# pool_window_feeder

--- config.mk ---
export PLATFORM = sky130hd
export DESIGN_NAME = pool_window_feeder
export DESIGN_NICKNAME = d
export VERILOG_FILES = /design/src/rtl/pool_window_feeder.sv
export SDC_FILE = /design/constraint.sdc
export NUM_CORES = 1
export LEC_CHECK = 0
export ABC_AREA = 0
export CORE_ASPECT_RATIO = 1.75
export CORE_UTILIZATION = 34
export CTS_BUF_LIST = sky130_fd_sc_hd__clkbuf_16
export CTS_CLUSTER_SIZE = 28
export DETAILED_ROUTE_END_ITERATION = 10
export GPL_TIMING_DRIVEN = 1
export PLACE_DENSITY = 0.71
export SLEW_MARGIN = 20
export SYNTH_ARGS = -nofsm -noshare
export SYNTH_HDL_FRONTEND = slang
export SYNTH_SLANG_ARGS = --single-unit
--- constraint.sdc ---
create_clock -name clk -period 1.5 [get_ports clk]
set_input_delay 0.15 -clock clk [delete_from_list [all_inputs] [get_ports clk]]
set_output_delay 0.15 -clock clk [all_outputs]
set_load 0.05 [all_outputs]
--- src/rtl/pool_window_feeder.sv ---
// ----------------------------------------------------------------------------
// pool_window_feeder
//
// Collects SIZE streamed fixed-point words into a window register, hands the
// window to an external running-max pooler (start pulse, then enable while it
// iterates), and captures the pooler's result into a one-deep output buffer
// with a valid/ready handshake. A new window may fill while the previous
// result is still waiting downstream.
//
// Ports
//   clk, rst_n         clock, asynchronous active-low reset
//   in_data/in_valid   streamed input word
//   in_ready           input accepted this cycle (only while filling)
//   win[SIZE]          window words presented to the pooler
//   win_en, win_load   pooler enable / start pulse
//   pool_done          pooler finished iterating over the window
//   pool_result        pooler's running-max output
//   out_data/out_valid pooled result to downstream
//   out_ready          downstream accepts out_data
// ----------------------------------------------------------------------------
module pool_window_feeder #(
    parameter int unsigned IL   = 4,
    parameter int unsigned FL   = 16,
    parameter int unsigned SIZE = 4
) (
    input  logic                 clk,
    input  logic                 rst_n,
    input  logic [IL+FL-1:0]     in_data,
    input  logic                 in_valid,
    output logic                 in_ready,
    output logic [IL+FL-1:0]     win [SIZE],
    output logic                 win_en,
    output logic                 win_load,
    input  logic                 pool_done,
    input  logic [IL+FL-1:0]     pool_result,
    output logic [IL+FL-1:0]     out_data,
    output logic                 out_valid,
    input  logic                 out_ready
);

    localparam int unsigned W    = IL + FL;
    localparam int unsigned PtrW = (SIZE > 1) ? $clog2(SIZE) : 1;

    typedef enum logic [1:0] {
        StFill,
        StLoad,
        StPool,
        StCapt
    } state_e;

    state_e          state_q, state_d;
    logic [PtrW-1:0] wr_ptr_q, wr_ptr_d;
    logic [W-1:0]    win_q [SIZE];
    logic [W-1:0]    win_d [SIZE];
    logic [W-1:0]    out_data_q, out_data_d;
    logic            out_valid_q, out_valid_d;

    // Pooler-facing strobes and input ready depend on state only.
    always_comb begin
        in_ready = 1'b0;
        win_en   = 1'b0;
        win_load = 1'b0;
        unique case (state_q)
            StFill: in_ready = 1'b1;
            StLoad: begin
                win_en   = 1'b1;
                win_load = 1'b1;
            end
            StPool: win_en = 1'b1;
            StCapt: ;
            default: ;
        endcase
    end

    always_comb begin
        state_d     = state_q;
        wr_ptr_d    = wr_ptr_q;
        win_d       = win_q;
        out_data_d  = out_data_q;
        out_valid_d = out_valid_q;

        // Downstream pop; a capture on the same edge overrides below.
        if (out_valid_q && out_ready) begin
            out_valid_d = 1'b0;
        end

        unique case (state_q)
            StFill: begin
                if (in_valid) begin
                    win_d[wr_ptr_q] = in_data;
                    wr_ptr_d        = wr_ptr_q + PtrW'(1);
                    if (wr_ptr_q == PtrW'(SIZE - 1)) begin
                        state_d = StLoad;
                    end
                end
            end
            StLoad: state_d = StPool;
            StPool: begin
                if (pool_done) begin
                    state_d = StCapt;
                end
            end
            StCapt: begin
                // Capture only when the output buffer is empty or emptying now.
                if (!out_valid_q || out_ready) begin
                    out_data_d  = pool_result;
                    out_valid_d = 1'b1;
                    state_d     = StFill;
                end
            end
            default: state_d = StFill;
        endcase
    end

    always_ff @(posedge clk or negedge rst_n) begin
        if (!rst_n) begin
            state_q     <= StFill;
            wr_ptr_q    <= '0;
            out_data_q  <= '0;
            out_valid_q <= 1'b0;
            for (int i = 0; i < int'(SIZE); i++) begin
                win_q[i] <= '0;
            end
        end else begin
            state_q     <= state_d;
            wr_ptr_q    <= wr_ptr_d;
            out_data_q  <= out_data_d;
            out_valid_q <= out_valid_d;
            for (int i = 0; i < int'(SIZE); i++) begin
                win_q[i] <= win_d[i];
            end
        end
    end

    assign win       = win_q;
    assign out_data  = out_data_q;
    assign out_valid = out_valid_q;

endmodule

pool_window_feeder/met1.png
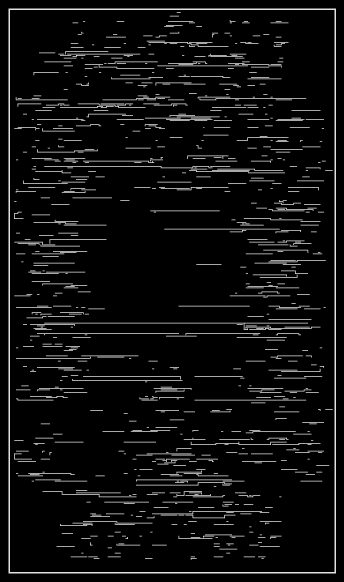
share of all routed wire: 36%
wire length on this layer: 3390 µm
main direction: horizontal

pool_window_feeder/met2.png
Scale bar: 20 µm. Cells faint in the background.
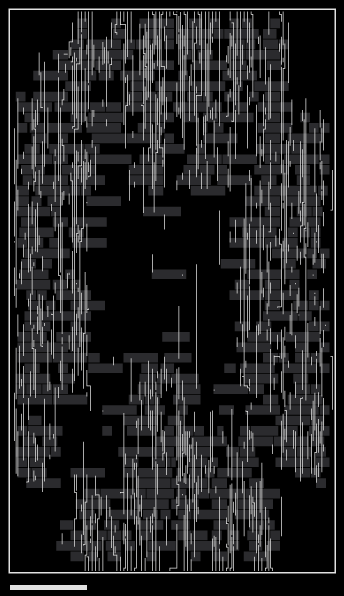
nets with wire on the layer: 444
share of all routed wire: 56%
wire length on this layer: 5270 µm
longest straight run: 65.5 µm
main direction: vertical
vias post-DR: 2646
wirelength, routed: 9356 µm
grt met2 use: 29.26%

==> flow_metrics.tcl <==
# yosys + openroad results
set metrics [dict create \
    largest_class "flip-flops and latches" \
    setup_viol_count_final 1 \
    violations "design-rule violations, negative setup slack" \
    setup_ws_ps -20.03 \
    nNetsFinal 465 \
    cts_hold_buffers 1 \
    dp_slack_ps -92.32 \
    synth-edff-count 0 \
    drc 11 \
    chipWidth_um 84.46 \
    status "finished with violations" \
    n_fill_cell 1000 \
    top_area_cell "dfrtp_1" \
    ys_ff 105 \
    synth_area_mm2 0.004045 \
    cp-end-kind "flop" \
]
logic make-up after synthesis:
logic type / share of synthesized area [%]
flops: 64.96
fa+ha+maj: 2.475
xor+xnor: 0.2166
mux: 28.39
compound gates: 0.4949
simple gates: 1.392
buf+inv: 2.072
state kept, by name, summed over array words and instances (netlist names):
signal,cells
out_valid,1
out_data,20
state_q,2
win,80
wr_ptr_q,2
placed cells by master, fill, tap and decap left out, drive strengths merged, types with 2 or more instances in the layout:
cell type,instances
clkdlybuf4s50,43
nand2,3
clkbuf,11
dfrtp,105
clkinvlp,2
inv,7
mux2,102
ha,8
nand3,4
buf,122
clkinv,2
critical path, cell delays in order (launching register included):
cell	delay, ps
dfrtp_1	410
buf_4	150
ha_2	190
a221oi_4	330
mux2_4	320
routing by layer:
metal	vias up	GRT usage, %	wire (µm)
met5	-	0	0
met4	0	5.932	130
met3	10	4.748	561
met2	92	29.26	5271
met1	1349	16.60	3392
li1	1195	-	-

# ex_muldiv_ctrl_flat

ex_muldiv_ctrl_flat/met1.png
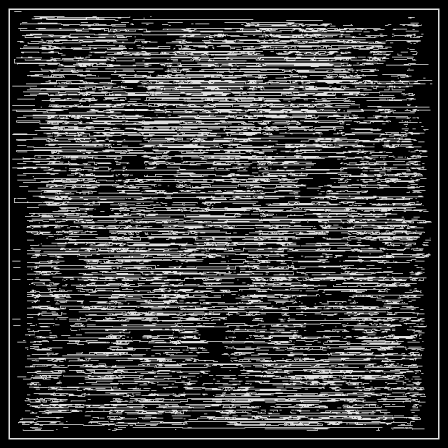
File: src/rtl/ex_muldiv_ctrl_pkg.sv
// Shared definitions for the RV32M multiply/divide sequencer:
// funct3 encodings, FSM states, iteration count and operand-class helpers.
package muldiv_pkg;

    localparam int MD_XLEN = 32;
    localparam int MD_ITER = 32;

    localparam logic [2:0] MD_MUL    = 3'd0;
    localparam logic [2:0] MD_MULH   = 3'd1;
    localparam logic [2:0] MD_MULHSU = 3'd2;
    localparam logic [2:0] MD_MULHU  = 3'd3;
    localparam logic [2:0] MD_DIV    = 3'd4;
    localparam logic [2:0] MD_DIVU   = 3'd5;
    localparam logic [2:0] MD_REM    = 3'd6;
    localparam logic [2:0] MD_REMU   = 3'd7;

    typedef enum logic [1:0] {
        MD_IDLE  = 2'd0,
        MD_CALC  = 2'd1,
        MD_FIXUP = 2'd2,
        MD_DONE  = 2'd3
    } md_state_t;

    typedef enum logic {
        STEP_MUL = 1'b0,
        STEP_DIV = 1'b1
    } md_step_t;

    function automatic logic is_div(input logic [2:0] op);
        return op[2];
    endfunction

    function automatic logic rs1_signed(input logic [2:0] op);
        return (op == MD_MULH) || (op == MD_MULHSU) || (op == MD_DIV) || (op == MD_REM);
    endfunction

    function automatic logic rs2_signed(input logic [2:0] op);
        return (op == MD_MULH) || (op == MD_DIV) || (op == MD_REM);
    endfunction

endpackage

File: src/rtl/ex_muldiv_ctrl_if.sv
// EX-stage to multiply/divide sequencer handshake: request, operands,
// flush, and the stall/done/result return path.
interface ex_muldiv_ctrl_if
    import muldiv_pkg::*;
#(
    parameter int XLEN = MD_XLEN
);
    logic            start;
    logic [2:0]      op;
    logic [XLEN-1:0] rs1_data;
    logic [XLEN-1:0] rs2_data;
    logic            flush;
    logic            stall;
    logic            done;
    logic [XLEN-1:0] result;

    modport master (
        output start, op, rs1_data, rs2_data, flush,
        input  stall, done, result
    );

    modport slave (
        input  start, op, rs1_data, rs2_data, flush,
        output stall, done, result
    );
endinterface

File: src/rtl/ex_muldiv_ctrl_step.sv
// One iteration of the shared datapath: shift-add multiply on {product_hi, multiplier}
// or restoring divide on {remainder, dividend/quotient}.
module muldiv_step
    import muldiv_pkg::*;
#(
    parameter int XLEN = MD_XLEN
) (
    input  md_step_t          mode,
    input  logic [2*XLEN-1:0] acc,
    input  logic [XLEN-1:0]   operand,
    output logic [2*XLEN-1:0] acc_next,
    output logic              q_bit
);
    logic [XLEN:0] sum_s;
    logic [XLEN:0] shifted_s;
    logic [XLEN:0] trial_s;

    assign sum_s     = {1'b0, acc[2*XLEN-1:XLEN]} + (acc[0] ? {1'b0, operand} : {(XLEN+1){1'b0}});
    assign shifted_s = {acc[2*XLEN-1:XLEN], acc[XLEN-1]};
    // shifted < 2*divisor, so bit XLEN of the 33-bit difference is exactly the borrow
    assign trial_s   = shifted_s - {1'b0, operand};

    // Select the multiply or divide iteration; the quotient bit is merged in by the caller
    always_comb begin
        acc_next = acc;
        q_bit    = 1'b0;
        case (mode)
            STEP_MUL: begin
                acc_next = {sum_s, acc[XLEN-1:1]};
                q_bit    = 1'b0;
            end
            STEP_DIV: begin
                q_bit    = ~trial_s[XLEN];
                acc_next = {(q_bit ? trial_s[XLEN-1:0] : shifted_s[XLEN-1:0]), acc[XLEN-2:0], 1'b0};
            end
            default: begin
                acc_next = acc;
                q_bit    = 1'b0;
            end
        endcase
    end
endmodule

File: src/rtl/ex_muldiv_ctrl.sv
// RV32M multiply/divide sequencer beside the EX ALU: accepts one op per start,
// stalls the pipeline while iterating, and pulses done with a registered result.
module ex_muldiv_ctrl
    import muldiv_pkg::*;
#(
    parameter int XLEN = MD_XLEN
) (
    input  logic            clk,
    input  logic            rst_n,
    ex_muldiv_ctrl_if.slave bus
);
    localparam int              CNT_W    = $clog2(MD_ITER);
    localparam logic [XLEN-1:0] ZERO     = {XLEN{1'b0}};
    localparam logic [XLEN-1:0] ONE      = {{(XLEN-1){1'b0}}, 1'b1};
    localparam logic [XLEN-1:0] ALL_ONES = {XLEN{1'b1}};
    localparam logic [XLEN-1:0] MIN_NEG  = {1'b1, {(XLEN-1){1'b0}}};

    md_state_t         state_r, state_s;
    md_step_t          mode_s;
    logic [CNT_W-1:0]  cnt_r;
    logic [2:0]        op_r;
    logic              neg_a_r, neg_b_r;
    logic [2*XLEN-1:0] acc_r, step_acc_s, prod_s;
    logic [XLEN-1:0]   opnd_r, result_r;
    logic [XLEN-1:0]   rs1_mag_s, rs2_mag_s, fast_res_s, fix_res_s, quo_s, rem_s;
    logic              rs1_neg_s, rs2_neg_s, accept_s, fast_s;
    logic              div_zero_s, div_ovf_s, last_iter_s, q_bit_s;

    assign accept_s    = (state_r == MD_IDLE) & bus.start & ~bus.flush;
    assign rs1_neg_s   = rs1_signed(bus.op) & bus.rs1_data[XLEN-1];
    assign rs2_neg_s   = rs2_signed(bus.op) & bus.rs2_data[XLEN-1];
    assign rs1_mag_s   = rs1_neg_s ? (~bus.rs1_data + ONE) : bus.rs1_data;
    assign rs2_mag_s   = rs2_neg_s ? (~bus.rs2_data + ONE) : bus.rs2_data;
    assign div_zero_s  = (bus.rs2_data == ZERO);
    assign div_ovf_s   = is_div(bus.op) & rs2_signed(bus.op) &
                         (bus.rs1_data == MIN_NEG) & (bus.rs2_data == ALL_ONES);
    assign fast_s      = is_div(bus.op) & (div_zero_s | div_ovf_s);
    assign last_iter_s = (cnt_r == CNT_W'(MD_ITER - 1));
    assign mode_s      = is_div(op_r) ? STEP_DIV : STEP_MUL;

    muldiv_step #(.XLEN(XLEN)) u_step (
        .mode     (mode_s),
        .acc      (acc_r),
        .operand  (opnd_r),
        .acc_next (step_acc_s),
        .q_bit    (q_bit_s)
    );

    // Divide-by-zero and signed-overflow answers, produced straight from the request
    always_comb begin
        fast_res_s = ZERO;
        case (bus.op)
            MD_DIV, MD_DIVU: fast_res_s = div_zero_s ? ALL_ONES : MIN_NEG;
            MD_REM, MD_REMU: fast_res_s = div_zero_s ? bus.rs1_data : ZERO;
            default:         fast_res_s = ZERO;
        endcase
    end

    // Sign restoration and result selection from the finished accumulator
    always_comb begin
        prod_s    = (neg_a_r ^ neg_b_r) ? (~acc_r + {{(2*XLEN-1){1'b0}}, 1'b1}) : acc_r;
        quo_s     = (neg_a_r ^ neg_b_r) ? (~acc_r[XLEN-1:0] + ONE) : acc_r[XLEN-1:0];
        rem_s     = neg_a_r ? (~acc_r[2*XLEN-1:XLEN] + ONE) : acc_r[2*XLEN-1:XLEN];
        fix_res_s = ZERO;
        case (op_r)
            MD_MUL:                       fix_res_s = prod_s[XLEN-1:0];
            MD_MULH, MD_MULHSU, MD_MULHU: fix_res_s = prod_s[2*XLEN-1:XLEN];
            MD_DIV, MD_DIVU:              fix_res_s = quo_s;
            MD_REM, MD_REMU:              fix_res_s = rem_s;
            default:                      fix_res_s = ZERO;
        endcase
    end

    // Next-state logic; flush overrides every transition
    always_comb begin
        state_s = state_r;
        if (bus.flush) begin
            state_s = MD_IDLE;
        end else begin
            case (state_r)
                MD_IDLE:  state_s = bus.start ? (fast_s ? MD_DONE : MD_CALC) : MD_IDLE;
                MD_CALC:  state_s = last_iter_s ? MD_FIXUP : MD_CALC;
                MD_FIXUP: state_s = MD_DONE;
                MD_DONE:  state_s = MD_IDLE;
                default:  state_s = MD_IDLE;
            endcase
        end
    end

    // State, operand latches, iteration datapath and result register
    always_ff @(posedge clk) begin
        if (!rst_n) begin
            state_r  <= MD_IDLE;
            cnt_r    <= {CNT_W{1'b0}};
            op_r     <= 3'd0;
            neg_a_r  <= 1'b0;
            neg_b_r  <= 1'b0;
            acc_r    <= {(2*XLEN){1'b0}};
            opnd_r   <= ZERO;
            result_r <= ZERO;
        end else begin
            state_r <= state_s;
            if (accept_s) begin
                op_r    <= bus.op;
                neg_a_r <= rs1_neg_s;
                neg_b_r <= rs2_neg_s;
                cnt_r   <= {CNT_W{1'b0}};
                // Multiply iterates over the multiplier in the low half; divide over the dividend
                if (is_div(bus.op)) begin
                    acc_r  <= {ZERO, rs1_mag_s};
                    opnd_r <= rs2_mag_s;
                end else begin
                    acc_r  <= {ZERO, rs2_mag_s};
                    opnd_r <= rs1_mag_s;
                end
                if (fast_s) begin
                    result_r <= fast_res_s;
                end
            end else if ((state_r == MD_CALC) && !bus.flush) begin
                acc_r <= step_acc_s | {{(2*XLEN-1){1'b0}}, q_bit_s};
                cnt_r <= cnt_r + CNT_W'(1);
            end else if ((state_r == MD_FIXUP) && !bus.flush) begin
                result_r <= fix_res_s;
            end
        end
    end

    assign bus.stall  = rst_n & (accept_s | (state_r == MD_CALC) | (state_r == MD_FIXUP));
    assign bus.done   = (state_r == MD_DONE);
    assign bus.result = result_r;

endmodule

File: src/flat_wrapper.sv
// flat-port wrapper written by rule: the top's interface ports become plain ports
module ex_muldiv_ctrl_flat import muldiv_pkg::*;
#(
    parameter int XLEN = MD_XLEN
)
  (clk, rst_n, bus_start, bus_op, bus_rs1_data, bus_rs2_data, bus_flush, bus_stall, bus_done, bus_result);
  ex_muldiv_ctrl_if #(.XLEN(XLEN)) bus_i ();
  input  logic clk;
  input  logic rst_n;
  input wire logic [$bits(bus_i.start)-1:0] bus_start;
  input wire logic [$bits(bus_i.op)-1:0] bus_op;
  input wire logic [$bits(bus_i.rs1_data)-1:0] bus_rs1_data;
  input wire logic [$bits(bus_i.rs2_data)-1:0] bus_rs2_data;
  input wire logic [$bits(bus_i.flush)-1:0] bus_flush;
  output wire logic [$bits(bus_i.stall)-1:0] bus_stall;
  output wire logic [$bits(bus_i.done)-1:0] bus_done;
  output wire logic [$bits(bus_i.result)-1:0] bus_result;
  assign bus_i.start = bus_start;
  assign bus_i.op = bus_op;
  assign bus_i.rs1_data = bus_rs1_data;
  assign bus_i.rs2_data = bus_rs2_data;
  assign bus_i.flush = bus_flush;
  assign bus_stall = bus_i.stall;
  assign bus_done = bus_i.done;
  assign bus_result = bus_i.result;
  ex_muldiv_ctrl #(.XLEN(XLEN)) u_core (.clk(clk), .rst_n(rst_n), .bus(bus_i));
endmodule
File: config.mk
export PLATFORM = sky130hd
export DESIGN_NAME = ex_muldiv_ctrl_flat
export DESIGN_NICKNAME = d
export VERILOG_FILES = /design/src/rtl/ex_muldiv_ctrl_pkg.sv /design/src/rtl/ex_muldiv_ctrl_if.sv /design/src/rtl/ex_muldiv_ctrl_step.sv /design/src/rtl/ex_muldiv_ctrl.sv /design/src/flat_wrapper.sv
export SDC_FILE = /design/constraint.sdc
export NUM_CORES = 1
export LEC_CHECK = 0
export CELL_PAD_IN_SITES_DETAIL_PLACEMENT = 1
export CELL_PAD_IN_SITES_GLOBAL_PLACEMENT = 2
export CORE_MARGIN = 2
export CORE_UTILIZATION = 39
export CTS_BUF_LIST = sky130_fd_sc_hd__clkbuf_8
export DETAILED_ROUTE_END_ITERATION = 12
export GPL_TIMING_DRIVEN = 0
export PLACE_DENSITY_LB_ADDON = 0.1
export SLEW_MARGIN = 20
export SYNTH_ARGS = -nofsm -noshare
export SYNTH_HDL_FRONTEND = slang
export SYNTH_HIERARCHICAL = 1
export SYNTH_SLANG_ARGS = --single-unit
File: constraint.sdc
create_clock -name clk -period 6.8 [get_ports clk]
set_input_delay 0.68 -clock clk [delete_from_list [all_inputs] [get_ports clk]]
set_output_delay 0.68 -clock clk [all_outputs]
set_load 0.03 [all_outputs]
==> flow_metrics.tcl <==
# yosys + openroad results
set metrics [dict create \
    worst-path-buf-inv 1 \
    async_flop_share_pct 0 \
    crit_type "reg -> reg" \
    grt_usage_pct 38.54 \
    post-route-min-period_ps 4913 \
    ys_warn_count 6 \
    top_register "u_core/acc_r" \
    io_buffers 102 \
    ys_sh_simple_pct 22.88 \
    cts_buffer_depth 2 \
    highest_layer "met5" \
    clk_pin_slew_ps 90 \
    ctsHtreeMaxLevel 4 \
    status "finished, final reports clean" \
    grt_pass1_wl_um 116700 \
    fp_util_pct 39.34 \
]
Notes on ex_muldiv_ctrl_flat/met1.png above:
nets with wire on the layer: 2250
longest straight run: 92.9 µm

## cells in the mapped netlist (all sizes together), types with 11 or more instances
cell type,count,area [µm²]
dfxtp,140,2803
clkbuf,117,440.4
nor4,29,200.2
inv,73,274.0
a31oi,44,275.3
nand2b,16,100.1
nand4,22,137.6
mux2,38,427.9
o21ai,162,810.8
o22ai,29,181.4
o211ai,23,172.7
and2,43,271.5
a311oi,11,113.9
ha,71,888.4
o211a,12,120.1
nor2b,19,118.9
nor2,164,615.6
or4,22,168.9
mux2i,56,560.5
nor3,51,265.3
a21oi,199,996.0
nand3,43,215.2
nand2,259,972.2
buf,29,151.4
a21o,38,285.3
o31ai,26,195.2
xor2,74,648.1
xnor2,93,814.5
a221oi,22,205.2
o21a,17,128.9
a211oi,24,180.2
o41ai,14,160.1
or3,15,93.84
## routing by layer
layer | vias to the layer above | global-route usage (%)
met4 | 6 | 17.15
met2 | 909 | 62.58
li1 | 8053 | -
met5 | - | 0
met1 | 8878 | 48.81
met3 | 190 | 8.682
## power by group
group	leakage, nW	internal [mW]	total, mW	switching, mW
Clock	0.203	0.342	0.756	0.414
Sequential	1.14	0.848	0.915	0.0674
Combinational	5.26	0.317	0.932	0.615
Total	6.60	1.51	2.60	1.10

# noc_inject_arbiter

===== src/rtl/noc_inject_arbiter.sv =====
// Wormhole inject arbiter: round-robin grant on header flits, locked until the tail,
// feeding a 1-entry output register slice toward a NoC node receive port.
`ifndef Noc_Data_Width
`define Noc_Data_Width 32
`endif

module noc_inject_arbiter #(
    parameter int NUM_REQ = 4,
    parameter int DATA_W  = `Noc_Data_Width,
    localparam int GNT_W  = $clog2(NUM_REQ)
) (
    input  logic                      noc_clk,
    input  logic                      noc_rst,
    input  logic [NUM_REQ-1:0]        req_valid,
    output logic [NUM_REQ-1:0]        req_ready,
    input  logic [NUM_REQ*DATA_W-1:0] req_flit,
    input  logic [NUM_REQ-1:0]        req_is_header,
    input  logic [NUM_REQ-1:0]        req_is_tail,
    output logic                      out_valid,
    input  logic                      out_ready,
    output logic [DATA_W-1:0]         out_flit,
    output logic                      out_is_header,
    output logic                      out_is_tail,
    output logic [GNT_W-1:0]          grant_id,
    output logic                      busy,
    output logic [15:0]               pkt_count,
    output logic                      proto_err
);

    typedef enum logic [0:0] {
        ST_IDLE   = 1'b0,
        ST_LOCKED = 1'b1
    } state_t;

    state_t               state_r;
    state_t               state_next_s;
    logic [GNT_W-1:0]     rr_ptr_r;
    logic [GNT_W-1:0]     grant_r;
    logic                 first_flit_r;
    logic                 out_valid_r;
    logic [DATA_W-1:0]    out_flit_r;
    logic                 out_hdr_r;
    logic                 out_tail_r;
    logic [15:0]          pkt_count_r;
    logic                 proto_err_r;

    logic [NUM_REQ-1:0]   cand_s;
    logic                 win_found_s;
    logic [GNT_W-1:0]     win_idx_s;
    logic [GNT_W-1:0]     scan_idx_s;
    logic                 slice_free_s;
    logic                 accept_s;
    logic [DATA_W-1:0]    sel_flit_s;
    logic                 sel_hdr_s;
    logic                 sel_tail_s;
    logic [NUM_REQ-1:0]   req_ready_s;
    logic                 idle_err_s;
    logic                 hdr_err_s;

    assign cand_s       = req_valid & req_is_header;
    assign slice_free_s = !out_valid_r || out_ready;
    assign sel_flit_s   = req_flit[int'(grant_r)*DATA_W +: DATA_W];
    assign sel_hdr_s    = req_is_header[grant_r];
    assign sel_tail_s   = req_is_tail[grant_r];
    assign accept_s     = (state_r == ST_LOCKED) && req_valid[grant_r] && slice_free_s;
    assign idle_err_s   = (state_r == ST_IDLE) && (|(req_valid & ~req_is_header));
    assign hdr_err_s    = accept_s && sel_hdr_s && !first_flit_r;

    // Round-robin search: first header candidate strictly after the pointer, wrapping.
    always_comb begin
        win_found_s = 1'b0;
        win_idx_s   = {GNT_W{1'b0}};
        scan_idx_s  = {GNT_W{1'b0}};
        for (int k = 1; k <= NUM_REQ; k++) begin
            scan_idx_s = GNT_W'((int'(rr_ptr_r) + k) % NUM_REQ);
            if (!win_found_s && cand_s[scan_idx_s]) begin
                win_found_s = 1'b1;
                win_idx_s   = scan_idx_s;
            end else begin
                win_found_s = win_found_s;
            end
        end
    end

    // Only the locked owner may be offered ready, and only when the slice can take a flit.
    always_comb begin
        req_ready_s = {NUM_REQ{1'b0}};
        if (state_r == ST_LOCKED) begin
            req_ready_s[grant_r] = slice_free_s;
        end else begin
            req_ready_s = {NUM_REQ{1'b0}};
        end
    end

    // FSM next state.
    always_comb begin
        state_next_s = state_r;
        case (state_r)
            ST_IDLE: begin
                if (win_found_s) begin
                    state_next_s = ST_LOCKED;
                end else begin
                    state_next_s = ST_IDLE;
                end
            end
            ST_LOCKED: begin
                if (accept_s && sel_tail_s) begin
                    state_next_s = ST_IDLE;
                end else begin
                    state_next_s = ST_LOCKED;
                end
            end
            default: state_next_s = ST_IDLE;
        endcase
    end

    // FSM state register.
    always_ff @(posedge noc_clk or posedge noc_rst) begin
        if (noc_rst) begin
            state_r <= ST_IDLE;
        end else begin
            state_r <= state_next_s;
        end
    end

    // Grant, round-robin pointer and first-flit tracking; pointer starts so req0 wins first.
    always_ff @(posedge noc_clk or posedge noc_rst) begin
        if (noc_rst) begin
            grant_r      <= {GNT_W{1'b0}};
            rr_ptr_r     <= GNT_W'(NUM_REQ - 1);
            first_flit_r <= 1'b1;
        end else if ((state_r == ST_IDLE) && win_found_s) begin
            grant_r      <= win_idx_s;
            first_flit_r <= 1'b1;
        end else if (accept_s) begin
            first_flit_r <= sel_tail_s;
            if (sel_tail_s) begin
                rr_ptr_r <= grant_r;
            end
        end
    end

    // Output register slice: a same-cycle drain and load keeps the slice full.
    always_ff @(posedge noc_clk or posedge noc_rst) begin
        if (noc_rst) begin
            out_valid_r <= 1'b0;
            out_flit_r  <= {DATA_W{1'b0}};
            out_hdr_r   <= 1'b0;
            out_tail_r  <= 1'b0;
        end else if (accept_s) begin
            out_valid_r <= 1'b1;
            out_flit_r  <= sel_flit_s;
            out_hdr_r   <= sel_hdr_s;
            out_tail_r  <= sel_tail_s;
        end else if (out_ready) begin
            out_valid_r <= 1'b0;
        end
    end

    // Delivered-packet counter (wraps) and sticky protocol error.
    always_ff @(posedge noc_clk or posedge noc_rst) begin
        if (noc_rst) begin
            pkt_count_r <= 16'h0000;
            proto_err_r <= 1'b0;
        end else begin
            if (out_valid_r && out_ready && out_tail_r) begin
                pkt_count_r <= pkt_count_r + 16'h0001;
            end
            if (idle_err_s || hdr_err_s) begin
                proto_err_r <= 1'b1;
            end
        end
    end

    assign req_ready     = req_ready_s;
    assign out_valid     = out_valid_r;
    assign out_flit      = out_flit_r;
    assign out_is_header = out_hdr_r;
    assign out_is_tail   = out_tail_r;
    assign grant_id      = grant_r;
    assign busy          = (state_r == ST_LOCKED);
    assign pkt_count     = pkt_count_r;
    assign proto_err     = proto_err_r;

endmodule


===== config.mk =====
export PLATFORM = sky130hd
export DESIGN_NAME = noc_inject_arbiter
export DESIGN_NICKNAME = d
export VERILOG_FILES = /design/src/rtl/noc_inject_arbiter.sv
export SDC_FILE = /design/constraint.sdc
export NUM_CORES = 1
export LEC_CHECK = 0
export CORE_ASPECT_RATIO = 0.7
export CORE_MARGIN = 10
export CORE_UTILIZATION = 27
export CTS_BUF_LIST = sky130_fd_sc_hd__clkbuf_8
export DETAILED_ROUTE_END_ITERATION = 16
export GPL_TIMING_DRIVEN = 0
export HOLD_SLACK_MARGIN = 0.08
export MAX_ROUTING_LAYER = met4
export PLACE_DENSITY_LB_ADDON = 0.15
export SKIP_CTS_REPAIR_TIMING = 1
export SLEW_MARGIN = 0
export SYNTH_ARGS = -nofsm -noshare
export SYNTH_HDL_FRONTEND = slang
export SYNTH_SLANG_ARGS = --single-unit

===== constraint.sdc =====
create_clock -name noc_clk -period 2.5 [get_ports noc_clk]
set_input_delay 0.5 -clock noc_clk [delete_from_list [all_inputs] [get_ports noc_clk]]
set_output_delay 0.5 -clock noc_clk [all_outputs]
set_load 0.1 [all_outputs]

noc_inject_arbiter/met1.png
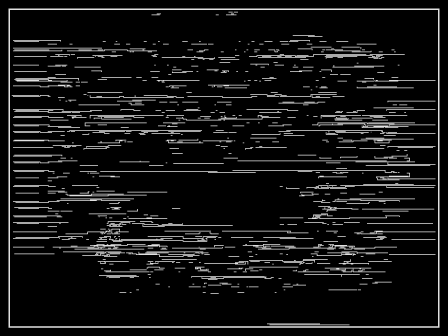
main direction: horizontal
nets with wire on the layer: 531
wirelength, routed: 11770 µm
grt met1 use: 17.08%
vias post-DR: 2874

noc_inject_arbiter/met2.png
Scale bar: 50 µm. Cells faint in the background.
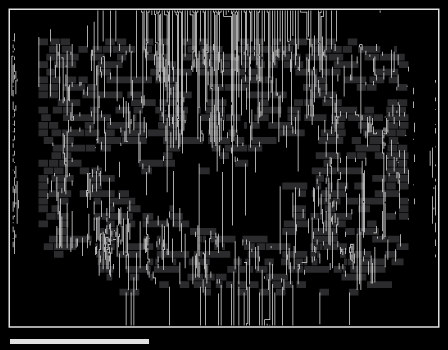
main direction: vertical
longest straight run: 51.2 µm
nets with wire on the layer: 537

==> flow_metrics.tcl <==
# yosys + openroad results
set metrics [dict create \
    antenna_found_initial 0 \
    largest_class "non-clock buffers" \
    post-route-min-period_ps 2423 \
    intPower_mw 3.849 \
    area_leaders "dfrtp_1 41%, mux4_2 23%, mux2_4 12%" \
    r2r_slack_ps 340 \
    power_density_mw_per_mm2 1443 \
    use_met2_pct 21.06 \
    power_switching_mw 4.572 \
    cp-endpoint "grant_id[0]" \
    layout_top_cell "clkdlybuf4s50_1" \
    comb_area_share_pct 31.74 \
    worstPathRequired_ps 2000 \
    rows 34 \
    chipWidth_um 153.5 \
    holdWs_ps 471.1 \
    power_leakage_nw 2.504 \
    ys_warn_count 0 \
    utilization_pct 47.46 \
    status "finished, final reports clean" \
    drtIter0Drc 91 \
    cts_buffer_depth 2 \
    cts.sinks 58 \
    cp_max_fo 4 \
    synth_top_area_share_pct 40.88 \
    yosys_cells 231 \
    pg_seq_mw 1.63 \
    cts_tree "yes" \
    grt_pass1_vias 3204 \
    routed_via_density 4.719 \
    drive_gt1_share_pct 25.06 \
    hp-start "pkt_count[15]" \
    hold_class "reg -> reg" \
    flop-count 58 \
    pwr-share-clk_pct 9.1 \
    crit_type "reg -> out" \
    p_seq_share_pct 19.3 \
    path_delay_family "buffers and inverters" \
    drc 0 \
    io_buffers 201 \
    layout_top_cells "188 x clkdlybuf4s50_1, 51 x dfrtp_1, 35 x mux4_2" \
    dieArea_mm2 0.01741 \
    fin_cells 609 \
]
noc_inject_arbiter/met3.png
Scale bar: 50 µm.
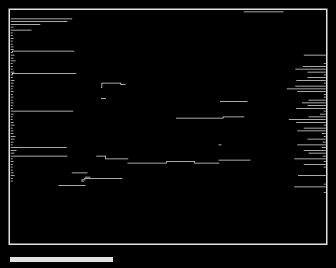
wire length on this layer: 815 µm
nets with wire on the layer: 110
share of all routed wire: 6.9%
longest straight run: 30.8 µm
met3 Usage GRT: 4.776%

-- sequential cells by signal, indices dropped and copies added (netlist names) --
name	count
proto_err	1
out_is_tail	1
rr_ptr_r	2
out_valid	1
out_flit	32
pkt_count	16
grant_id	2
busy	1
first_flit_r	1
out_is_header	1
-- logic make-up (layout without fill, tap and decap cells) --
kind of cell / Yosys count / in the layout / share of synthesized area, %
buffers and inverters: 17 / 233 / 2.973
muxes: 69 / 69 / 37.79
AOI/OAI and AO/OA: 15 / 15 / 2.824
and+or+nand+nor: 56 / 56 / 8.919
xor gates and xnor gates: 15 / 15 / 3.902
adders and majority gates: 1 / 1 / 0.3715
DFF: 58 / 58 / 43.22
-- synth_stat cells, drive strengths merged --
master  count
o41ai       1
ha          1
nand2b      6
clkbuf      2
nor3        4
and4        3
mux4       35
or2         1
a31oi       1
xor2        3
nor2        8
and2        1
nand4       8
inv         4
xnor2      12
buf        11
a41oi       1
a22oi       3
a21o        1
mux2       34
nand3       6
nand2      15
o22ai       1
nor4        1
o21ai       3
and3        3
dfrtp      55
a21oi       4
dfstp       3
-- per-layer routing --
layer	routed length, µm	part of all wire (%)
met3	815	6.9
met2	5643	48
met1	5212	44
met4	99	0.84
met5	0	0

# imem_load_ctrl_flat

--- config.mk ---
export PLATFORM = sky130hd
export DESIGN_NAME = imem_load_ctrl_flat
export DESIGN_NICKNAME = d
export VERILOG_FILES = /design/src/rtl/imem_load_ctrl_if.sv /design/src/rtl/imem_load_ctrl.sv /design/src/flat_wrapper.sv
export SDC_FILE = /design/constraint.sdc
export NUM_CORES = 1
export LEC_CHECK = 0
export ABC_AREA = 1
export CAP_MARGIN = 15
export CORE_UTILIZATION = 56
export CTS_CLUSTER_DIAMETER = 80
export DETAILED_ROUTE_END_ITERATION = 12
export GPL_ROUTABILITY_DRIVEN = 0
export PLACE_DENSITY = 0.87
export SETUP_SLACK_MARGIN = 0.2
export SLEW_MARGIN = 20
export SYNTH_ARGS = -nofsm -noshare
export SYNTH_HDL_FRONTEND = slang
export SYNTH_SLANG_ARGS = --single-unit
export TNS_END_PERCENT = 30
--- constraint.sdc ---
create_clock -name clk -period 4.71 [get_ports clk]
set_clock_uncertainty 0.2 [all_clocks]
set_input_delay 0.7065 -clock clk [delete_from_list [all_inputs] [get_ports clk]]
set_output_delay 0.7065 -clock clk [all_outputs]
set_load 0.05 [all_outputs]
--- src/rtl/imem_load_ctrl_if.sv ---
// Byte-stream loader bundle: host stream/control side plus instruction-memory write port.
// slave = loader controller, master = host/testbench side.
interface imem_load_ctrl_if #(
  parameter int ADDR_W = 8
);
  logic              start;
  logic [ADDR_W:0]   word_count;
  logic              abort;
  logic              in_valid;
  logic [7:0]        in_data;
  logic              in_ready;
  logic              mem_we;
  logic [ADDR_W-1:0] mem_waddr;
  logic [31:0]       mem_wdata;
  logic              core_hold;
  logic              busy;
  logic              done;
  logic              err;

  modport slave (
    input  start, word_count, abort, in_valid, in_data,
    output in_ready, mem_we, mem_waddr, mem_wdata, core_hold, busy, done, err
  );

  modport master (
    output start, word_count, abort, in_valid, in_data,
    input  in_ready, mem_we, mem_waddr, mem_wdata, core_hold, busy, done, err
  );
endinterface

--- src/rtl/imem_load_ctrl.sv ---
// Instruction-memory loader: assembles little-endian bytes into 32-bit words,
// writes them from address 0 upward and holds the core while loading.
module imem_load_ctrl #(
  parameter int ADDR_W  = 8,
  parameter int TIMEOUT = 1024
) (
  input  logic               clk,
  input  logic               reset,
  imem_load_ctrl_if.slave    bus
);
  localparam int CNT_W  = ADDR_W + 1;
  localparam int IDLE_W = (TIMEOUT > 0) ? $clog2(TIMEOUT + 1) : 1;
  localparam logic [CNT_W-1:0]  MAX_WORDS  = {1'b1, {ADDR_W{1'b0}}};
  localparam logic [IDLE_W-1:0] IDLE_LAST  = (TIMEOUT > 0) ? IDLE_W'(TIMEOUT - 1) : '0;
  localparam logic              TIMEOUT_EN = (TIMEOUT > 0);

  typedef enum logic [1:0] {
    S_IDLE    = 2'd0,
    S_COLLECT = 2'd1,
    S_WRITE   = 2'd2,
    S_DONE    = 2'd3
  } state_t;

  state_t            state_q;
  logic [CNT_W-1:0]  cnt_q;
  logic [CNT_W-1:0]  waddr_q;
  logic [1:0]        byte_idx_q;
  logic [31:0]       word_buf_q;
  logic [IDLE_W-1:0] idle_ctr_q;
  logic              in_ready_q;
  logic              we_q;
  logic [ADDR_W-1:0] mem_waddr_q;
  logic [31:0]       mem_wdata_q;
  logic              core_hold_q;
  logic              busy_q;
  logic              done_q;
  logic              err_q;

  logic              hs_d;
  logic              idle_to_d;
  logic [CNT_W-1:0]  waddr_inc_d;
  logic [31:0]       merged_d;

  assign hs_d        = bus.in_valid & in_ready_q;
  assign idle_to_d   = TIMEOUT_EN & (idle_ctr_q == IDLE_LAST);
  assign waddr_inc_d = waddr_q + CNT_W'(1);

  // Word buffer with the incoming byte placed at the current byte lane
  always_comb begin
    merged_d = word_buf_q;
    merged_d[8*byte_idx_q +: 8] = bus.in_data;
  end

  // Load sequencer with registered outputs
  always_ff @(posedge clk or posedge reset) begin
    if (reset) begin
      state_q     <= S_IDLE;
      cnt_q       <= '0;
      waddr_q     <= '0;
      byte_idx_q  <= 2'd0;
      word_buf_q  <= 32'd0;
      idle_ctr_q  <= '0;
      in_ready_q  <= 1'b0;
      we_q        <= 1'b0;
      mem_waddr_q <= '0;
      mem_wdata_q <= 32'd0;
      core_hold_q <= 1'b0;
      busy_q      <= 1'b0;
      done_q      <= 1'b0;
      err_q       <= 1'b0;
    end else begin
      done_q <= 1'b0;
      we_q   <= 1'b0;
      case (state_q)
        S_IDLE: begin
          if (bus.start) begin
            err_q <= 1'b0;
            if (bus.word_count == '0) begin
              // Empty load completes without stalling the core
              state_q <= S_DONE;
              done_q  <= 1'b1;
              busy_q  <= 1'b1;
            end else begin
              cnt_q       <= (bus.word_count > MAX_WORDS) ? MAX_WORDS : bus.word_count;
              waddr_q     <= '0;
              byte_idx_q  <= 2'd0;
              idle_ctr_q  <= '0;
              state_q     <= S_COLLECT;
              in_ready_q  <= 1'b1;
              core_hold_q <= 1'b1;
              busy_q      <= 1'b1;
            end
          end
        end
        S_COLLECT: begin
          if (bus.abort) begin
            state_q     <= S_IDLE;
            in_ready_q  <= 1'b0;
            core_hold_q <= 1'b0;
            busy_q      <= 1'b0;
          end else if (hs_d) begin
            word_buf_q <= merged_d;
            byte_idx_q <= byte_idx_q + 2'd1;
            idle_ctr_q <= '0;
            if (byte_idx_q == 2'd3) begin
              state_q     <= S_WRITE;
              in_ready_q  <= 1'b0;
              we_q        <= 1'b1;
              mem_waddr_q <= waddr_q[ADDR_W-1:0];
              mem_wdata_q <= merged_d;
            end
          end else if (idle_to_d) begin
            err_q       <= 1'b1;
            state_q     <= S_IDLE;
            in_ready_q  <= 1'b0;
            core_hold_q <= 1'b0;
            busy_q      <= 1'b0;
          end else begin
            idle_ctr_q <= idle_ctr_q + IDLE_W'(1);
          end
        end
        S_WRITE: begin
          if (bus.abort) begin
            state_q     <= S_IDLE;
            core_hold_q <= 1'b0;
            busy_q      <= 1'b0;
          end else if (waddr_inc_d == cnt_q) begin
            state_q <= S_DONE;
            done_q  <= 1'b1;
          end else begin
            waddr_q    <= waddr_inc_d;
            byte_idx_q <= 2'd0;
            state_q    <= S_COLLECT;
            in_ready_q <= 1'b1;
          end
        end
        S_DONE: begin
          state_q     <= S_IDLE;
          core_hold_q <= 1'b0;
          busy_q      <= 1'b0;
        end
        default: begin
          state_q     <= S_IDLE;
          in_ready_q  <= 1'b0;
          core_hold_q <= 1'b0;
          busy_q      <= 1'b0;
        end
      endcase
    end
  end

  // Abort must kill the write the memory would otherwise take at the end of this cycle
  assign bus.mem_we    = we_q & ~bus.abort;
  assign bus.in_ready  = in_ready_q;
  assign bus.mem_waddr = mem_waddr_q;
  assign bus.mem_wdata = mem_wdata_q;
  assign bus.core_hold = core_hold_q;
  assign bus.busy      = busy_q;
  assign bus.done      = done_q;
  assign bus.err       = err_q;
endmodule

--- src/flat_wrapper.sv ---
// flat-port wrapper written by rule: the top's interface ports become plain ports
module imem_load_ctrl_flat 
#(
  parameter int ADDR_W  = 8,
  parameter int TIMEOUT = 1024
)
  (clk, reset, bus_start, bus_word_count, bus_abort, bus_in_valid, bus_in_data, bus_in_ready, bus_mem_we, bus_mem_waddr, bus_mem_wdata, bus_core_hold, bus_busy, bus_done, bus_err);
  imem_load_ctrl_if #(.ADDR_W(ADDR_W)) bus_i ();
  input  logic clk;
  input  logic reset;
  input wire logic [$bits(bus_i.start)-1:0] bus_start;
  input wire logic [$bits(bus_i.word_count)-1:0] bus_word_count;
  input wire logic [$bits(bus_i.abort)-1:0] bus_abort;
  input wire logic [$bits(bus_i.in_valid)-1:0] bus_in_valid;
  input wire logic [$bits(bus_i.in_data)-1:0] bus_in_data;
  output wire logic [$bits(bus_i.in_ready)-1:0] bus_in_ready;
  output wire logic [$bits(bus_i.mem_we)-1:0] bus_mem_we;
  output wire logic [$bits(bus_i.mem_waddr)-1:0] bus_mem_waddr;
  output wire logic [$bits(bus_i.mem_wdata)-1:0] bus_mem_wdata;
  output wire logic [$bits(bus_i.core_hold)-1:0] bus_core_hold;
  output wire logic [$bits(bus_i.busy)-1:0] bus_busy;
  output wire logic [$bits(bus_i.done)-1:0] bus_done;
  output wire logic [$bits(bus_i.err)-1:0] bus_err;
  assign bus_i.start = bus_start;
  assign bus_i.word_count = bus_word_count;
  assign bus_i.abort = bus_abort;
  assign bus_i.in_valid = bus_in_valid;
  assign bus_i.in_data = bus_in_data;
  assign bus_in_ready = bus_i.in_ready;
  assign bus_mem_we = bus_i.mem_we;
  assign bus_mem_waddr = bus_i.mem_waddr;
  assign bus_mem_wdata = bus_i.mem_wdata;
  assign bus_core_hold = bus_i.core_hold;
  assign bus_busy = bus_i.busy;
  assign bus_done = bus_i.done;
  assign bus_err = bus_i.err;
  imem_load_ctrl #(.ADDR_W(ADDR_W), .TIMEOUT(TIMEOUT)) u_core (.clk(clk), .reset(reset), .bus(bus_i));
endmodule
imem_load_ctrl_flat/met3.png
Scale bar: 20 µm.
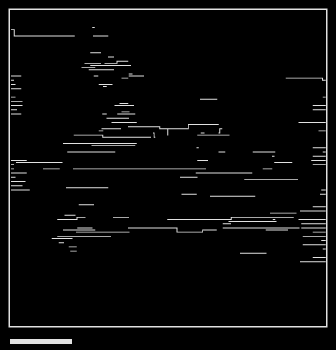
share of all routed wire: 6.3%
wire length on this layer: 794 µm
nets with wire on the layer: 99
main direction: horizontal
longest straight run: 42.6 µm

imem_load_ctrl_flat/final_congestion.png
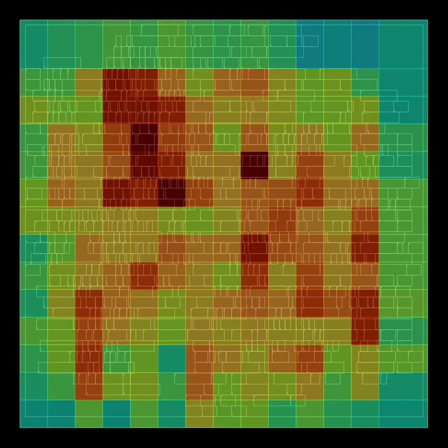
GRT busiest layer: met2
drt wl/cell: 15.29 µm

==> flow_metrics.tcl <==
# yosys + openroad results
set metrics [dict create \
    top_cells_by_count "119 x nand2_1, 111 x dfrtp_1, 76 x inv_1" \
    clk_pin_slew_ps 100 \
    drtIter0Drc 270 \
    cts_setup_buffers 0 \
    min_to "u_core.bus.busy" \
    cp_max_fo 4 \
    status "finished, final reports clean" \
    warnings 31 \
    cp-endpoint "bus_mem_we" \
    arrival_ps 2140 \
    hpwlAfterDp_um 9068 \
    cpPeakStageDelay_ps 810 \
    power_density_mw_per_mm2 483.3 \
    cts_hold_buffers 0 \
    power.share.switching_pct 40.89 \
    clockRootBuffer "clkbuf_8" \
    intPower_mw 1.874 \
    hp-start "u_core.bus.busy" \
    hold_class "reg -> reg" \
    pg_seq_mw 1.33 \
    hold_violations 0 \
    io_buffers 67 \
    top_area_cell "dfrtp_1" \
    cts_tree "yes" \
    tightest_slew_ps 794.7 \
    placed_cells 808 \
    reg2reg_from "u_core.byte_idx_q[0]" \
    clk_share_pct 3.242 \
    worst-path-buf-inv 2 \
    ir_drop_mv 0.2529 \
    grt.overflow.total 0 \
    comb_area_share_pct 36.07 \
    chipHeight_um 101.9 \
    p_seq_share_pct 41.8 \
    ys_ff 111 \
    finalMaxSlewViolations 0 \
    nClkBuffers 10 \
    cts_buffer_depth 2 \
    power_leader "registers" \
    dieArea_mm2 0.01038 \
]
imem_load_ctrl_flat/met4.png
Cells faint in the background.
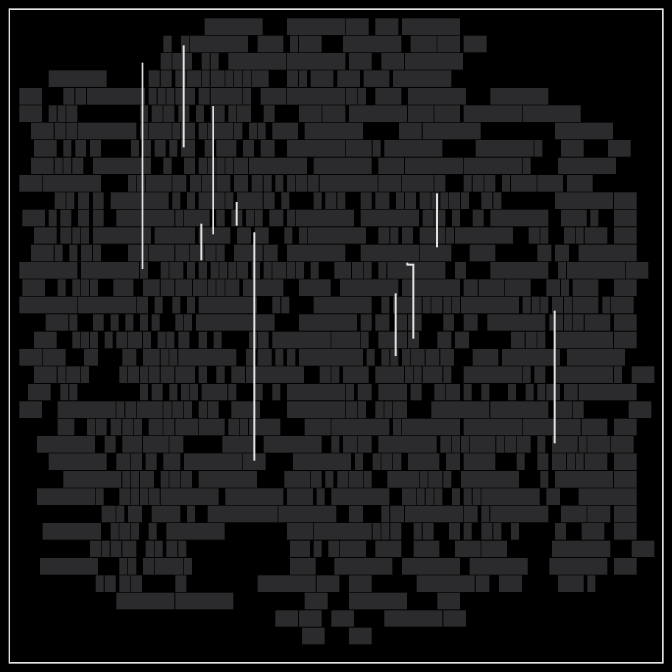
longest straight run: 35.4 µm
share of all routed wire: 1.3%
nets with wire on the layer: 8
vias post-DR: 4622
wirelength, routed: 12610 µm

-- registers in the layout, summed over array words and instances (netlist names) --
name,flops
u_core.bus.err,1
u_core.we_q,1
u_core.byte_idx_q,2
u_core.state_q,2
u_core.word_buf_q,32
u_core.idle_ctr_q,11
u_core.waddr_q,9
u_core.bus.mem_waddr,8
u_core.bus.core_hold,1
u_core.bus.in_ready,1
u_core.cnt_q,9
u_core.bus.done,1
u_core.bus.busy,1
u_core.bus.mem_wdata,32
-- metrics by stage --
| step | area [µm²] | setup WS [ps] |
|---|---|---|
| 2_1_floorplan | 5585 | 872.8 |
| 3_3_place_gp | 6317 | 1514 |
| 3_5_place_dp | 6317 | 1456 |
| 4_1_cts | 6530 | 1678 |
| 5_1_grt | 6560 | 1625 |
| 6_report | 6560 | 1667 |
-- metal layers --
metal	GRT usage [%]	vias to the layer above	routed length [µm]
li1	-	2207	-
met1	33.44	2209	5387
met2	45.89	184	6271
met3	4.720	22	793
met4	8.571	0	162
met5	0	-	0
-- cell families after synthesis --
logic type,share of synthesized area (%)
DFF,49.73
AOI/OAI and AO/OA,10.10
buffers and inverters,8.042
adders and majority gates,1.792
and+or+nand+nor,22.80
muxes,7.056
xor gates and xnor gates,0.4705

# printer_10

[src/rtl/printer_pkg.sv]
// Shared types and constants for the printer banner source.
// Message layout: "printer_" + decimal ID + LF.
package printer_pkg;

    typedef enum logic [1:0] {
        IDLE,
        SEND,
        DONE
    } state_t;

    localparam int unsigned IDX_W       = 4;
    localparam int unsigned MSG_MAX_LEN = 11;

    localparam logic [63:0] PREFIX   = "printer_";
    localparam logic [7:0]  ASCII_0  = 8'h30;
    localparam logic [7:0]  ASCII_LF = 8'h0A;

    function automatic int unsigned msg_len(input int unsigned id);
        return (id >= 10) ? 11 : 10;
    endfunction

endpackage

[src/rtl/printer_10.sv]
// Banner source instance with ID 10.
module printer_10 #(
    parameter bit AUTO_START = 1'b1
) (
    input  logic       clk,
    input  logic       rst,
    input  logic       start,
    input  logic       char_ready,
    output logic [7:0] char_data,
    output logic       char_valid,
    output logic       busy,
    output logic       done
);

    printer #(.ID(10), .AUTO_START(AUTO_START)) u_printer (
        .clk        (clk),
        .rst        (rst),
        .start      (start),
        .char_ready (char_ready),
        .char_data  (char_data),
        .char_valid (char_valid),
        .busy       (busy),
        .done       (done)
    );

endmodule

[src/rtl/printer_msg_rom.sv]
// Index-to-byte lookup for the fixed banner line.
// Digits are resolved from ID at elaboration time.
module printer_msg_rom
    import printer_pkg::*;
#(
    parameter int unsigned ID = 0
) (
    input  logic [IDX_W-1:0] i_idx,
    output logic [7:0]       o_byte
);

    localparam logic [7:0] TENS = ASCII_0 + 8'(ID / 10);
    localparam logic [7:0] ONES = ASCII_0 + 8'(ID % 10);
    localparam bit         TWO  = (ID >= 10);

    always_comb begin
        o_byte = 8'h00;
        if (i_idx < 4'd8) begin
            o_byte = PREFIX[8*(7-int'(i_idx)) +: 8];
        end else if (TWO) begin
            case (i_idx)
                4'd8:    o_byte = TENS;
                4'd9:    o_byte = ONES;
                4'd10:   o_byte = ASCII_LF;
                default: o_byte = 8'h00;
            endcase
        end else begin
            case (i_idx)
                4'd8:    o_byte = ONES;
                4'd9:    o_byte = ASCII_LF;
                default: o_byte = 8'h00;
            endcase
        end
    end

endmodule

[src/rtl/printer.sv]
// Banner source: streams "printer_<ID>\n" over a valid/ready byte link.
// FSM, index counter and output decode live here.
module printer
    import printer_pkg::*;
#(
    parameter int unsigned ID         = 0,
    parameter bit          AUTO_START = 1'b1
) (
    input  logic       clk,
    input  logic       rst,
    input  logic       start,
    input  logic       char_ready,
    output logic [7:0] char_data,
    output logic       char_valid,
    output logic       busy,
    output logic       done
);

    if (ID > 99) begin : g_id_chk
        $error("printer: ID must be in 0..99");
    end

    localparam logic [IDX_W-1:0] LAST = IDX_W'(msg_len(ID) - 1);

    state_t           r_state;
    state_t           w_state_nxt;
    logic [IDX_W-1:0] r_idx;
    logic [IDX_W-1:0] w_idx_nxt;
    logic             r_auto;
    logic [7:0]       w_rom_byte;
    logic             w_send;

    printer_msg_rom #(.ID(ID)) u_rom (
        .i_idx  (r_idx),
        .o_byte (w_rom_byte)
    );

    // r_auto launches the first line one edge after reset release
    always_ff @(posedge clk or posedge rst) begin
        if (rst) begin
            r_state <= IDLE;
            r_idx   <= '0;
            r_auto  <= AUTO_START;
        end else begin
            r_state <= w_state_nxt;
            r_idx   <= w_idx_nxt;
            r_auto  <= 1'b0;
        end
    end

    always_comb begin
        w_state_nxt = r_state;
        w_idx_nxt   = r_idx;
        case (r_state)
            IDLE: begin
                if (r_auto || start) begin
                    w_state_nxt = SEND;
                    w_idx_nxt   = '0;
                end
            end
            SEND: begin
                if (char_ready) begin
                    if (r_idx == LAST) begin
                        w_state_nxt = DONE;
                        w_idx_nxt   = '0;
                    end else begin
                        w_idx_nxt = r_idx + 1'b1;
                    end
                end
            end
            DONE: begin
                if (start) begin
                    w_state_nxt = SEND;
                    w_idx_nxt   = '0;
                end
            end
            default: begin
                w_state_nxt = IDLE;
                w_idx_nxt   = '0;
            end
        endcase
    end

    assign w_send     = (r_state == SEND);
    assign char_valid = w_send;
    assign busy       = w_send;
    assign done       = (r_state == DONE);
    assign char_data  = w_send ? w_rom_byte : 8'h00;

endmodule

[config.mk]
export PLATFORM = sky130hd
export DESIGN_NAME = printer_10
export DESIGN_NICKNAME = d
export VERILOG_FILES = /design/src/rtl/printer_pkg.sv /design/src/rtl/printer_10.sv /design/src/rtl/printer_msg_rom.sv /design/src/rtl/printer.sv
export SDC_FILE = /design/constraint.sdc
export NUM_CORES = 1
export LEC_CHECK = 0
export ABC_AREA = 0
export CAP_MARGIN = 20
export CORE_AREA = 4 4 41 43
export DETAILED_ROUTE_END_ITERATION = 6
export DIE_AREA = 0 0 45 47
export PLACE_DENSITY = 0.66
export REMOVE_ABC_BUFFERS = 1
export SYNTH_ARGS = -nofsm -noshare
export SYNTH_HDL_FRONTEND = slang
export SYNTH_SLANG_ARGS = --single-unit
[constraint.sdc]
create_clock -name clk -period 3.3 [get_ports clk]
set_clock_uncertainty 0.2 [all_clocks]
set_input_delay 0.33 -clock clk [delete_from_list [all_inputs] [get_ports clk]]
set_output_delay 0.33 -clock clk [all_outputs]
set_load 0.03 [all_outputs]
printer_10/zoom.png
Scale bar: 5 µm. Region (1, 25) to (21, 45) µm. Cells in gray, sequential cells in the stronger gray; small squares are vias.
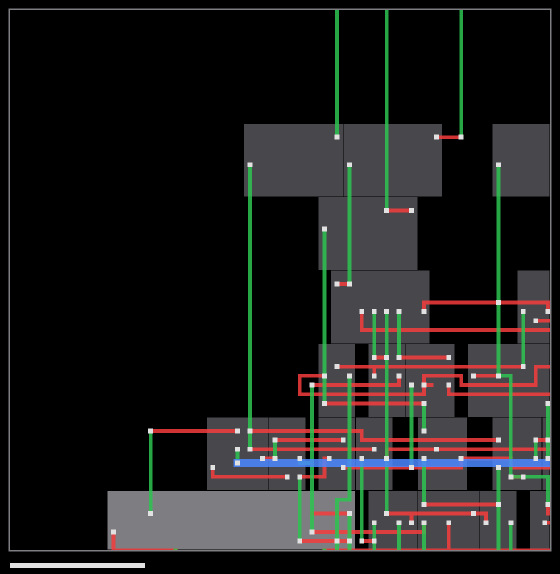
[met1] red
[met3] blue
[met2] green
most frequent: clkdlybuf4s50_1 (5), nand2_1 (3), nor2_1 (3)
cells with their middle in the window: 21
netlist names of flops here include: `u_printer.r_idx` (1)
sequential cells in the window: 1

printer_10/met2.png
Scale bar: 10 µm. Cells faint in the background.
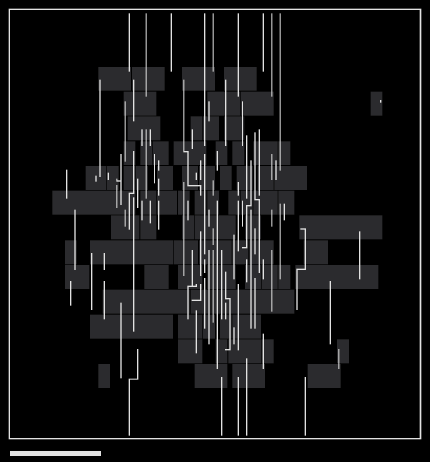
share of all routed wire: 50%
nets with wire on the layer: 66
main direction: vertical
longest straight run: 18.4 µm

printer_10/registers.png
Scale bar: 10 µm.
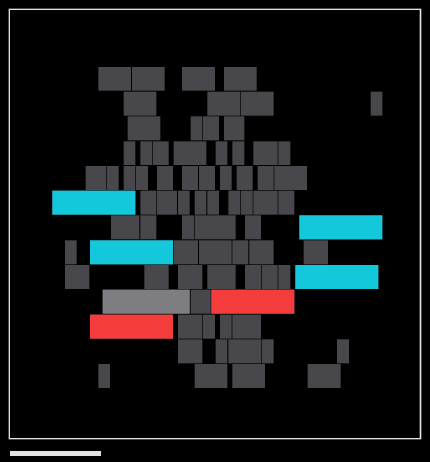
[`u_printer.r_state`] red | sequential cells: 2
[`u_printer.r_idx`] cyan | sequential cells: 4

-- worst max-delay path, cell delays in order, from the launching register on --
cell	delay, ps
dfrtp_1	400
or2b_1	330
nor2_1	150
a21boi_0	190
clkdlybuf4s50_1	700
-- area by class of cell --
type                    instances  area share, %
multi-input cells              50          42.86
flip-flops and latches          7          27.22
repair buffers                 13          20.08
clock buffers                   4          4.054
inverters                       5          2.896
well taps                      15          2.896
-- cells by family after synthesis --
| family | share of synthesized area [%] |
|---|---|
| xor gates and xnor gates | 1.737 |
| DFF | 34.99 |
| buffers and inverters | 10.67 |
| and+or+nand+nor | 27.55 |
| other | 0.7437 |
| AOI/OAI and AO/OA | 24.32 |
-- layer usage --
layer	track usage, %	up-vias	routed length (µm)	part of all wire, %
li1	-	255	-	-
met1	14.58	207	489	47
met4	3.509	0	0	0
met5	0	-	0	0
met3	5.747	0	39	3.7
met2	15.54	6	522	50
-- power breakdown --
| part | leakage [nW] | internal [mW] | switching [mW] |
|---|---|---|---|
| Combinational | 0.184 | 0.216 | 0.296 |
| Sequential | 0.0857 | 0.114 | 0.0625 |
| Clock | 0.0150 | 0.0463 | 0.0333 |
| Total | 0.285 | 0.377 | 0.392 |
==> flow_metrics.tcl <==
# yosys + openroad results
set metrics [dict create \
    syn_area_per_cell_um2 7.415 \
    status "finished, final reports clean" \
    largest_register_ff_count 4 \
    num_vias 468 \
    wirelength_um 1051 \
    drc 0 \
    ys_ff 7 \
    comb_area_um2 277.8 \
    wl_per_cell_um 11.18 \
    cp-end-kind "output pin" \
    crit_start "u_printer.r_state[1]" \
    clockRootBuffer "clkbuf_4" \
    design.core.area_mm2 0.001301 \
    ir_drop_mv 0.5191 \
    top_area_cell "dfrtp_1" \
    reg_top3 "u_printer.r_idx x4, u_printer.r_state x2, u_printer.r_auto x1" \
    grt_max_degree 14 \
    warnings 25 \
    grt.overflow.total 0 \
    worst_skew_pair.late_latency_ps 260 \
    setup_viol_count_final 0 \
    fin_cells 94 \
    ctsResizeCount 0 \
    utilization_pct 49.81 \
    finalCritPeriodShare_pct 77.77 \
    setup_ws_ps 733.7 \
]

# alarm_ctrl

**src/rtl/alarm_pkg.sv**
```systemverilog
// Shared types and helpers for the alarm ring sequencer.
package alarm_pkg;

  typedef enum logic [1:0] {
    IDLE   = 2'd0,
    RING   = 2'd1,
    SNOOZE = 2'd2
  } state_e;

  typedef enum logic [1:0] {
    SRC_NONE  = 2'b00,
    SRC_ALARM = 2'b01,
    SRC_TIMER = 2'b10
  } src_e;

  function automatic int cnt_width(int a, int b);
    int m;
    m = (a > b) ? a : b;
    return $clog2(m + 1);
  endfunction

endpackage

```
**src/rtl/sec_down_counter.sv**
```systemverilog
// Loadable seconds down-counter; decrements on tick and saturates at zero.
module sec_down_counter #(
  parameter int W = 9
) (
  input  logic         clk,
  input  logic         rst,
  input  logic         load,
  input  logic [W-1:0] load_val,
  input  logic         tick,
  output logic         at_one
);

  logic [W-1:0] count;

  always_ff @(posedge clk or negedge rst) begin
    if (!rst) begin
      count <= '0;
    end else if (load) begin
      count <= load_val;
    end else if (tick && (count != '0)) begin
      count <= count - W'(1);
    end
  end

  assign at_one = (count == W'(1));

endmodule

```
**src/rtl/alarm_ctrl.sv**
```systemverilog
// Ring/snooze sequencer for the alarm chaser: serialises alarm and timer
// requests and times each ring and snooze from the 1 Hz tick.
module alarm_ctrl
  import alarm_pkg::*;
#(
  parameter int RING_SECS   = 30,
  parameter int SNOOZE_SECS = 300,
  parameter int MAX_SNOOZE  = 3
) (
  input  logic       clk,
  input  logic       rst,
  input  logic       tick_1hz,
  input  logic       SW,
  input  logic       alarm_hit,
  input  logic       timer_done,
  input  logic       key_stop,
  input  logic       key_snooze,
  output logic       sign,
  output logic [1:0] src,
  output logic [1:0] pend,
  output logic [1:0] snooze_cnt
);

  localparam int CW = cnt_width(RING_SECS, SNOOZE_SECS);
  localparam logic [CW-1:0] RING_LD   = CW'(RING_SECS);
  localparam logic [CW-1:0] SNOOZE_LD = CW'(SNOOZE_SECS);
  localparam logic [1:0]    MAX_SNZ   = 2'(MAX_SNOOZE);

  state_e        state, state_n;
  src_e          src_q, src_n;
  logic [1:0]    pend_q, pend_n;
  logic [1:0]    snz_q, snz_n;
  logic [1:0]    req;
  logic          load;
  logic [CW-1:0] load_val;
  logic          at_one;

  sec_down_counter #(.W(CW)) u_cnt (
    .clk      (clk),
    .rst      (rst),
    .load     (load),
    .load_val (load_val),
    .tick     (tick_1hz),
    .at_one   (at_one)
  );

  always_ff @(posedge clk or negedge rst) begin
    if (!rst) begin
      state  <= IDLE;
      src_q  <= SRC_NONE;
      pend_q <= '0;
      snz_q  <= '0;
    end else begin
      state  <= state_n;
      src_q  <= src_n;
      pend_q <= pend_n;
      snz_q  <= snz_n;
    end
  end

  always_comb begin
    state_n  = state;
    src_n    = src_q;
    snz_n    = snz_q;
    load     = 1'b0;
    load_val = '0;
    req      = {timer_done, alarm_hit};
    // The source currently ringing does not re-pend itself.
    if (state == RING && src_q == SRC_ALARM) req[0] = 1'b0;
    if (state == RING && src_q == SRC_TIMER) req[1] = 1'b0;
    pend_n = pend_q | req;

    if (!SW) begin
      state_n = IDLE;
      src_n   = SRC_NONE;
      pend_n  = '0;
      snz_n   = '0;
    end else begin
      unique case (state)
        IDLE: begin
          if (pend_n[1]) begin
            state_n   = RING;
            src_n     = SRC_TIMER;
            pend_n[1] = 1'b0;
            load      = 1'b1;
            load_val  = RING_LD;
          end else if (pend_n[0]) begin
            state_n   = RING;
            src_n     = SRC_ALARM;
            pend_n[0] = 1'b0;
            load      = 1'b1;
            load_val  = RING_LD;
          end
        end
        RING: begin
          if (key_stop || (tick_1hz && at_one)) begin
            if (!key_stop && key_snooze && src_q == SRC_ALARM && snz_q < MAX_SNZ) begin
              state_n  = SNOOZE;
              load     = 1'b1;
              load_val = SNOOZE_LD;
              snz_n    = snz_q + 2'd1;
            end else begin
              state_n = IDLE;
              src_n   = SRC_NONE;
              snz_n   = '0;
            end
          end else if (key_snooze && src_q == SRC_ALARM && snz_q < MAX_SNZ) begin
            state_n  = SNOOZE;
            load     = 1'b1;
            load_val = SNOOZE_LD;
            snz_n    = snz_q + 2'd1;
          end
        end
        SNOOZE: begin
          if (key_stop) begin
            state_n = IDLE;
            src_n   = SRC_NONE;
            snz_n   = '0;
          end else if (pend_n[1]) begin
            // Timer preempts the snooze; the alarm is re-queued behind it.
            state_n   = RING;
            src_n     = SRC_TIMER;
            pend_n[1] = 1'b0;
            pend_n[0] = 1'b1;
            snz_n     = '0;
            load      = 1'b1;
            load_val  = RING_LD;
          end else if (tick_1hz && at_one) begin
            state_n  = RING;
            load     = 1'b1;
            load_val = RING_LD;
          end
        end
        default: begin
          state_n = IDLE;
          src_n   = SRC_NONE;
        end
      endcase
    end
  end

  assign sign       = (state == RING);
  assign src        = src_q;
  assign pend       = pend_q;
  assign snooze_cnt = snz_q;

endmodule

```
**config.mk**
```make
export PLATFORM = sky130hd
export DESIGN_NAME = alarm_ctrl
export DESIGN_NICKNAME = d
export VERILOG_FILES = /design/src/rtl/alarm_pkg.sv /design/src/rtl/sec_down_counter.sv /design/src/rtl/alarm_ctrl.sv
export SDC_FILE = /design/constraint.sdc
export NUM_CORES = 1
export LEC_CHECK = 0
export CAP_MARGIN = 15
export CORE_UTILIZATION = 40
export DETAILED_ROUTE_END_ITERATION = 10
export PLACE_DENSITY = 0.63
export SLEW_MARGIN = 25
export SYNTH_ARGS = -nofsm -noshare
export SYNTH_HDL_FRONTEND = slang
export SYNTH_HIERARCHICAL = 1
export SYNTH_SLANG_ARGS = --single-unit
```
**constraint.sdc**
```tcl
create_clock -name clk -period 7.3 [get_ports clk]
set_input_delay 1.46 -clock clk [delete_from_list [all_inputs] [get_ports clk]]
set_output_delay 1.46 -clock clk [all_outputs]
set_load 0.02 [all_outputs]
```
==> flow_metrics.tcl <==
# yosys + openroad results
set metrics [dict create \
    fp_util_pct 42.87 \
    max-slew-margin-rel_pct 45.11 \
    worstPathRequired_ps 7430 \
    io_buffers 14 \
    finalMaxSlewViolations 0 \
    grt.overflow.total 0 \
    hold_violations 0 \
    drive_gt1_share_pct 14.48 \
    grt_pass1_wl_um 4443 \
    grt_usage_pct 17.92 \
    syn_to_final_growth_pct 16.47 \
    top_register "u_cnt/count" \
    cts_tree "yes" \
    cpPeakStageDelay_ps 620 \
    synth_seq_share_pct 35.68 \
    cp_max_fo 19 \
    worst_skew_pair.late_latency_ps 280 \
    clk-power_mw 0.0497 \
    seq_share_pct 30.63 \
    grt_pass1_vias 982 \
    layout_top_cells "17 x dfrtp_1, 14 x clkdlybuf4s50_1, 12 x nor2_1" \
    area_leaders "dfrtp_1 36%, ha_1 4.2%, nor2_1 3.8%" \
    power_leader "registers" \
    syn_area_per_cell_um2 9.316 \
    cp-end-kind "flop" \
    routed_via_density 6.199 \
    post-route-min-period_ps 3944 \
    worst-path-buf-inv 2 \
    clockRootBuffer "clkbuf_4" \
    cts_buffer_depth 2 \
    utilization_pct 49.93 \
    status "finished, final reports clean" \
    ys_ff 17 \
    p_seq_share_pct 46.4 \
    power_density_mw_per_mm2 216.9 \
    power_leakage_nw 0.5706 \
    synth-edff-count 0 \
]
[final timing paths]
path,from,end,slack (ps),cells past startpoint
max,tick_1hz,u_cnt/count[4],3360,8
min,snooze_cnt[1],snooze_cnt[1],560,1
max reg2reg,u_cnt/count[3],u_cnt/count[4],4090,10
min reg2reg,snooze_cnt[1],snooze_cnt[1],560,1
max in group asynchronous,rst,u_cnt/count[6],5150,1
min in group asynchronous,rst,u_cnt/count[5],1640,1
[layer usage]
| metal | global-route usage [%] | vias to the layer above | wire, µm |
|---|---|---|---|
| met4 | 7.666 | 0 | 23 |
| met3 | 3.456 | 4 | 102 |
| met5 | 0 | - | 0 |
| met1 | 26.06 | 532 | 1353 |
| met2 | 25.71 | 31 | 1193 |
| li1 | - | 524 | - |
[kinds of logic (layout without fill, tap and decap cells)]
| kind of cell | count (synthesis) | count (layout) | synth area share [%] |
|---|---|---|---|
| multiplexers | 4 | 4 | 4.407 |
| AND/OR/NAND/NOR | 50 | 50 | 26.02 |
| other | 1 | 3 | 0.3145 |
| AND-OR/OR-AND | 39 | 39 | 24.34 |
| buffers and inverters | 13 | 28 | 5.037 |
| flip-flops | 17 | 17 | 35.68 |
| adder cells (fa/ha/maj) | 4 | 4 | 4.197 |
alarm_ctrl/met1.png
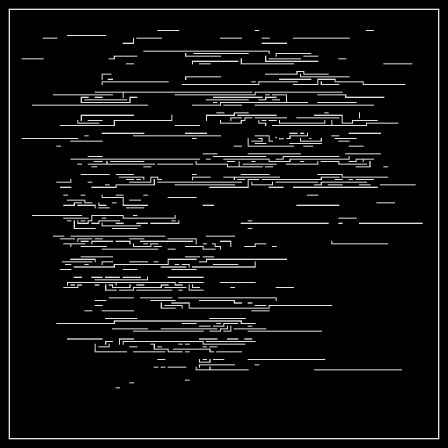
nets with wire on the layer: 141
share of all routed wire: 51%
main direction: horizontal

alarm_ctrl/met2.png
Scale bar: 20 µm. Cells faint in the background.
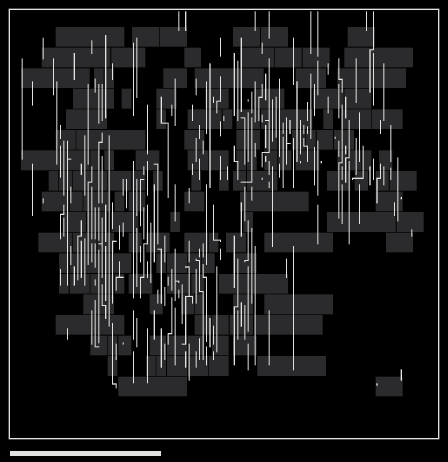
wire length on this layer: 1190 µm
longest straight run: 25.2 µm
main direction: vertical
nets with wire on the layer: 133
grt met2 use: 25.71%
wirelength, routed: 2673 µm
vias post-DR: 1091


# lsu_ctrl

## src/rtl/lsu_ctrl.sv

```systemverilog
// lsu_ctrl: byte-addressed load/store controller in front of a 64-bit
// word-addressed RAM. Misaligned accesses may span two RAM words; stores
// are merged by read-modify-write unless they cover a whole aligned word.
module lsu_ctrl #(
   parameter int DATA_WIDTH = 64,
   parameter int RAM_SIZE   = 16
) (
   input  logic                  clk,
   input  logic                  rst,
   input  logic                  req_valid_i,
   output logic                  req_ready_o,
   input  logic                  req_we_i,
   input  logic [63:0]           req_addr_i,
   input  logic [2:0]            req_wid_i,
   input  logic [DATA_WIDTH-1:0] req_wdata_i,
   output logic                  rsp_valid_o,
   output logic [DATA_WIDTH-1:0] rsp_rdata_o,
   output logic                  rsp_err_o,
   output logic [RAM_SIZE-1:0]   ram_addr_o,
   output logic                  ram_ewr_o,
   output logic [2:0]            ram_wid_o,
   output logic [DATA_WIDTH-1:0] ram_data_o,
   input  logic [DATA_WIDTH-1:0] ram_data_i
);

   localparam logic [2:0] S_IDLE = 3'd0;
   localparam logic [2:0] S_RD0  = 3'd1;
   localparam logic [2:0] S_RD1  = 3'd2;
   localparam logic [2:0] S_WR0  = 3'd3;
   localparam logic [2:0] S_WR1  = 3'd4;
   localparam logic [2:0] S_RESP = 3'd5;

   localparam logic [RAM_SIZE-1:0] WORD_LAST = {RAM_SIZE{1'b1}};
   localparam logic [RAM_SIZE-1:0] WORD_ONE  = {{(RAM_SIZE-1){1'b0}}, 1'b1};

   // Access size in bytes from the width code (low two bits select 1/2/4/8).
   function automatic logic [3:0] size_of(input logic [2:0] wid);
      logic [3:0] n;
      case (wid[1:0])
         2'b00:   n = 4'd1;
         2'b01:   n = 4'd2;
         2'b10:   n = 4'd4;
         default: n = 4'd8;
      endcase
      return n;
   endfunction

   // Expand a 16-entry byte-enable vector into a 128-bit bit mask.
   function automatic logic [127:0] bit_mask(input logic [15:0] bm);
      logic [127:0] m;
      m = 128'd0;
      for (int i = 0; i < 16; i++) begin
         m[8*i +: 8] = {8{bm[i]}};
      end
      return m;
   endfunction

   // Insert the low n store bytes at byte offset off of the two-word window.
   function automatic logic [127:0] store_merge(input logic [127:0] old,
                                                input logic [63:0]  wdata,
                                                input logic [2:0]   off,
                                                input logic [3:0]   n);
      logic [15:0]  bm;
      logic [127:0] bits;
      logic [127:0] data;
      bm   = ((16'd1 << n) - 16'd1) << off;
      bits = bit_mask(bm);
      data = {64'd0, wdata} << {off, 3'b000};
      return (data & bits) | (old & ~bits);
   endfunction

   // Keep the low bytes of the lane-aligned value and sign/zero extend them.
   function automatic logic [63:0] load_extend(input logic [63:0] raw,
                                               input logic [2:0]  wid);
      logic [63:0] r;
      case (wid)
         3'b000:  r = {{56{raw[7]}},  raw[7:0]};
         3'b001:  r = {{48{raw[15]}}, raw[15:0]};
         3'b010:  r = {{32{raw[31]}}, raw[31:0]};
         3'b100:  r = {56'd0, raw[7:0]};
         3'b101:  r = {48'd0, raw[15:0]};
         3'b110:  r = {32'd0, raw[31:0]};
         default: r = raw;
      endcase
      return r;
   endfunction

   logic [2:0]            state_q, state_d;
   logic                  we_q, we_d;
   logic [2:0]            wid_q, wid_d;
   logic [2:0]            off_q, off_d;
   logic [RAM_SIZE-1:0]   word_q, word_d;
   logic [63:0]           wdata_q, wdata_d;
   logic                  cross_q, cross_d;
   logic                  err_q, err_d;
   logic [63:0]           w0_q, w0_d;
   logic [63:0]           w1_q, w1_d;
   logic                  ready_q, ready_d;
   logic                  rsp_valid_q, rsp_valid_d;
   logic [63:0]           rsp_rdata_q, rsp_rdata_d;
   logic                  rsp_err_q, rsp_err_d;
   logic [RAM_SIZE-1:0]   ram_addr_q, ram_addr_d;
   logic                  ram_ewr_q, ram_ewr_d;
   logic [63:0]           ram_data_q, ram_data_d;

   logic                  accept_s;
   logic [3:0]            req_size_s;
   logic [RAM_SIZE-1:0]   req_word_s;
   logic                  req_cross_s;
   logic                  req_err_s;
   logic [127:0]          merged_s;
   logic [127:0]          window_s;
   logic [63:0]           loaded_s;

   assign accept_s    = req_valid_i & ready_q;
   assign req_size_s  = size_of(req_wid_i);
   assign req_word_s  = req_addr_i[RAM_SIZE+2:3];
   assign req_cross_s = (({1'b0, req_addr_i[2:0]} + req_size_s) > 4'd8);
   // A crossing access in the last word would need word 0 next: rejected.
   assign req_err_s   = (req_wid_i == 3'b111)
                      | (req_we_i & req_wid_i[2])
                      | (|req_addr_i[63:RAM_SIZE+3])
                      | (req_cross_s & (req_word_s == WORD_LAST));

   // Sequencing: request capture, RAM word capture and state transitions.
   always_comb begin
      state_d = state_q;
      we_d    = we_q;
      wid_d   = wid_q;
      off_d   = off_q;
      word_d  = word_q;
      wdata_d = wdata_q;
      cross_d = cross_q;
      err_d   = err_q;
      w0_d    = w0_q;
      w1_d    = w1_q;
      case (state_q)
         S_IDLE: begin
            if (accept_s) begin
               we_d    = req_we_i;
               wid_d   = req_wid_i;
               off_d   = req_addr_i[2:0];
               word_d  = req_word_s;
               wdata_d = req_wdata_i;
               cross_d = req_cross_s;
               err_d   = req_err_s;
               w0_d    = 64'd0;
               w1_d    = 64'd0;
               if (req_err_s) begin
                  state_d = S_RESP;
               end else if (req_we_i && (req_addr_i[2:0] == 3'd0) && (req_size_s == 4'd8)) begin
                  state_d = S_WR0;
               end else begin
                  state_d = S_RD0;
               end
            end else begin
               state_d = S_IDLE;
            end
         end
         S_RD0: begin
            w0_d = ram_data_i;
            if (cross_q) begin
               state_d = S_RD1;
            end else if (we_q) begin
               state_d = S_WR0;
            end else begin
               state_d = S_RESP;
            end
         end
         S_RD1: begin
            w1_d = ram_data_i;
            if (we_q) begin
               state_d = S_WR0;
            end else begin
               state_d = S_RESP;
            end
         end
         S_WR0: begin
            if (cross_q) begin
               state_d = S_WR1;
            end else begin
               state_d = S_RESP;
            end
         end
         S_WR1:   state_d = S_RESP;
         S_RESP:  state_d = S_IDLE;
         default: state_d = S_IDLE;
      endcase
   end

   // Registered outputs computed from the upcoming state and captured data.
   always_comb begin
      window_s    = {w1_d, w0_d};
      merged_s    = store_merge(window_s, wdata_d, off_d, size_of(wid_d));
      loaded_s    = load_extend(64'(window_s >> {off_d, 3'b000}), wid_d);
      ready_d     = (state_d == S_IDLE);
      rsp_valid_d = (state_d == S_RESP);
      rsp_err_d   = (state_d == S_RESP) & err_d;
      if ((state_d == S_RESP) && !we_d && !err_d) begin
         rsp_rdata_d = loaded_s;
      end else begin
         rsp_rdata_d = 64'd0;
      end
      ram_ewr_d  = ~((state_d == S_WR0) | (state_d == S_WR1));
      ram_addr_d = ram_addr_q;
      ram_data_d = ram_data_q;
      case (state_d)
         S_RD0: ram_addr_d = word_d;
         S_RD1: ram_addr_d = word_d + WORD_ONE;
         S_WR0: begin
            ram_addr_d = word_d;
            ram_data_d = merged_s[63:0];
         end
         S_WR1: begin
            ram_addr_d = word_d + WORD_ONE;
            ram_data_d = merged_s[127:64];
         end
         default: begin
            ram_addr_d = ram_addr_q;
            ram_data_d = ram_data_q;
         end
      endcase
   end

   // State and output registers; reset abandons any operation in flight.
   always_ff @(posedge clk or posedge rst) begin
      if (rst) begin
         state_q     <= S_IDLE;
         we_q        <= 1'b0;
         wid_q       <= 3'd0;
         off_q       <= 3'd0;
         word_q      <= {RAM_SIZE{1'b0}};
         wdata_q     <= 64'd0;
         cross_q     <= 1'b0;
         err_q       <= 1'b0;
         w0_q        <= 64'd0;
         w1_q        <= 64'd0;
         ready_q     <= 1'b0;
         rsp_valid_q <= 1'b0;
         rsp_rdata_q <= 64'd0;
         rsp_err_q   <= 1'b0;
         ram_addr_q  <= {RAM_SIZE{1'b0}};
         ram_ewr_q   <= 1'b1;
         ram_data_q  <= 64'd0;
      end else begin
         state_q     <= state_d;
         we_q        <= we_d;
         wid_q       <= wid_d;
         off_q       <= off_d;
         word_q      <= word_d;
         wdata_q     <= wdata_d;
         cross_q     <= cross_d;
         err_q       <= err_d;
         w0_q        <= w0_d;
         w1_q        <= w1_d;
         ready_q     <= ready_d;
         rsp_valid_q <= rsp_valid_d;
         rsp_rdata_q <= rsp_rdata_d;
         rsp_err_q   <= rsp_err_d;
         ram_addr_q  <= ram_addr_d;
         ram_ewr_q   <= ram_ewr_d;
         ram_data_q  <= ram_data_d;
      end
   end

   assign req_ready_o = ready_q;
   assign rsp_valid_o = rsp_valid_q;
   assign rsp_rdata_o = rsp_rdata_q;
   assign rsp_err_o   = rsp_err_q;
   assign ram_addr_o  = ram_addr_q;
   assign ram_ewr_o   = ram_ewr_q;
   assign ram_wid_o   = 3'b011;
   assign ram_data_o  = ram_data_q;

endmodule

```

## config.mk

```make
export PLATFORM = sky130hd
export DESIGN_NAME = lsu_ctrl
export DESIGN_NICKNAME = d
export VERILOG_FILES = /design/src/rtl/lsu_ctrl.sv
export SDC_FILE = /design/constraint.sdc
export NUM_CORES = 1
export LEC_CHECK = 0
export CAP_MARGIN = 10
export CORE_MARGIN = 10
export CORE_UTILIZATION = 44
export CTS_CLUSTER_DIAMETER = 40
export CTS_CLUSTER_SIZE = 24
export DETAILED_ROUTE_END_ITERATION = 6
export PLACE_DENSITY = 0.67
export SLEW_MARGIN = 20
export SYNTH_ARGS = -nofsm -noshare
export SYNTH_HDL_FRONTEND = slang
export SYNTH_SLANG_ARGS = --single-unit
export TNS_END_PERCENT = 20
```

## constraint.sdc

```tcl
create_clock -name clk -period 37.9 [get_ports clk]
set_input_delay 5.685 -clock clk [delete_from_list [all_inputs] [get_ports clk]]
set_output_delay 5.685 -clock clk [all_outputs]
set_load 0.02 [all_outputs]
```

lsu_ctrl/met1.png
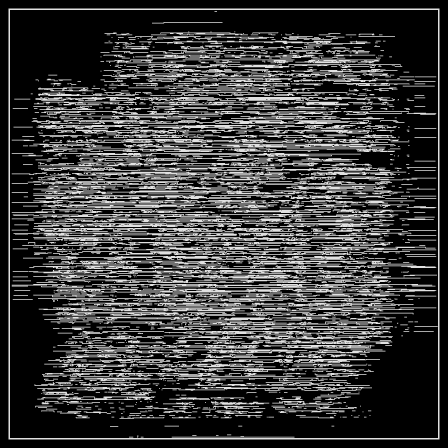
longest straight run: 75.0 µm
share of all routed wire: 40%

lsu_ctrl/met2.png
Scale bar: 50 µm. Cells faint in the background.
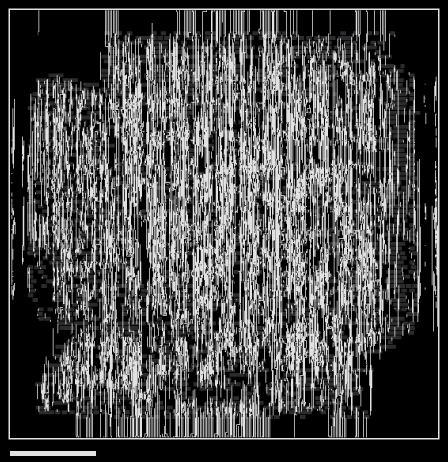
nets with wire on the layer: 2390
share of all routed wire: 43%
longest straight run: 128 µm
wire length on this layer: 46.2 mm

lsu_ctrl/met3.png
Scale bar: 50 µm.
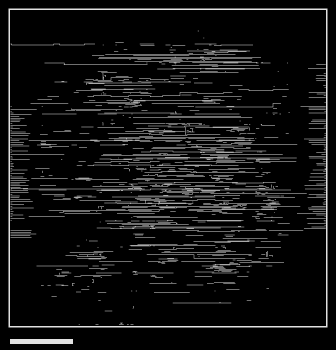
wire length on this layer: 11400 µm
nets with wire on the layer: 535
share of all routed wire: 11%
longest straight run: 127 µm

==> flow_metrics.tcl <==
# yosys + openroad results
set metrics [dict create \
    cts-buffers-inserted 59 \
    nNetsFinal 2808 \
    drive_gt1_share_pct 10.74 \
    finalMaxSlewViolations 0 \
    wl_per_cell_um 31.93 \
    intPower_mw 1.491 \
    min_to "w1_q[58]" \
    tightest_slew_ps 1246 \
    chipHeight_um 248.8 \
    status "finished, final reports clean" \
    grt.overflow.total 0 \
    crit_chain "clkdlybuf4s50_1 > and2_1 > and3_1 > nor2_4 > buf_4 > inv_2 > buf_4 > buf_4 > o21ai_0 > a22oi_1 > buf_4 > mux2i_1 > o221ai_1" \
    synth_seq_share_pct 39.98 \
    finalCritPeriodShare_pct 26.39 \
    pwr-share-clk_pct 17.5 \
    synthCells 2379 \
    num_vias 22410 \
    min_path_cells 1 \
]
-- routing by layer --
layer	GRT usage, %	wire, µm	vias up
li1	-	-	9527
met2	48.56	46190	1436
met4	17.18	6214	6
met3	9.944	11400	288
met5	0	44	-
met1	42.78	42850	11160
-- logic make-up after synthesis --
family,share of synthesized area [%]
AND-OR/OR-AND,23.14
AND/OR/NAND/NOR,13.50
flip-flops,39.98
multiplexers,17.31
buffers and inverters,5.659
adder cells (fa/ha/maj),0.3476
other,0.03260
XOR/XNOR,0.03802
-- metrics by stage --
step / setup WS [ps] / area [µm²] / std cells / total power [mW]
6_report: 27900 / 28650 / 3342 / 3.087
5_1_grt: 27660 / 28640 / 3337 / 3.194
4_1_cts: 27930 / 28620 / 3332 / 3.016
3_5_place_dp: 27290 / 26640 / 3222 / 2.470
3_3_place_gp: 27480 / 26630 / 3222 / 2.456
2_1_floorplan: 22000 / 23040 / 2380 / 1.784
-- power groups by stage --
stage               Combinational (mW)  Sequential [mW]  Clock, mW
global route                      1.98            0.654      0.560
CTS                               1.84            0.638      0.541
finish                            1.90            0.642      0.540
global placement                  1.82            0.640          0
detailed placement                1.83            0.644          0
floorplan                         1.13            0.659          0

# ew_pipeline_register

**config.mk**
```make
export PLATFORM = sky130hd
export DESIGN_NAME = ew_pipeline_register
export DESIGN_NICKNAME = d
export VERILOG_FILES = /design/src/rtl/ew_pipeline_register.sv
export SDC_FILE = /design/constraint.sdc
export NUM_CORES = 1
export LEC_CHECK = 0
export CORE_MARGIN = 10
export CORE_UTILIZATION = 40
export CTS_CLUSTER_DIAMETER = 200
export DETAILED_ROUTE_END_ITERATION = 10
export PLACE_DENSITY_LB_ADDON = 0.05
export SKIP_LAST_GASP = 1
export SLEW_MARGIN = 20
export SYNTH_ARGS = -nofsm -noshare
export SYNTH_HDL_FRONTEND = slang
export SYNTH_SLANG_ARGS = --single-unit
```
**constraint.sdc**
```tcl
create_clock -name clk -period 3.6 [get_ports clk]
set_input_delay 0.54 -clock clk [delete_from_list [all_inputs] [get_ports clk]]
set_output_delay 0.54 -clock clk [all_outputs]
set_load 0.05 [all_outputs]
```
**src/rtl/ew_pipeline_register.sv**
```systemverilog
// Execute-to-writeback pipeline register with hold, bubble and flush
// handling, plus the retired-instruction (instret) counter.
//
// Ports:
//   clk, rst_n       clock, synchronous active-low reset
//   flush_w          squash the E instruction entering W
//   hold_w           W keeps its contents (data memory not ready)
//   bubble_e         E holds no valid instruction
//   *_e              E-stage instruction, PC, ALU result, store data, control
//   *_w              registered W-stage copies of the E-stage fields
//   valid_w          W holds a real instruction
//   instret          count of retired instructions (wraps)
module ew_pipeline_register #(
    parameter int unsigned    XLEN     = 32,
    parameter int unsigned    CNT_W    = 64,
    parameter logic [31:0]    NOP_INSN = 32'h00000013
) (
    input  logic             clk,
    input  logic             rst_n,
    input  logic             flush_w,
    input  logic             hold_w,
    input  logic             bubble_e,
    input  logic [31:0]      instruction_e,
    input  logic [XLEN-1:0]  pc_e,
    input  logic [XLEN-1:0]  alu_out_e,
    input  logic [XLEN-1:0]  wdata_e,
    input  logic             reg_wr_e,
    input  logic             rd_en_e,
    input  logic             wr_en_e,
    input  logic [1:0]       wb_sel_e,
    output logic [31:0]      instruction_w,
    output logic [XLEN-1:0]  pc_w,
    output logic [XLEN-1:0]  alu_out_w,
    output logic [XLEN-1:0]  wdata_w,
    output logic             reg_wr_w,
    output logic             rd_en_w,
    output logic             wr_en_w,
    output logic [1:0]       wb_sel_w,
    output logic             valid_w,
    output logic [CNT_W-1:0] instret
);

    logic [31:0]      insn_q, insn_d;
    logic [XLEN-1:0]  pc_q, pc_d;
    logic [XLEN-1:0]  alu_q, alu_d;
    logic [XLEN-1:0]  wdata_q, wdata_d;
    logic             reg_wr_q, reg_wr_d;
    logic             rd_en_q, rd_en_d;
    logic             wr_en_q, wr_en_d;
    logic [1:0]       wb_sel_q, wb_sel_d;
    logic             valid_q, valid_d;
    logic [CNT_W-1:0] cnt_q, cnt_d;

    logic retire;
    logic squash;
    logic load;

    // Retirement looks at what is in W before this edge; a stalled or
    // squashed W instruction does not count.
    assign retire = valid_q & ~hold_w & ~flush_w;
    // Flush beats hold, so a held store can still be killed by a trap.
    assign squash = flush_w | (~hold_w & bubble_e);
    assign load   = ~flush_w & ~hold_w & ~bubble_e;

    always_comb begin
        insn_d   = insn_q;
        pc_d     = pc_q;
        alu_d    = alu_q;
        wdata_d  = wdata_q;
        reg_wr_d = reg_wr_q;
        rd_en_d  = rd_en_q;
        wr_en_d  = wr_en_q;
        wb_sel_d = wb_sel_q;
        valid_d  = valid_q;
        cnt_d    = cnt_q + (retire ? CNT_W'(1) : CNT_W'(0));

        if (squash) begin
            insn_d   = NOP_INSN;
            pc_d     = '0;
            alu_d    = '0;
            wdata_d  = '0;
            reg_wr_d = 1'b0;
            rd_en_d  = 1'b0;
            wr_en_d  = 1'b0;
            wb_sel_d = 2'b00;
            valid_d  = 1'b0;
        end else if (load) begin
            insn_d   = instruction_e;
            pc_d     = pc_e;
            alu_d    = alu_out_e;
            wdata_d  = wdata_e;
            // x0 is hard-wired; never advertise a write to it
            reg_wr_d = reg_wr_e & (instruction_e[11:7] != 5'd0);
            rd_en_d  = rd_en_e;
            wr_en_d  = wr_en_e;
            wb_sel_d = wb_sel_e;
            valid_d  = 1'b1;
        end
    end

    always_ff @(posedge clk) begin
        if (!rst_n) begin
            insn_q   <= NOP_INSN;
            pc_q     <= '0;
            alu_q    <= '0;
            wdata_q  <= '0;
            reg_wr_q <= 1'b0;
            rd_en_q  <= 1'b0;
            wr_en_q  <= 1'b0;
            wb_sel_q <= 2'b00;
            valid_q  <= 1'b0;
            cnt_q    <= '0;
        end else begin
            insn_q   <= insn_d;
            pc_q     <= pc_d;
            alu_q    <= alu_d;
            wdata_q  <= wdata_d;
            reg_wr_q <= reg_wr_d;
            rd_en_q  <= rd_en_d;
            wr_en_q  <= wr_en_d;
            wb_sel_q <= wb_sel_d;
            valid_q  <= valid_d;
            cnt_q    <= cnt_d;
        end
    end

    assign instruction_w = insn_q;
    assign pc_w          = pc_q;
    assign alu_out_w     = alu_q;
    assign wdata_w       = wdata_q;
    assign reg_wr_w      = reg_wr_q;
    assign rd_en_w       = rd_en_q;
    assign wr_en_w       = wr_en_q;
    assign wb_sel_w      = wb_sel_q;
    assign valid_w       = valid_q;
    assign instret       = cnt_q;

endmodule

```
ew_pipeline_register/met1.png
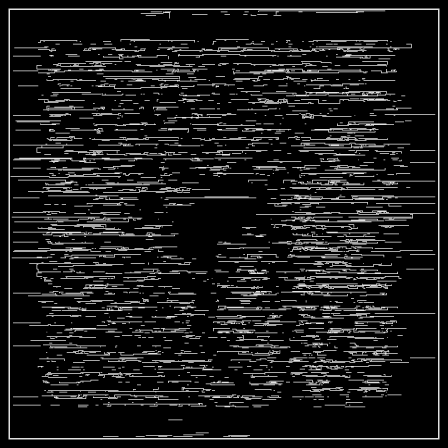
main direction: horizontal
wire length on this layer: 10100 µm

ew_pipeline_register/met2.png
Scale bar: 50 µm. Cells faint in the background.
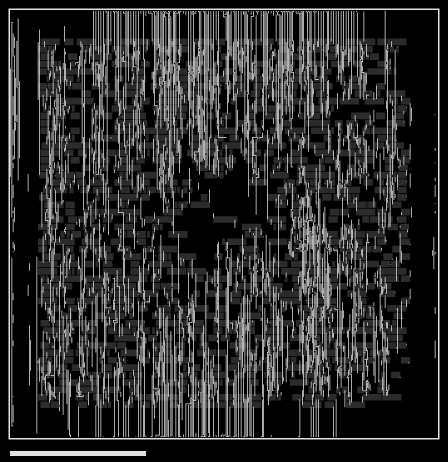
wire length on this layer: 13000 µm
longest straight run: 71.6 µm
share of all routed wire: 49%
grt met2 use: 34.16%
vias post-DR: 7426
wirelength, routed: 26640 µm

-- tightest hold or removal path, cell delays in order, from the launching register on --
cell and delay [ps]:
dfxtp_1 310, nand2_1 50, a21oi_1 50
-- registers in the layout, summed over array words and instances (netlist names), 2 cells and up --
signal,count
wdata_w,32
instret,64
wb_sel_w,2
alu_out_w,32
instruction_w,32
pc_w,32
-- cells in the final DEF (no fill, tap or decap), drive strengths merged, types with 4 or more instances in the layout --
cell type and n:
a21oi 150, and2 5, and3 11, and4 5
buf 10, clkbuf 22, clkdlybuf4s50 335, clkinv 4
dfxtp 198, inv 7, nand2 290, nand3 24
nand4 26, nor2 48, nor3 7, nor4 6
o21ai 14, o31ai 6, or3 13, or4 7
xnor2 7, xor2 34
-- metal layers --
layer	up-vias	share of wire, %	routed length [µm]
met5	-	0	0
met4	0	1.6	439
met3	23	12	3101
met2	243	49	13030
met1	3456	38	10070
li1	3704	-	-
-- power by group through the flow --
stage,Clock (mW),Combinational [mW],Sequential [mW]
finish,1.99,0.362,2.21
global route,2.13,0.388,2.21
CTS,2.04,0.365,2.21
detailed placement,0,0.364,2.26
global placement,0,0.363,2.26
floorplan,0,0.0889,2.32
==> flow_metrics.tcl <==
# yosys + openroad results
set metrics [dict create \
    timing.rr.end "instret[54]" \
    syn_to_final_growth_pct 55.41 \
    status "finished, final reports clean" \
    hpwlAfterDp_um 19570 \
    critPathLaunchType "input pin" \
    wl_per_cell_um 17.97 \
    crit_type "in -> reg" \
    fin_cells 1483 \
    grt_pass1_wl_um 39870 \
    holdWs_ps 453.2 \
    top_cells_by_count "289 x nand2_1, 198 x dfxtp_1, 150 x a21oi_1" \
    grt_max_degree 135 \
    dp_slack_ps 172.2 \
    warnings 29 \
    synth_area_mm2 0.007531 \
    intPower_mw 3.543 \
    final.setup.tns_ps 0 \
    ys_chip_area_mm2 0.007531 \
    crit_start "hold_w" \
]

# gfx256_wbm_read_arb

gfx256_wbm_read_arb/met1.png
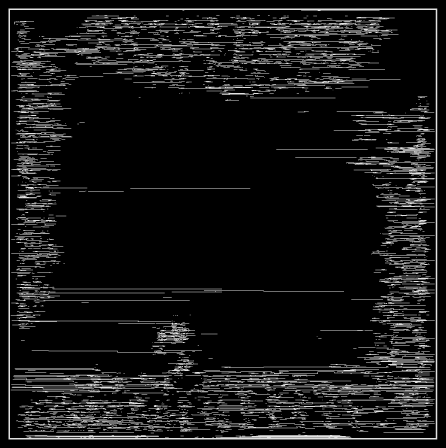
gfx256_wbm_read_arb/met2.png
Scale bar: 100 µm. Cells faint in the background.
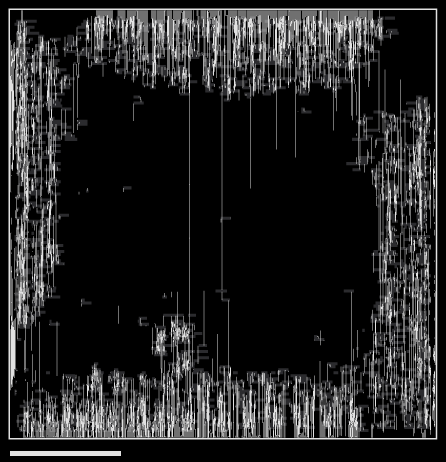
gfx256_wbm_read_arb/met3.png
Scale bar: 100 µm.
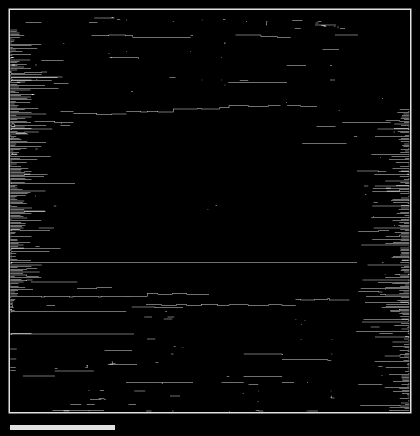
===== src/rtl/gfx256_wbm_read_arb.sv =====
// gfx256_wbm_read_arb
// Read-side Wishbone master for the 256-bit graphics pipeline. It arbitrates
// between the z-buffer channel (clip stage) and the texture channel (fragment
// stage), runs one classic Wishbone read per grant, and returns the whole
// memory line with a one-cycle ack pulse on the granted channel.
// Optional single-line read cache: define GFX256_RD_CACHE_EN.
module gfx256_wbm_read_arb #(
   parameter int unsigned MDW  = 256,
   parameter int unsigned TO_W = 10
) (
   input  logic               clk_i,
   input  logic               rst_ni,
   input  logic               z_request_i,
   input  logic [31:0]        z_addr_i,
   input  logic [MDW/8-1:0]   z_sel_i,
   output logic               z_ack_o,
   output logic [MDW-1:0]     z_data_o,
   input  logic               tex_request_i,
   input  logic [31:0]        tex_addr_i,
   input  logic [MDW/8-1:0]   tex_sel_i,
   output logic               tex_ack_o,
   output logic [MDW-1:0]     tex_data_o,
   output logic               busy_o,
   output logic               err_o,
   input  logic               cache_inv_i,
   output logic               wbm_cyc_o,
   output logic               wbm_stb_o,
   output logic [2:0]         wbm_cti_o,
   output logic [1:0]         wbm_bte_o,
   output logic [31:0]        wbm_adr_o,
   output logic [MDW/8-1:0]   wbm_sel_o,
   input  logic [MDW-1:0]     wbm_dat_i,
   input  logic               wbm_ack_i,
   input  logic               wbm_err_i
);

   localparam int unsigned SW  = MDW / 8;
   localparam int unsigned OFS = $clog2(SW);
   // Last counter value before the timeout fires; the cycle seeing it is the
   // (2^TO_W-1)-th BUS cycle.
   localparam logic [TO_W-1:0] TO_LAST = {{(TO_W-1){1'b1}}, 1'b0};

   typedef enum logic [1:0] {
      ST_IDLE,
      ST_BUS,
      ST_DONE,
      ST_HIT
   } state_t;

   state_t              state_q, state_d;

   logic                gnt_tex_q;
   logic                prio_tex_q;
   logic                err_q;
   logic [31:OFS]       adr_q;
   logic [SW-1:0]       sel_q;
   logic [TO_W-1:0]     to_cnt_q;
   logic [MDW-1:0]      z_data_q;
   logic [MDW-1:0]      tex_data_q;

   logic                any_req;
   logic                pick_tex;
   logic [31:OFS]       req_tag;
   logic                timeout;
   logic                bus_end;
   logic                bus_fail;
   logic                cache_hit;
   logic [MDW-1:0]      hit_data;
   logic                unused_ok;

   assign any_req  = z_request_i | tex_request_i;
   // z wins a tie unless the previous contested grant went to z
   assign pick_tex = tex_request_i & (~z_request_i | prio_tex_q);
   assign req_tag  = pick_tex ? tex_addr_i[31:OFS] : z_addr_i[31:OFS];
   assign timeout  = (to_cnt_q == TO_LAST);
   assign bus_end  = wbm_ack_i | wbm_err_i | timeout;
   assign bus_fail = wbm_err_i | timeout;

   // Line offset bits never reach the bus; cache_inv_i is idle without the cache
   assign unused_ok = ^{cache_inv_i, z_addr_i[OFS-1:0], tex_addr_i[OFS-1:0]};

`ifdef GFX256_RD_CACHE_EN
   logic                line_valid_q;
   logic [31:OFS]       line_tag_q;
   logic [MDW-1:0]      line_data_q;

   assign cache_hit = line_valid_q & (line_tag_q == req_tag);
   assign hit_data  = line_data_q;

   // Shared line register: filled by every clean bus completion, invalidate wins
   always_ff @(posedge clk_i or negedge rst_ni) begin
      if (!rst_ni) begin
         line_valid_q <= 1'b0;
         line_tag_q   <= '0;
         line_data_q  <= '0;
      end else if (cache_inv_i) begin
         line_valid_q <= 1'b0;
      end else if (state_q == ST_BUS && wbm_ack_i && !bus_fail) begin
         line_valid_q <= 1'b1;
         line_tag_q   <= adr_q;
         line_data_q  <= wbm_dat_i;
      end
   end
`else
   assign cache_hit = 1'b0;
   assign hit_data  = '0;
`endif

   // State register
   always_ff @(posedge clk_i or negedge rst_ni) begin
      if (!rst_ni) state_q <= ST_IDLE;
      else         state_q <= state_d;
   end

   // Next-state logic; DONE always returns to IDLE so a stale request is dropped
   always_comb begin
      state_d = state_q;
      case (state_q)
         ST_IDLE: if (any_req) state_d = cache_hit ? ST_HIT : ST_BUS;
         ST_BUS:  if (bus_end) state_d = ST_DONE;
         ST_HIT:  state_d = ST_DONE;
         ST_DONE: state_d = ST_IDLE;
         default: state_d = ST_IDLE;
      endcase
   end

   // Outputs decoded from state and the latched grant/datapath registers
   always_comb begin
      wbm_cyc_o  = 1'b0;
      wbm_stb_o  = 1'b0;
      z_ack_o    = 1'b0;
      tex_ack_o  = 1'b0;
      err_o      = 1'b0;
      busy_o     = (state_q != ST_IDLE);
      wbm_cti_o  = 3'b000;
      wbm_bte_o  = 2'b00;
      wbm_adr_o  = {adr_q, {OFS{1'b0}}};
      wbm_sel_o  = sel_q;
      z_data_o   = z_data_q;
      tex_data_o = tex_data_q;
      case (state_q)
         ST_BUS: begin
            wbm_cyc_o = 1'b1;
            wbm_stb_o = 1'b1;
         end
         ST_DONE: begin
            z_ack_o   = ~gnt_tex_q;
            tex_ack_o = gnt_tex_q;
            err_o     = err_q;
         end
         default: ;
      endcase
   end

   // Grant latch, round-robin pointer, timeout counter and line data capture
   always_ff @(posedge clk_i or negedge rst_ni) begin
      if (!rst_ni) begin
         gnt_tex_q  <= 1'b0;
         prio_tex_q <= 1'b0;
         err_q      <= 1'b0;
         adr_q      <= '0;
         sel_q      <= '0;
         to_cnt_q   <= '0;
         z_data_q   <= '0;
         tex_data_q <= '0;
      end else begin
         case (state_q)
            ST_IDLE: begin
               if (any_req) begin
                  gnt_tex_q <= pick_tex;
                  adr_q     <= req_tag;
                  sel_q     <= pick_tex ? tex_sel_i : z_sel_i;
                  to_cnt_q  <= '0;
                  err_q     <= 1'b0;
                  // pointer only moves on a contested grant
                  if (z_request_i && tex_request_i) prio_tex_q <= ~pick_tex;
               end
            end
            ST_BUS: begin
               to_cnt_q <= to_cnt_q + 1'b1;
               if (bus_end) begin
                  err_q <= bus_fail;
                  if (gnt_tex_q) tex_data_q <= bus_fail ? '0 : wbm_dat_i;
                  else           z_data_q   <= bus_fail ? '0 : wbm_dat_i;
               end
            end
            ST_HIT: begin
               err_q <= 1'b0;
               if (gnt_tex_q) tex_data_q <= hit_data;
               else           z_data_q   <= hit_data;
            end
            default: ;
         endcase
      end
   end

endmodule

===== config.mk =====
export PLATFORM = sky130hd
export DESIGN_NAME = gfx256_wbm_read_arb
export DESIGN_NICKNAME = d
export VERILOG_FILES = /design/src/rtl/gfx256_wbm_read_arb.sv
export SDC_FILE = /design/constraint.sdc
export NUM_CORES = 1
export LEC_CHECK = 0
export CAP_MARGIN = 20
export CORE_AREA = 4 4 378 380
export CTS_CLUSTER_SIZE = 30
export DETAILED_ROUTE_END_ITERATION = 12
export DIE_AREA = 0 0 382 384
export DONT_BUFFER_PORTS = 1
export GPL_TIMING_DRIVEN = 1
export PLACE_DENSITY = 0.4
export SLEW_MARGIN = 20
export SYNTH_ARGS = -nofsm -noshare
export SYNTH_HDL_FRONTEND = slang
export SYNTH_SLANG_ARGS = --single-unit

===== constraint.sdc =====
create_clock -name clk_i -period 2.3 [get_ports clk_i]
set_input_delay 0.46 -clock clk_i [delete_from_list [all_inputs] [get_ports clk_i]]
set_output_delay 0.46 -clock clk_i [all_outputs]
set_load 0.01 [all_outputs]

==> flow_metrics.tcl <==
# yosys + openroad results
set metrics [dict create \
    placed_cell_area_mm2 0.02888 \
    cp_max_fo 104 \
    status "finished with violations" \
    synth_seq_share_pct 55.67 \
    holdWs_ps -470.7 \
    max_freq_ghz 0.4321 \
    crit_slowest_cell "o31a_2" \
    yosys_cells 1723 \
    violations "negative hold slack, max-slew violations, negative setup slack" \
    grt-busiest-layer "met2" \
    power.share.switching_pct 34.19 \
    grt_usage_pct 11.09 \
    wirelength_um 86930 \
    final.setup.tns_ps -77.95 \
    layout_top_cells "586 x dfrtp_1, 484 x mux2_4, 236 x and2_1" \
    critPathLaunchType "flop" \
    routed_via_density 3.785 \
    drtIter0Drc 689 \
    setup_viol_count_final 8 \
    hold_violations 586 \
    clk-power_mw 12.1 \
    worst_skew_pair.late_latency_ps 630 \
    cpPeakStageDelay_ps 400 \
    synth_area_mm2 0.02634 \
    pg_seq_mw 19.8 \
    rows 137 \
    xor_area_share_pct 0.03325 \
    setup_ws_ps -14.10 \
    design.core.area_mm2 0.1392 \
    clk_pin_slew_ps 60 \
    clockRootBuffer "clkbuf_16" \
    utilization_pct 23.61 \
    finalMaxSlewViolations 179 \
]
## Picture notes: gfx256_wbm_read_arb/met1.png
longest straight run: 152 µm
main direction: horizontal
nets with wire on the layer: 2129

## Picture notes: gfx256_wbm_read_arb/met2.png
main direction: vertical
share of all routed wire: 50%
wire length on this layer: 43.9 mm

## Picture notes: gfx256_wbm_read_arb/met3.png
wire length on this layer: 7880 µm
share of all routed wire: 9.1%
main direction: horizontal

-- area by class of cell --
class,count,area (µm²)
inverter,7,27.53
clock buffer,103,2123
multi-input combinational,1021,10830
tap,1876,2347
fill,14570,106300
sequential,586,14660
clock inverter,30,396.6
timing repair buffer,215,2440
antenna,12,30.03
-- repair_timing --
item / in CTS / in global routing
setup endpoints to repair: 17 / 234
endpoints found under the hold margin: 642 / 586
gates cloned: 0 / 6
pin swaps: 0 / 8
setup buffers: 0 / 1
resized: 2 / 63
-- registers in the layout (all words and copies together) (netlist names), 2 cells and up --
register / flops
adr_q: 27
z_data_o: 256
wbm_sel_o: 32
state_q: 2
tex_data_o: 256
to_cnt_q: 10
-- Yosys cell counts (3+ instances only) --
cell        n  area share (%)
buf_1       3           0.043
buf_6      44             1.9
and2_1    256             6.1
nand3_1     6            0.11
clkbuf_1   41            0.58
mux2_4    480              27
buf_4      12            0.34
nand4_1     4           0.095
mux2_2     32             1.4
buf_2       7            0.13
inv_1       6           0.086
a31oi_1     3           0.071
and3_1      5            0.12
buf_8      10            0.57
nand2_1    66            0.94
dfrtp_1   586              56
nor2_1      4           0.057
mux2i_1    60             2.3
a21oi_1     5           0.095
o21ai_0    71             1.3

# button_event_scheduler

<file path="config.mk">
export PLATFORM = sky130hd
export DESIGN_NAME = button_event_scheduler
export DESIGN_NICKNAME = d
export VERILOG_FILES = /design/src/rtl/button_event_pkg.sv /design/src/rtl/button_event_fsm.sv /design/src/rtl/button_event_scheduler.sv
export SDC_FILE = /design/constraint.sdc
export NUM_CORES = 1
export LEC_CHECK = 0
export ABC_AREA = 1
export ABC_CLOCK_PERIOD_IN_PS = 6100
export CORE_MARGIN = 3
export CORE_UTILIZATION = 65
export CTS_BUF_LIST = sky130_fd_sc_hd__clkbuf_2 sky130_fd_sc_hd__clkbuf_4 sky130_fd_sc_hd__clkbuf_8
export CTS_CLUSTER_DIAMETER = 150
export DETAILED_ROUTE_END_ITERATION = 10
export PLACE_DENSITY_LB_ADDON = 0.15
export SLEW_MARGIN = 20
export SYNTH_ARGS = -nofsm -noshare
export SYNTH_HDL_FRONTEND = slang
export SYNTH_SLANG_ARGS = --single-unit
</file>
<file path="constraint.sdc">
create_clock -name clk -period 6.1 [get_ports clk]
set_clock_uncertainty 0.1 [all_clocks]
set_input_delay 0.915 -clock clk [delete_from_list [all_inputs] [get_ports clk]]
set_output_delay 0.915 -clock clk [all_outputs]
set_load 0.05 [all_outputs]
</file>
<file path="src/rtl/button_event_pkg.sv">
// Shared definitions for the button event scheduler.
// Holds:
//   - event codes carried on the event stream
//   - the per-button FSM state encoding
//   - the event record stored in the event FIFO
//   - a clog2 helper that never returns less than 1
package button_event_pkg;

    localparam logic [1:0] EV_SHORT  = 2'd0;
    localparam logic [1:0] EV_LONG   = 2'd1;
    localparam logic [1:0] EV_REPEAT = 2'd2;

    // Widest button index supported (up to 16 buttons).
    localparam int ID_MAX_W = 4;

    typedef enum logic [1:0] {
        WAIT_LOW = 2'd0,
        IDLE     = 2'd1,
        PRESS    = 2'd2,
        HELD     = 2'd3
    } btn_state_t;

    typedef struct packed {
        logic [1:0]          code;
        logic [ID_MAX_W-1:0] id;
    } ev_rec_t;

    // Returns the number of bits needed to hold values 0..value-1, minimum 1.
    function automatic int clog2_min1(input int value);
        int r;
        r = 0;
        for (int i = 0; i < 31; i++) begin
            if ((1 << i) < value) begin
                r = i + 1;
            end
        end
        return (r < 1) ? 1 : r;
    endfunction

endpackage

</file>
<file path="src/rtl/button_event_fsm.sv">
// Per-button press classifier.
// Tracks how long one debounced level has been high and raises SHORT, LONG
// and REPEAT events into a one-deep pending slot that the arbiter drains.
// Ports:
//   clk, rst    - clock, synchronous active-high reset
//   enable      - 0 forces the FSM back to WAIT_LOW (pending slot is kept)
//   level       - debounced button level, 1 = pressed
//   grant       - arbiter takes the pending event this cycle
//   pending     - an event is waiting for the arbiter
//   pend_code   - code of the waiting event
//   drop        - a new event was lost because the slot was still occupied
//   active      - FSM is in PRESS or HELD
module button_event_fsm
    import button_event_pkg::*;
#(
    parameter int LONG_CYCLES   = 50000000,
    parameter int REPEAT_CYCLES = 12500000
) (
    input  logic       clk,
    input  logic       rst,
    input  logic       enable,
    input  logic       level,
    input  logic       grant,
    output logic       pending,
    output logic [1:0] pend_code,
    output logic       drop,
    output logic       active
);

    localparam int CNT_MAX = (LONG_CYCLES > REPEAT_CYCLES) ? LONG_CYCLES : REPEAT_CYCLES;
    localparam int CNT_W   = clog2_min1(CNT_MAX + 1);

    btn_state_t       state, state_nxt;
    logic [CNT_W-1:0] cnt, cnt_nxt, cnt_inc;
    logic             emit_nxt;
    logic [1:0]       code_nxt;

    logic             vld_p0;
    logic [1:0]       code_p0;

    always_comb begin
        state_nxt = state;
        cnt_nxt   = cnt;
        cnt_inc   = cnt + CNT_W'(1);
        emit_nxt  = 1'b0;
        code_nxt  = EV_SHORT;
        if (!enable) begin
            state_nxt = WAIT_LOW;
            cnt_nxt   = '0;
        end else begin
            case (state)
                WAIT_LOW: begin
                    // A level held through reset or disable must be released
                    // before it can start a new press.
                    if (!level) begin
                        state_nxt = IDLE;
                    end
                end
                IDLE: begin
                    if (level) begin
                        state_nxt = PRESS;
                        cnt_nxt   = CNT_W'(1);
                    end
                end
                PRESS: begin
                    if (level) begin
                        if (cnt_inc == CNT_W'(LONG_CYCLES)) begin
                            emit_nxt  = 1'b1;
                            code_nxt  = EV_LONG;
                            state_nxt = HELD;
                            cnt_nxt   = '0;
                        end else begin
                            cnt_nxt = cnt_inc;
                        end
                    end else begin
                        emit_nxt  = 1'b1;
                        code_nxt  = EV_SHORT;
                        state_nxt = IDLE;
                        cnt_nxt   = '0;
                    end
                end
                HELD: begin
                    if (level) begin
                        if (cnt_inc == CNT_W'(REPEAT_CYCLES)) begin
                            emit_nxt = 1'b1;
                            code_nxt = EV_REPEAT;
                            cnt_nxt  = '0;
                        end else begin
                            cnt_nxt = cnt_inc;
                        end
                    end else begin
                        state_nxt = IDLE;
                        cnt_nxt   = '0;
                    end
                end
                default: begin
                    state_nxt = WAIT_LOW;
                    cnt_nxt   = '0;
                end
            endcase
        end
    end

    // Stage p0: event detected on the triggering sample.
    always_ff @(posedge clk) begin
        if (rst) begin
            state  <= WAIT_LOW;
            cnt    <= '0;
            vld_p0 <= 1'b0;
        end else begin
            state  <= state_nxt;
            cnt    <= cnt_nxt;
            vld_p0 <= emit_nxt;
        end
    end

    always_ff @(posedge clk) begin
        code_p0 <= code_nxt;
    end

    // Stage p1: pending slot presented to the arbiter. A slot being granted
    // this cycle is free to take the new event.
    always_ff @(posedge clk) begin
        if (rst) begin
            pending <= 1'b0;
        end else if (vld_p0 && (!pending || grant)) begin
            pending <= 1'b1;
        end else if (grant) begin
            pending <= 1'b0;
        end
    end

    always_ff @(posedge clk) begin
        if (vld_p0 && (!pending || grant)) begin
            pend_code <= code_p0;
        end
    end

    assign drop   = vld_p0 && pending && !grant;
    assign active = (state == PRESS) || (state == HELD);

endmodule

</file>
<file path="src/rtl/button_event_scheduler.sv">
// Button event scheduler top.
// Classifies N debounced buttons into SHORT/LONG/REPEAT events, merges them
// with a round-robin arbiter and delivers them through a show-ahead FIFO.
// Ports:
//   clk, rst    - clock, synchronous active-high reset
//   enable      - 1 = detection running; 0 = FSMs parked, FIFO still drains
//   btn_level   - debounced levels, 1 = pressed
//   ev_valid    - FIFO head valid
//   ev_ready    - consumer takes head when ev_valid & ev_ready
//   ev_code     - head event code (0 SHORT, 1 LONG, 2 REPEAT)
//   ev_id       - head button index
//   overflow    - sticky, an event was dropped
//   ovf_clear   - clears overflow (a new drop in the same cycle wins)
//   busy        - a button is mid-press or the FIFO holds events
module button_event_scheduler
    import button_event_pkg::*;
#(
    parameter int N_BUTTONS     = 4,
    parameter int LONG_CYCLES   = 50000000,
    parameter int REPEAT_CYCLES = 12500000,
    parameter int FIFO_DEPTH    = 4,
    localparam int ID_W         = clog2_min1(N_BUTTONS)
) (
    input  logic                 clk,
    input  logic                 rst,
    input  logic                 enable,
    input  logic [N_BUTTONS-1:0] btn_level,
    output logic                 ev_valid,
    input  logic                 ev_ready,
    output logic [1:0]           ev_code,
    output logic [ID_W-1:0]      ev_id,
    output logic                 overflow,
    input  logic                 ovf_clear,
    output logic                 busy
);

    localparam int AW = clog2_min1(FIFO_DEPTH);

    logic [N_BUTTONS-1:0] pending;
    logic [1:0]           pend_code [N_BUTTONS];
    logic [N_BUTTONS-1:0] drop;
    logic [N_BUTTONS-1:0] active;
    logic [N_BUTTONS-1:0] grant_vec;

    genvar gi;
    generate
        for (gi = 0; gi < N_BUTTONS; gi++) begin : g_btn
            button_event_fsm #(
                .LONG_CYCLES   (LONG_CYCLES),
                .REPEAT_CYCLES (REPEAT_CYCLES)
            ) u_fsm (
                .clk       (clk),
                .rst       (rst),
                .enable    (enable),
                .level     (btn_level[gi]),
                .grant     (grant_vec[gi]),
                .pending   (pending[gi]),
                .pend_code (pend_code[gi]),
                .drop      (drop[gi]),
                .active    (active[gi])
            );
        end
    endgenerate

    // FIFO state
    ev_rec_t        mem [FIFO_DEPTH];
    ev_rec_t        last_q;
    ev_rec_t        head;
    logic [AW-1:0]  wr_ptr, rd_ptr;
    logic [AW:0]    count;
    logic           full, push, pop, can_push;

    // Arbiter state: rr_ptr is the first index searched next cycle.
    logic [ID_W-1:0] rr_ptr;
    logic [ID_W-1:0] grant_idx;
    logic            grant_any;
    logic [1:0]      grant_code;

    assign ev_valid = (count != '0);
    assign full     = (count == (AW+1)'(FIFO_DEPTH));
    assign pop      = ev_valid && ev_ready;
    // A pop on the same edge frees a slot for the grant.
    assign can_push = !full || pop;

    always_comb begin
        int              idx;
        logic [ID_W-1:0] sel;
        idx        = 0;
        sel        = '0;
        grant_vec  = '0;
        grant_idx  = '0;
        grant_any  = 1'b0;
        grant_code = EV_SHORT;
        if (can_push) begin
            for (int k = 0; k < N_BUTTONS; k++) begin
                idx = int'(rr_ptr) + k;
                if (idx >= N_BUTTONS) begin
                    idx = idx - N_BUTTONS;
                end
                sel = ID_W'(idx);
                if (!grant_any && pending[sel]) begin
                    grant_any  = 1'b1;
                    grant_idx  = sel;
                    grant_code = pend_code[sel];
                end
            end
        end
        if (grant_any) begin
            grant_vec[grant_idx] = 1'b1;
        end
    end

    assign push = grant_any;

    // Stage p2: granted event written into the FIFO.
    always_ff @(posedge clk) begin
        if (push) begin
            mem[wr_ptr] <= '{code: grant_code, id: ID_MAX_W'(grant_idx)};
        end
    end

    always_ff @(posedge clk) begin
        if (rst) begin
            wr_ptr   <= '0;
            rd_ptr   <= '0;
            count    <= '0;
            last_q   <= '0;
            rr_ptr   <= '0;
            overflow <= 1'b0;
        end else begin
            if (push) begin
                wr_ptr <= wr_ptr + AW'(1);
                rr_ptr <= (grant_idx == ID_W'(N_BUTTONS - 1)) ? '0 : grant_idx + ID_W'(1);
            end
            if (pop) begin
                rd_ptr <= rd_ptr + AW'(1);
                last_q <= mem[rd_ptr];
            end
            case ({push, pop})
                2'b10:   count <= count + (AW+1)'(1);
                2'b01:   count <= count - (AW+1)'(1);
                default: count <= count;
            endcase
            if (|drop) begin
                overflow <= 1'b1;
            end else if (ovf_clear) begin
                overflow <= 1'b0;
            end
        end
    end

    // While empty the outputs hold the last event that left the FIFO.
    assign head    = ev_valid ? mem[rd_ptr] : last_q;
    assign ev_code = head.code;
    assign ev_id   = head.id[ID_W-1:0];

    logic unused_id_bits;
    assign unused_id_bits = ^head.id;

    assign busy = (|active) || ev_valid;

endmodule

</file>
button_event_scheduler/met1.png
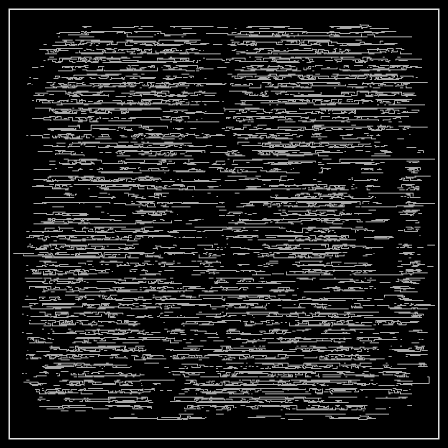
nets with wire on the layer: 1721
wire length on this layer: 11900 µm
grt met1 use: 35.71%
wirelength, routed: 25680 µm
vias post-DR: 10760

button_event_scheduler/met2.png
Scale bar: 50 µm. Cells faint in the background.
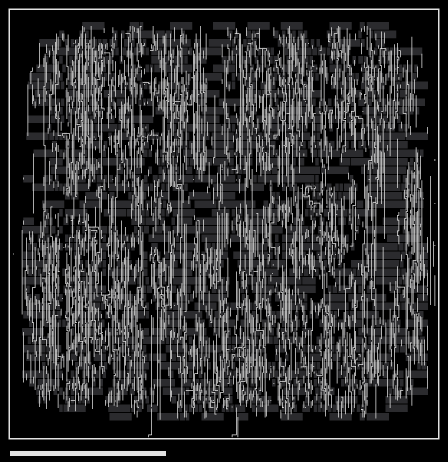
longest straight run: 43.5 µm
wire length on this layer: 12300 µm

button_event_scheduler/met3.png
Scale bar: 50 µm.
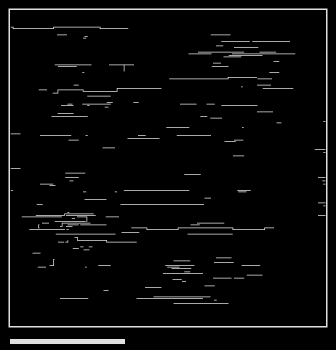
wire length on this layer: 1210 µm
nets with wire on the layer: 105

==> flow_metrics.tcl <==
# yosys + openroad results
set metrics [dict create \
    n_fill_cell 1436 \
    flop_area_mm2 0.003603 \
    utilization_pct 70.59 \
    grt_max_degree 67 \
    ir_drop_mv 0.4006 \
    timing.rr.end "g_btn[3].u_fsm.pend_code[0]" \
    power_leakage_nw 4.015 \
    ys_warn_count 0 \
    hold_violations 0 \
    ios 16 \
    syn_to_final_growth_pct 5.746 \
    seq_share_pct 30.56 \
    rows 47 \
    hp-start "g_btn[3].u_fsm.code_p0[1]" \
    post-route-min-period_ps 4138 \
    max-slew-margin-rel_pct 40.66 \
    n_all_buffers 17 \
    crit_slowest_cell "xnor2_1" \
    power.share.switching_pct 34.00 \
    clk-power_mw 0.864 \
    rsz0062_at_grt "false" \
    place.gp.congestion 0.9252 \
    clk_pin_slew_ps 80 \
    max_cap_viol_count 0 \
    syn_area_per_cell_um2 6.281 \
    comb.multi_input.count 1366 \
    grt.overflow.total 0 \
    drc 0 \
    ys_sh_aoi_pct 12.07 \
    min_to "g_btn[3].u_fsm.pend_code[1]" \
    status "finished, final reports clean" \
    finalMaxSlewViolations 0 \
    hpwlAfterDp_um 18560 \
    flop-count 168 \
    cts_tree "yes" \
    ys_sh_simple_pct 40.67 \
    cp-endpoint "g_btn[3].u_fsm.pend_code[0]" \
    inverters 195 \
    nNetsFinal 1804 \
    max_freq_ghz 0.2417 \
]
[sequential cells by signal, summed over array words and instances (netlist names), named ones only]
signal / cells
count: 3
g_btn.u_fsm.cnt: 104
g_btn.u_fsm.code_p0: 8
g_btn.u_fsm.pend_code: 8
g_btn.u_fsm.pending: 4
g_btn.u_fsm.state: 8
g_btn.u_fsm.vld_p0: 4
last_q: 4
mem: 16
overflow: 1
rd_ptr: 2
rr_ptr: 2
wr_ptr: 2
[synthesized netlist by cell type (11+ instances only)]
library cell	instances	area share (%)
nand4_1	26	1.5
edfxtp_1	24	6.5
nand3b_1	16	1.1
nand2_1	564	19
o21ai_0	56	2.5
a21oi_1	149	6.7
a21oi_2	11	0.86
nand2_2	30	1.7
xor2_1	17	1.3
nand3_1	86	3.9
ha_1	29	3.3
nor2_1	264	8.9
inv_1	186	6.3
dfxtp_1	144	26
nor3_1	14	0.63
nand3_2	12	1.1
nor2_2	27	1.5
clkbuf_1	34	1.1
xnor2_1	11	0.86
[stage by stage]
step	hold WS (ps)	total power, mW	instance area, µm²
detailed placement	288.7	1.988	11350
floorplan	285.5	1.799	11150
global route	315.2	2.985	11790
global placement	286.7	1.972	11350
CTS	307.4	2.845	11790
finish	307.4	2.839	11790


==> notes/layouts.md <==
Pictures saved along the way, in no particular order.

Track usage over the die.
(a)
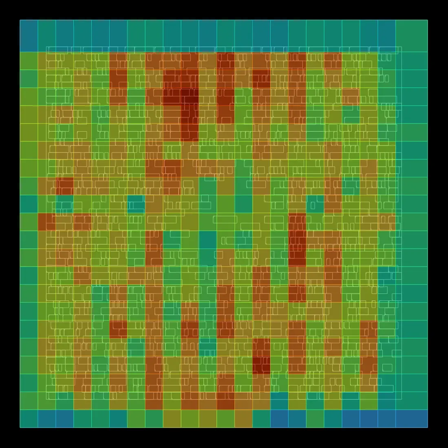
(b)
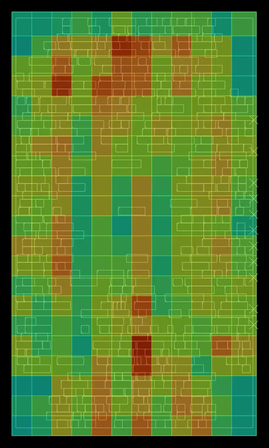
(c)
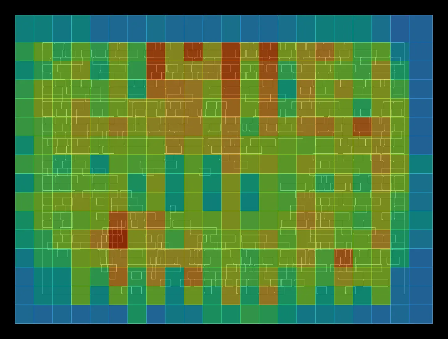
(d)
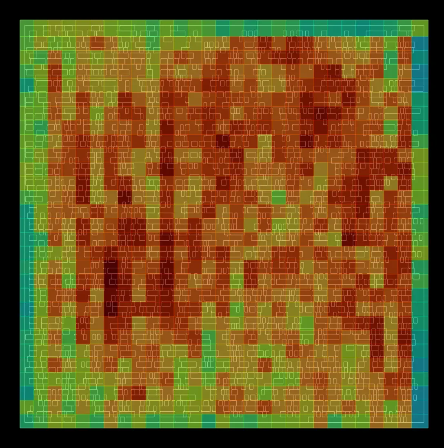
(e)
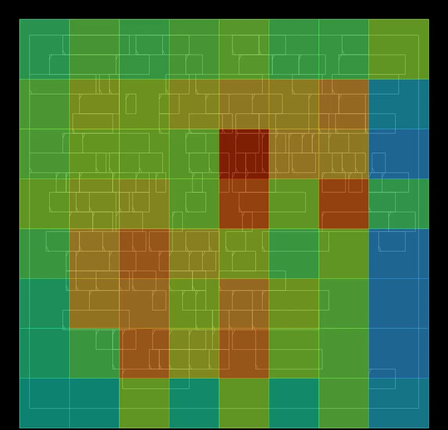
(f)
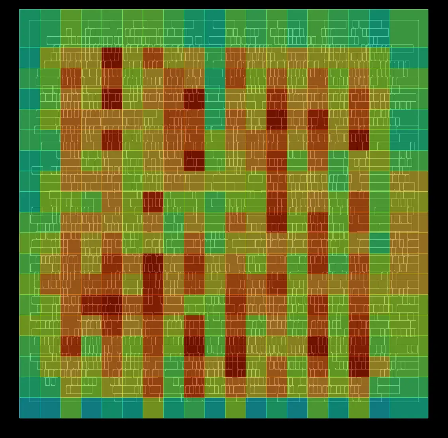
alarm_ctrl: (e)
pool_window_feeder: (b)
button_event_scheduler: (f)
ex_muldiv_ctrl_flat: (d)
ew_pipeline_register: (a)
noc_inject_arbiter: (c)
The one with the lowest track usage is (c).
The one with the highest track usage is (d).


==> screenshots <==
The metal 3 layer.
picture 1
Scale bar: 50 µm.
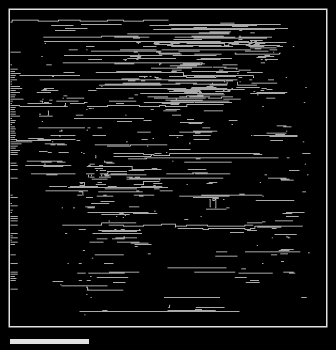
picture 2
Scale bar: 50 µm.
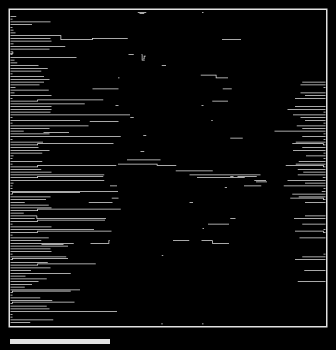
picture 3
Scale bar: 20 µm.
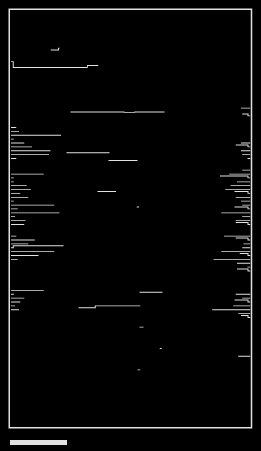
picture 4
Scale bar: 20 µm.
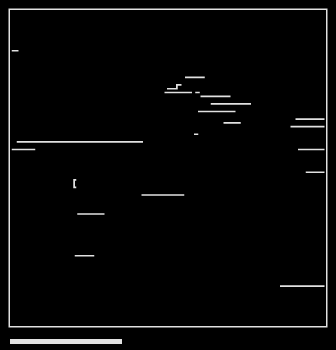
Of these, largest die: picture 1
Of these, smallest die: picture 4
ex_muldiv_ctrl_flat: picture 1
pool_window_feeder: picture 3
alarm_ctrl: picture 4
ew_pipeline_register: picture 2

Key to picture 2:
longest straight run: 59.1 µm
nets with wire on the layer: 194

Power figures rest on the tool's default switching activity, not on a simulated workload.
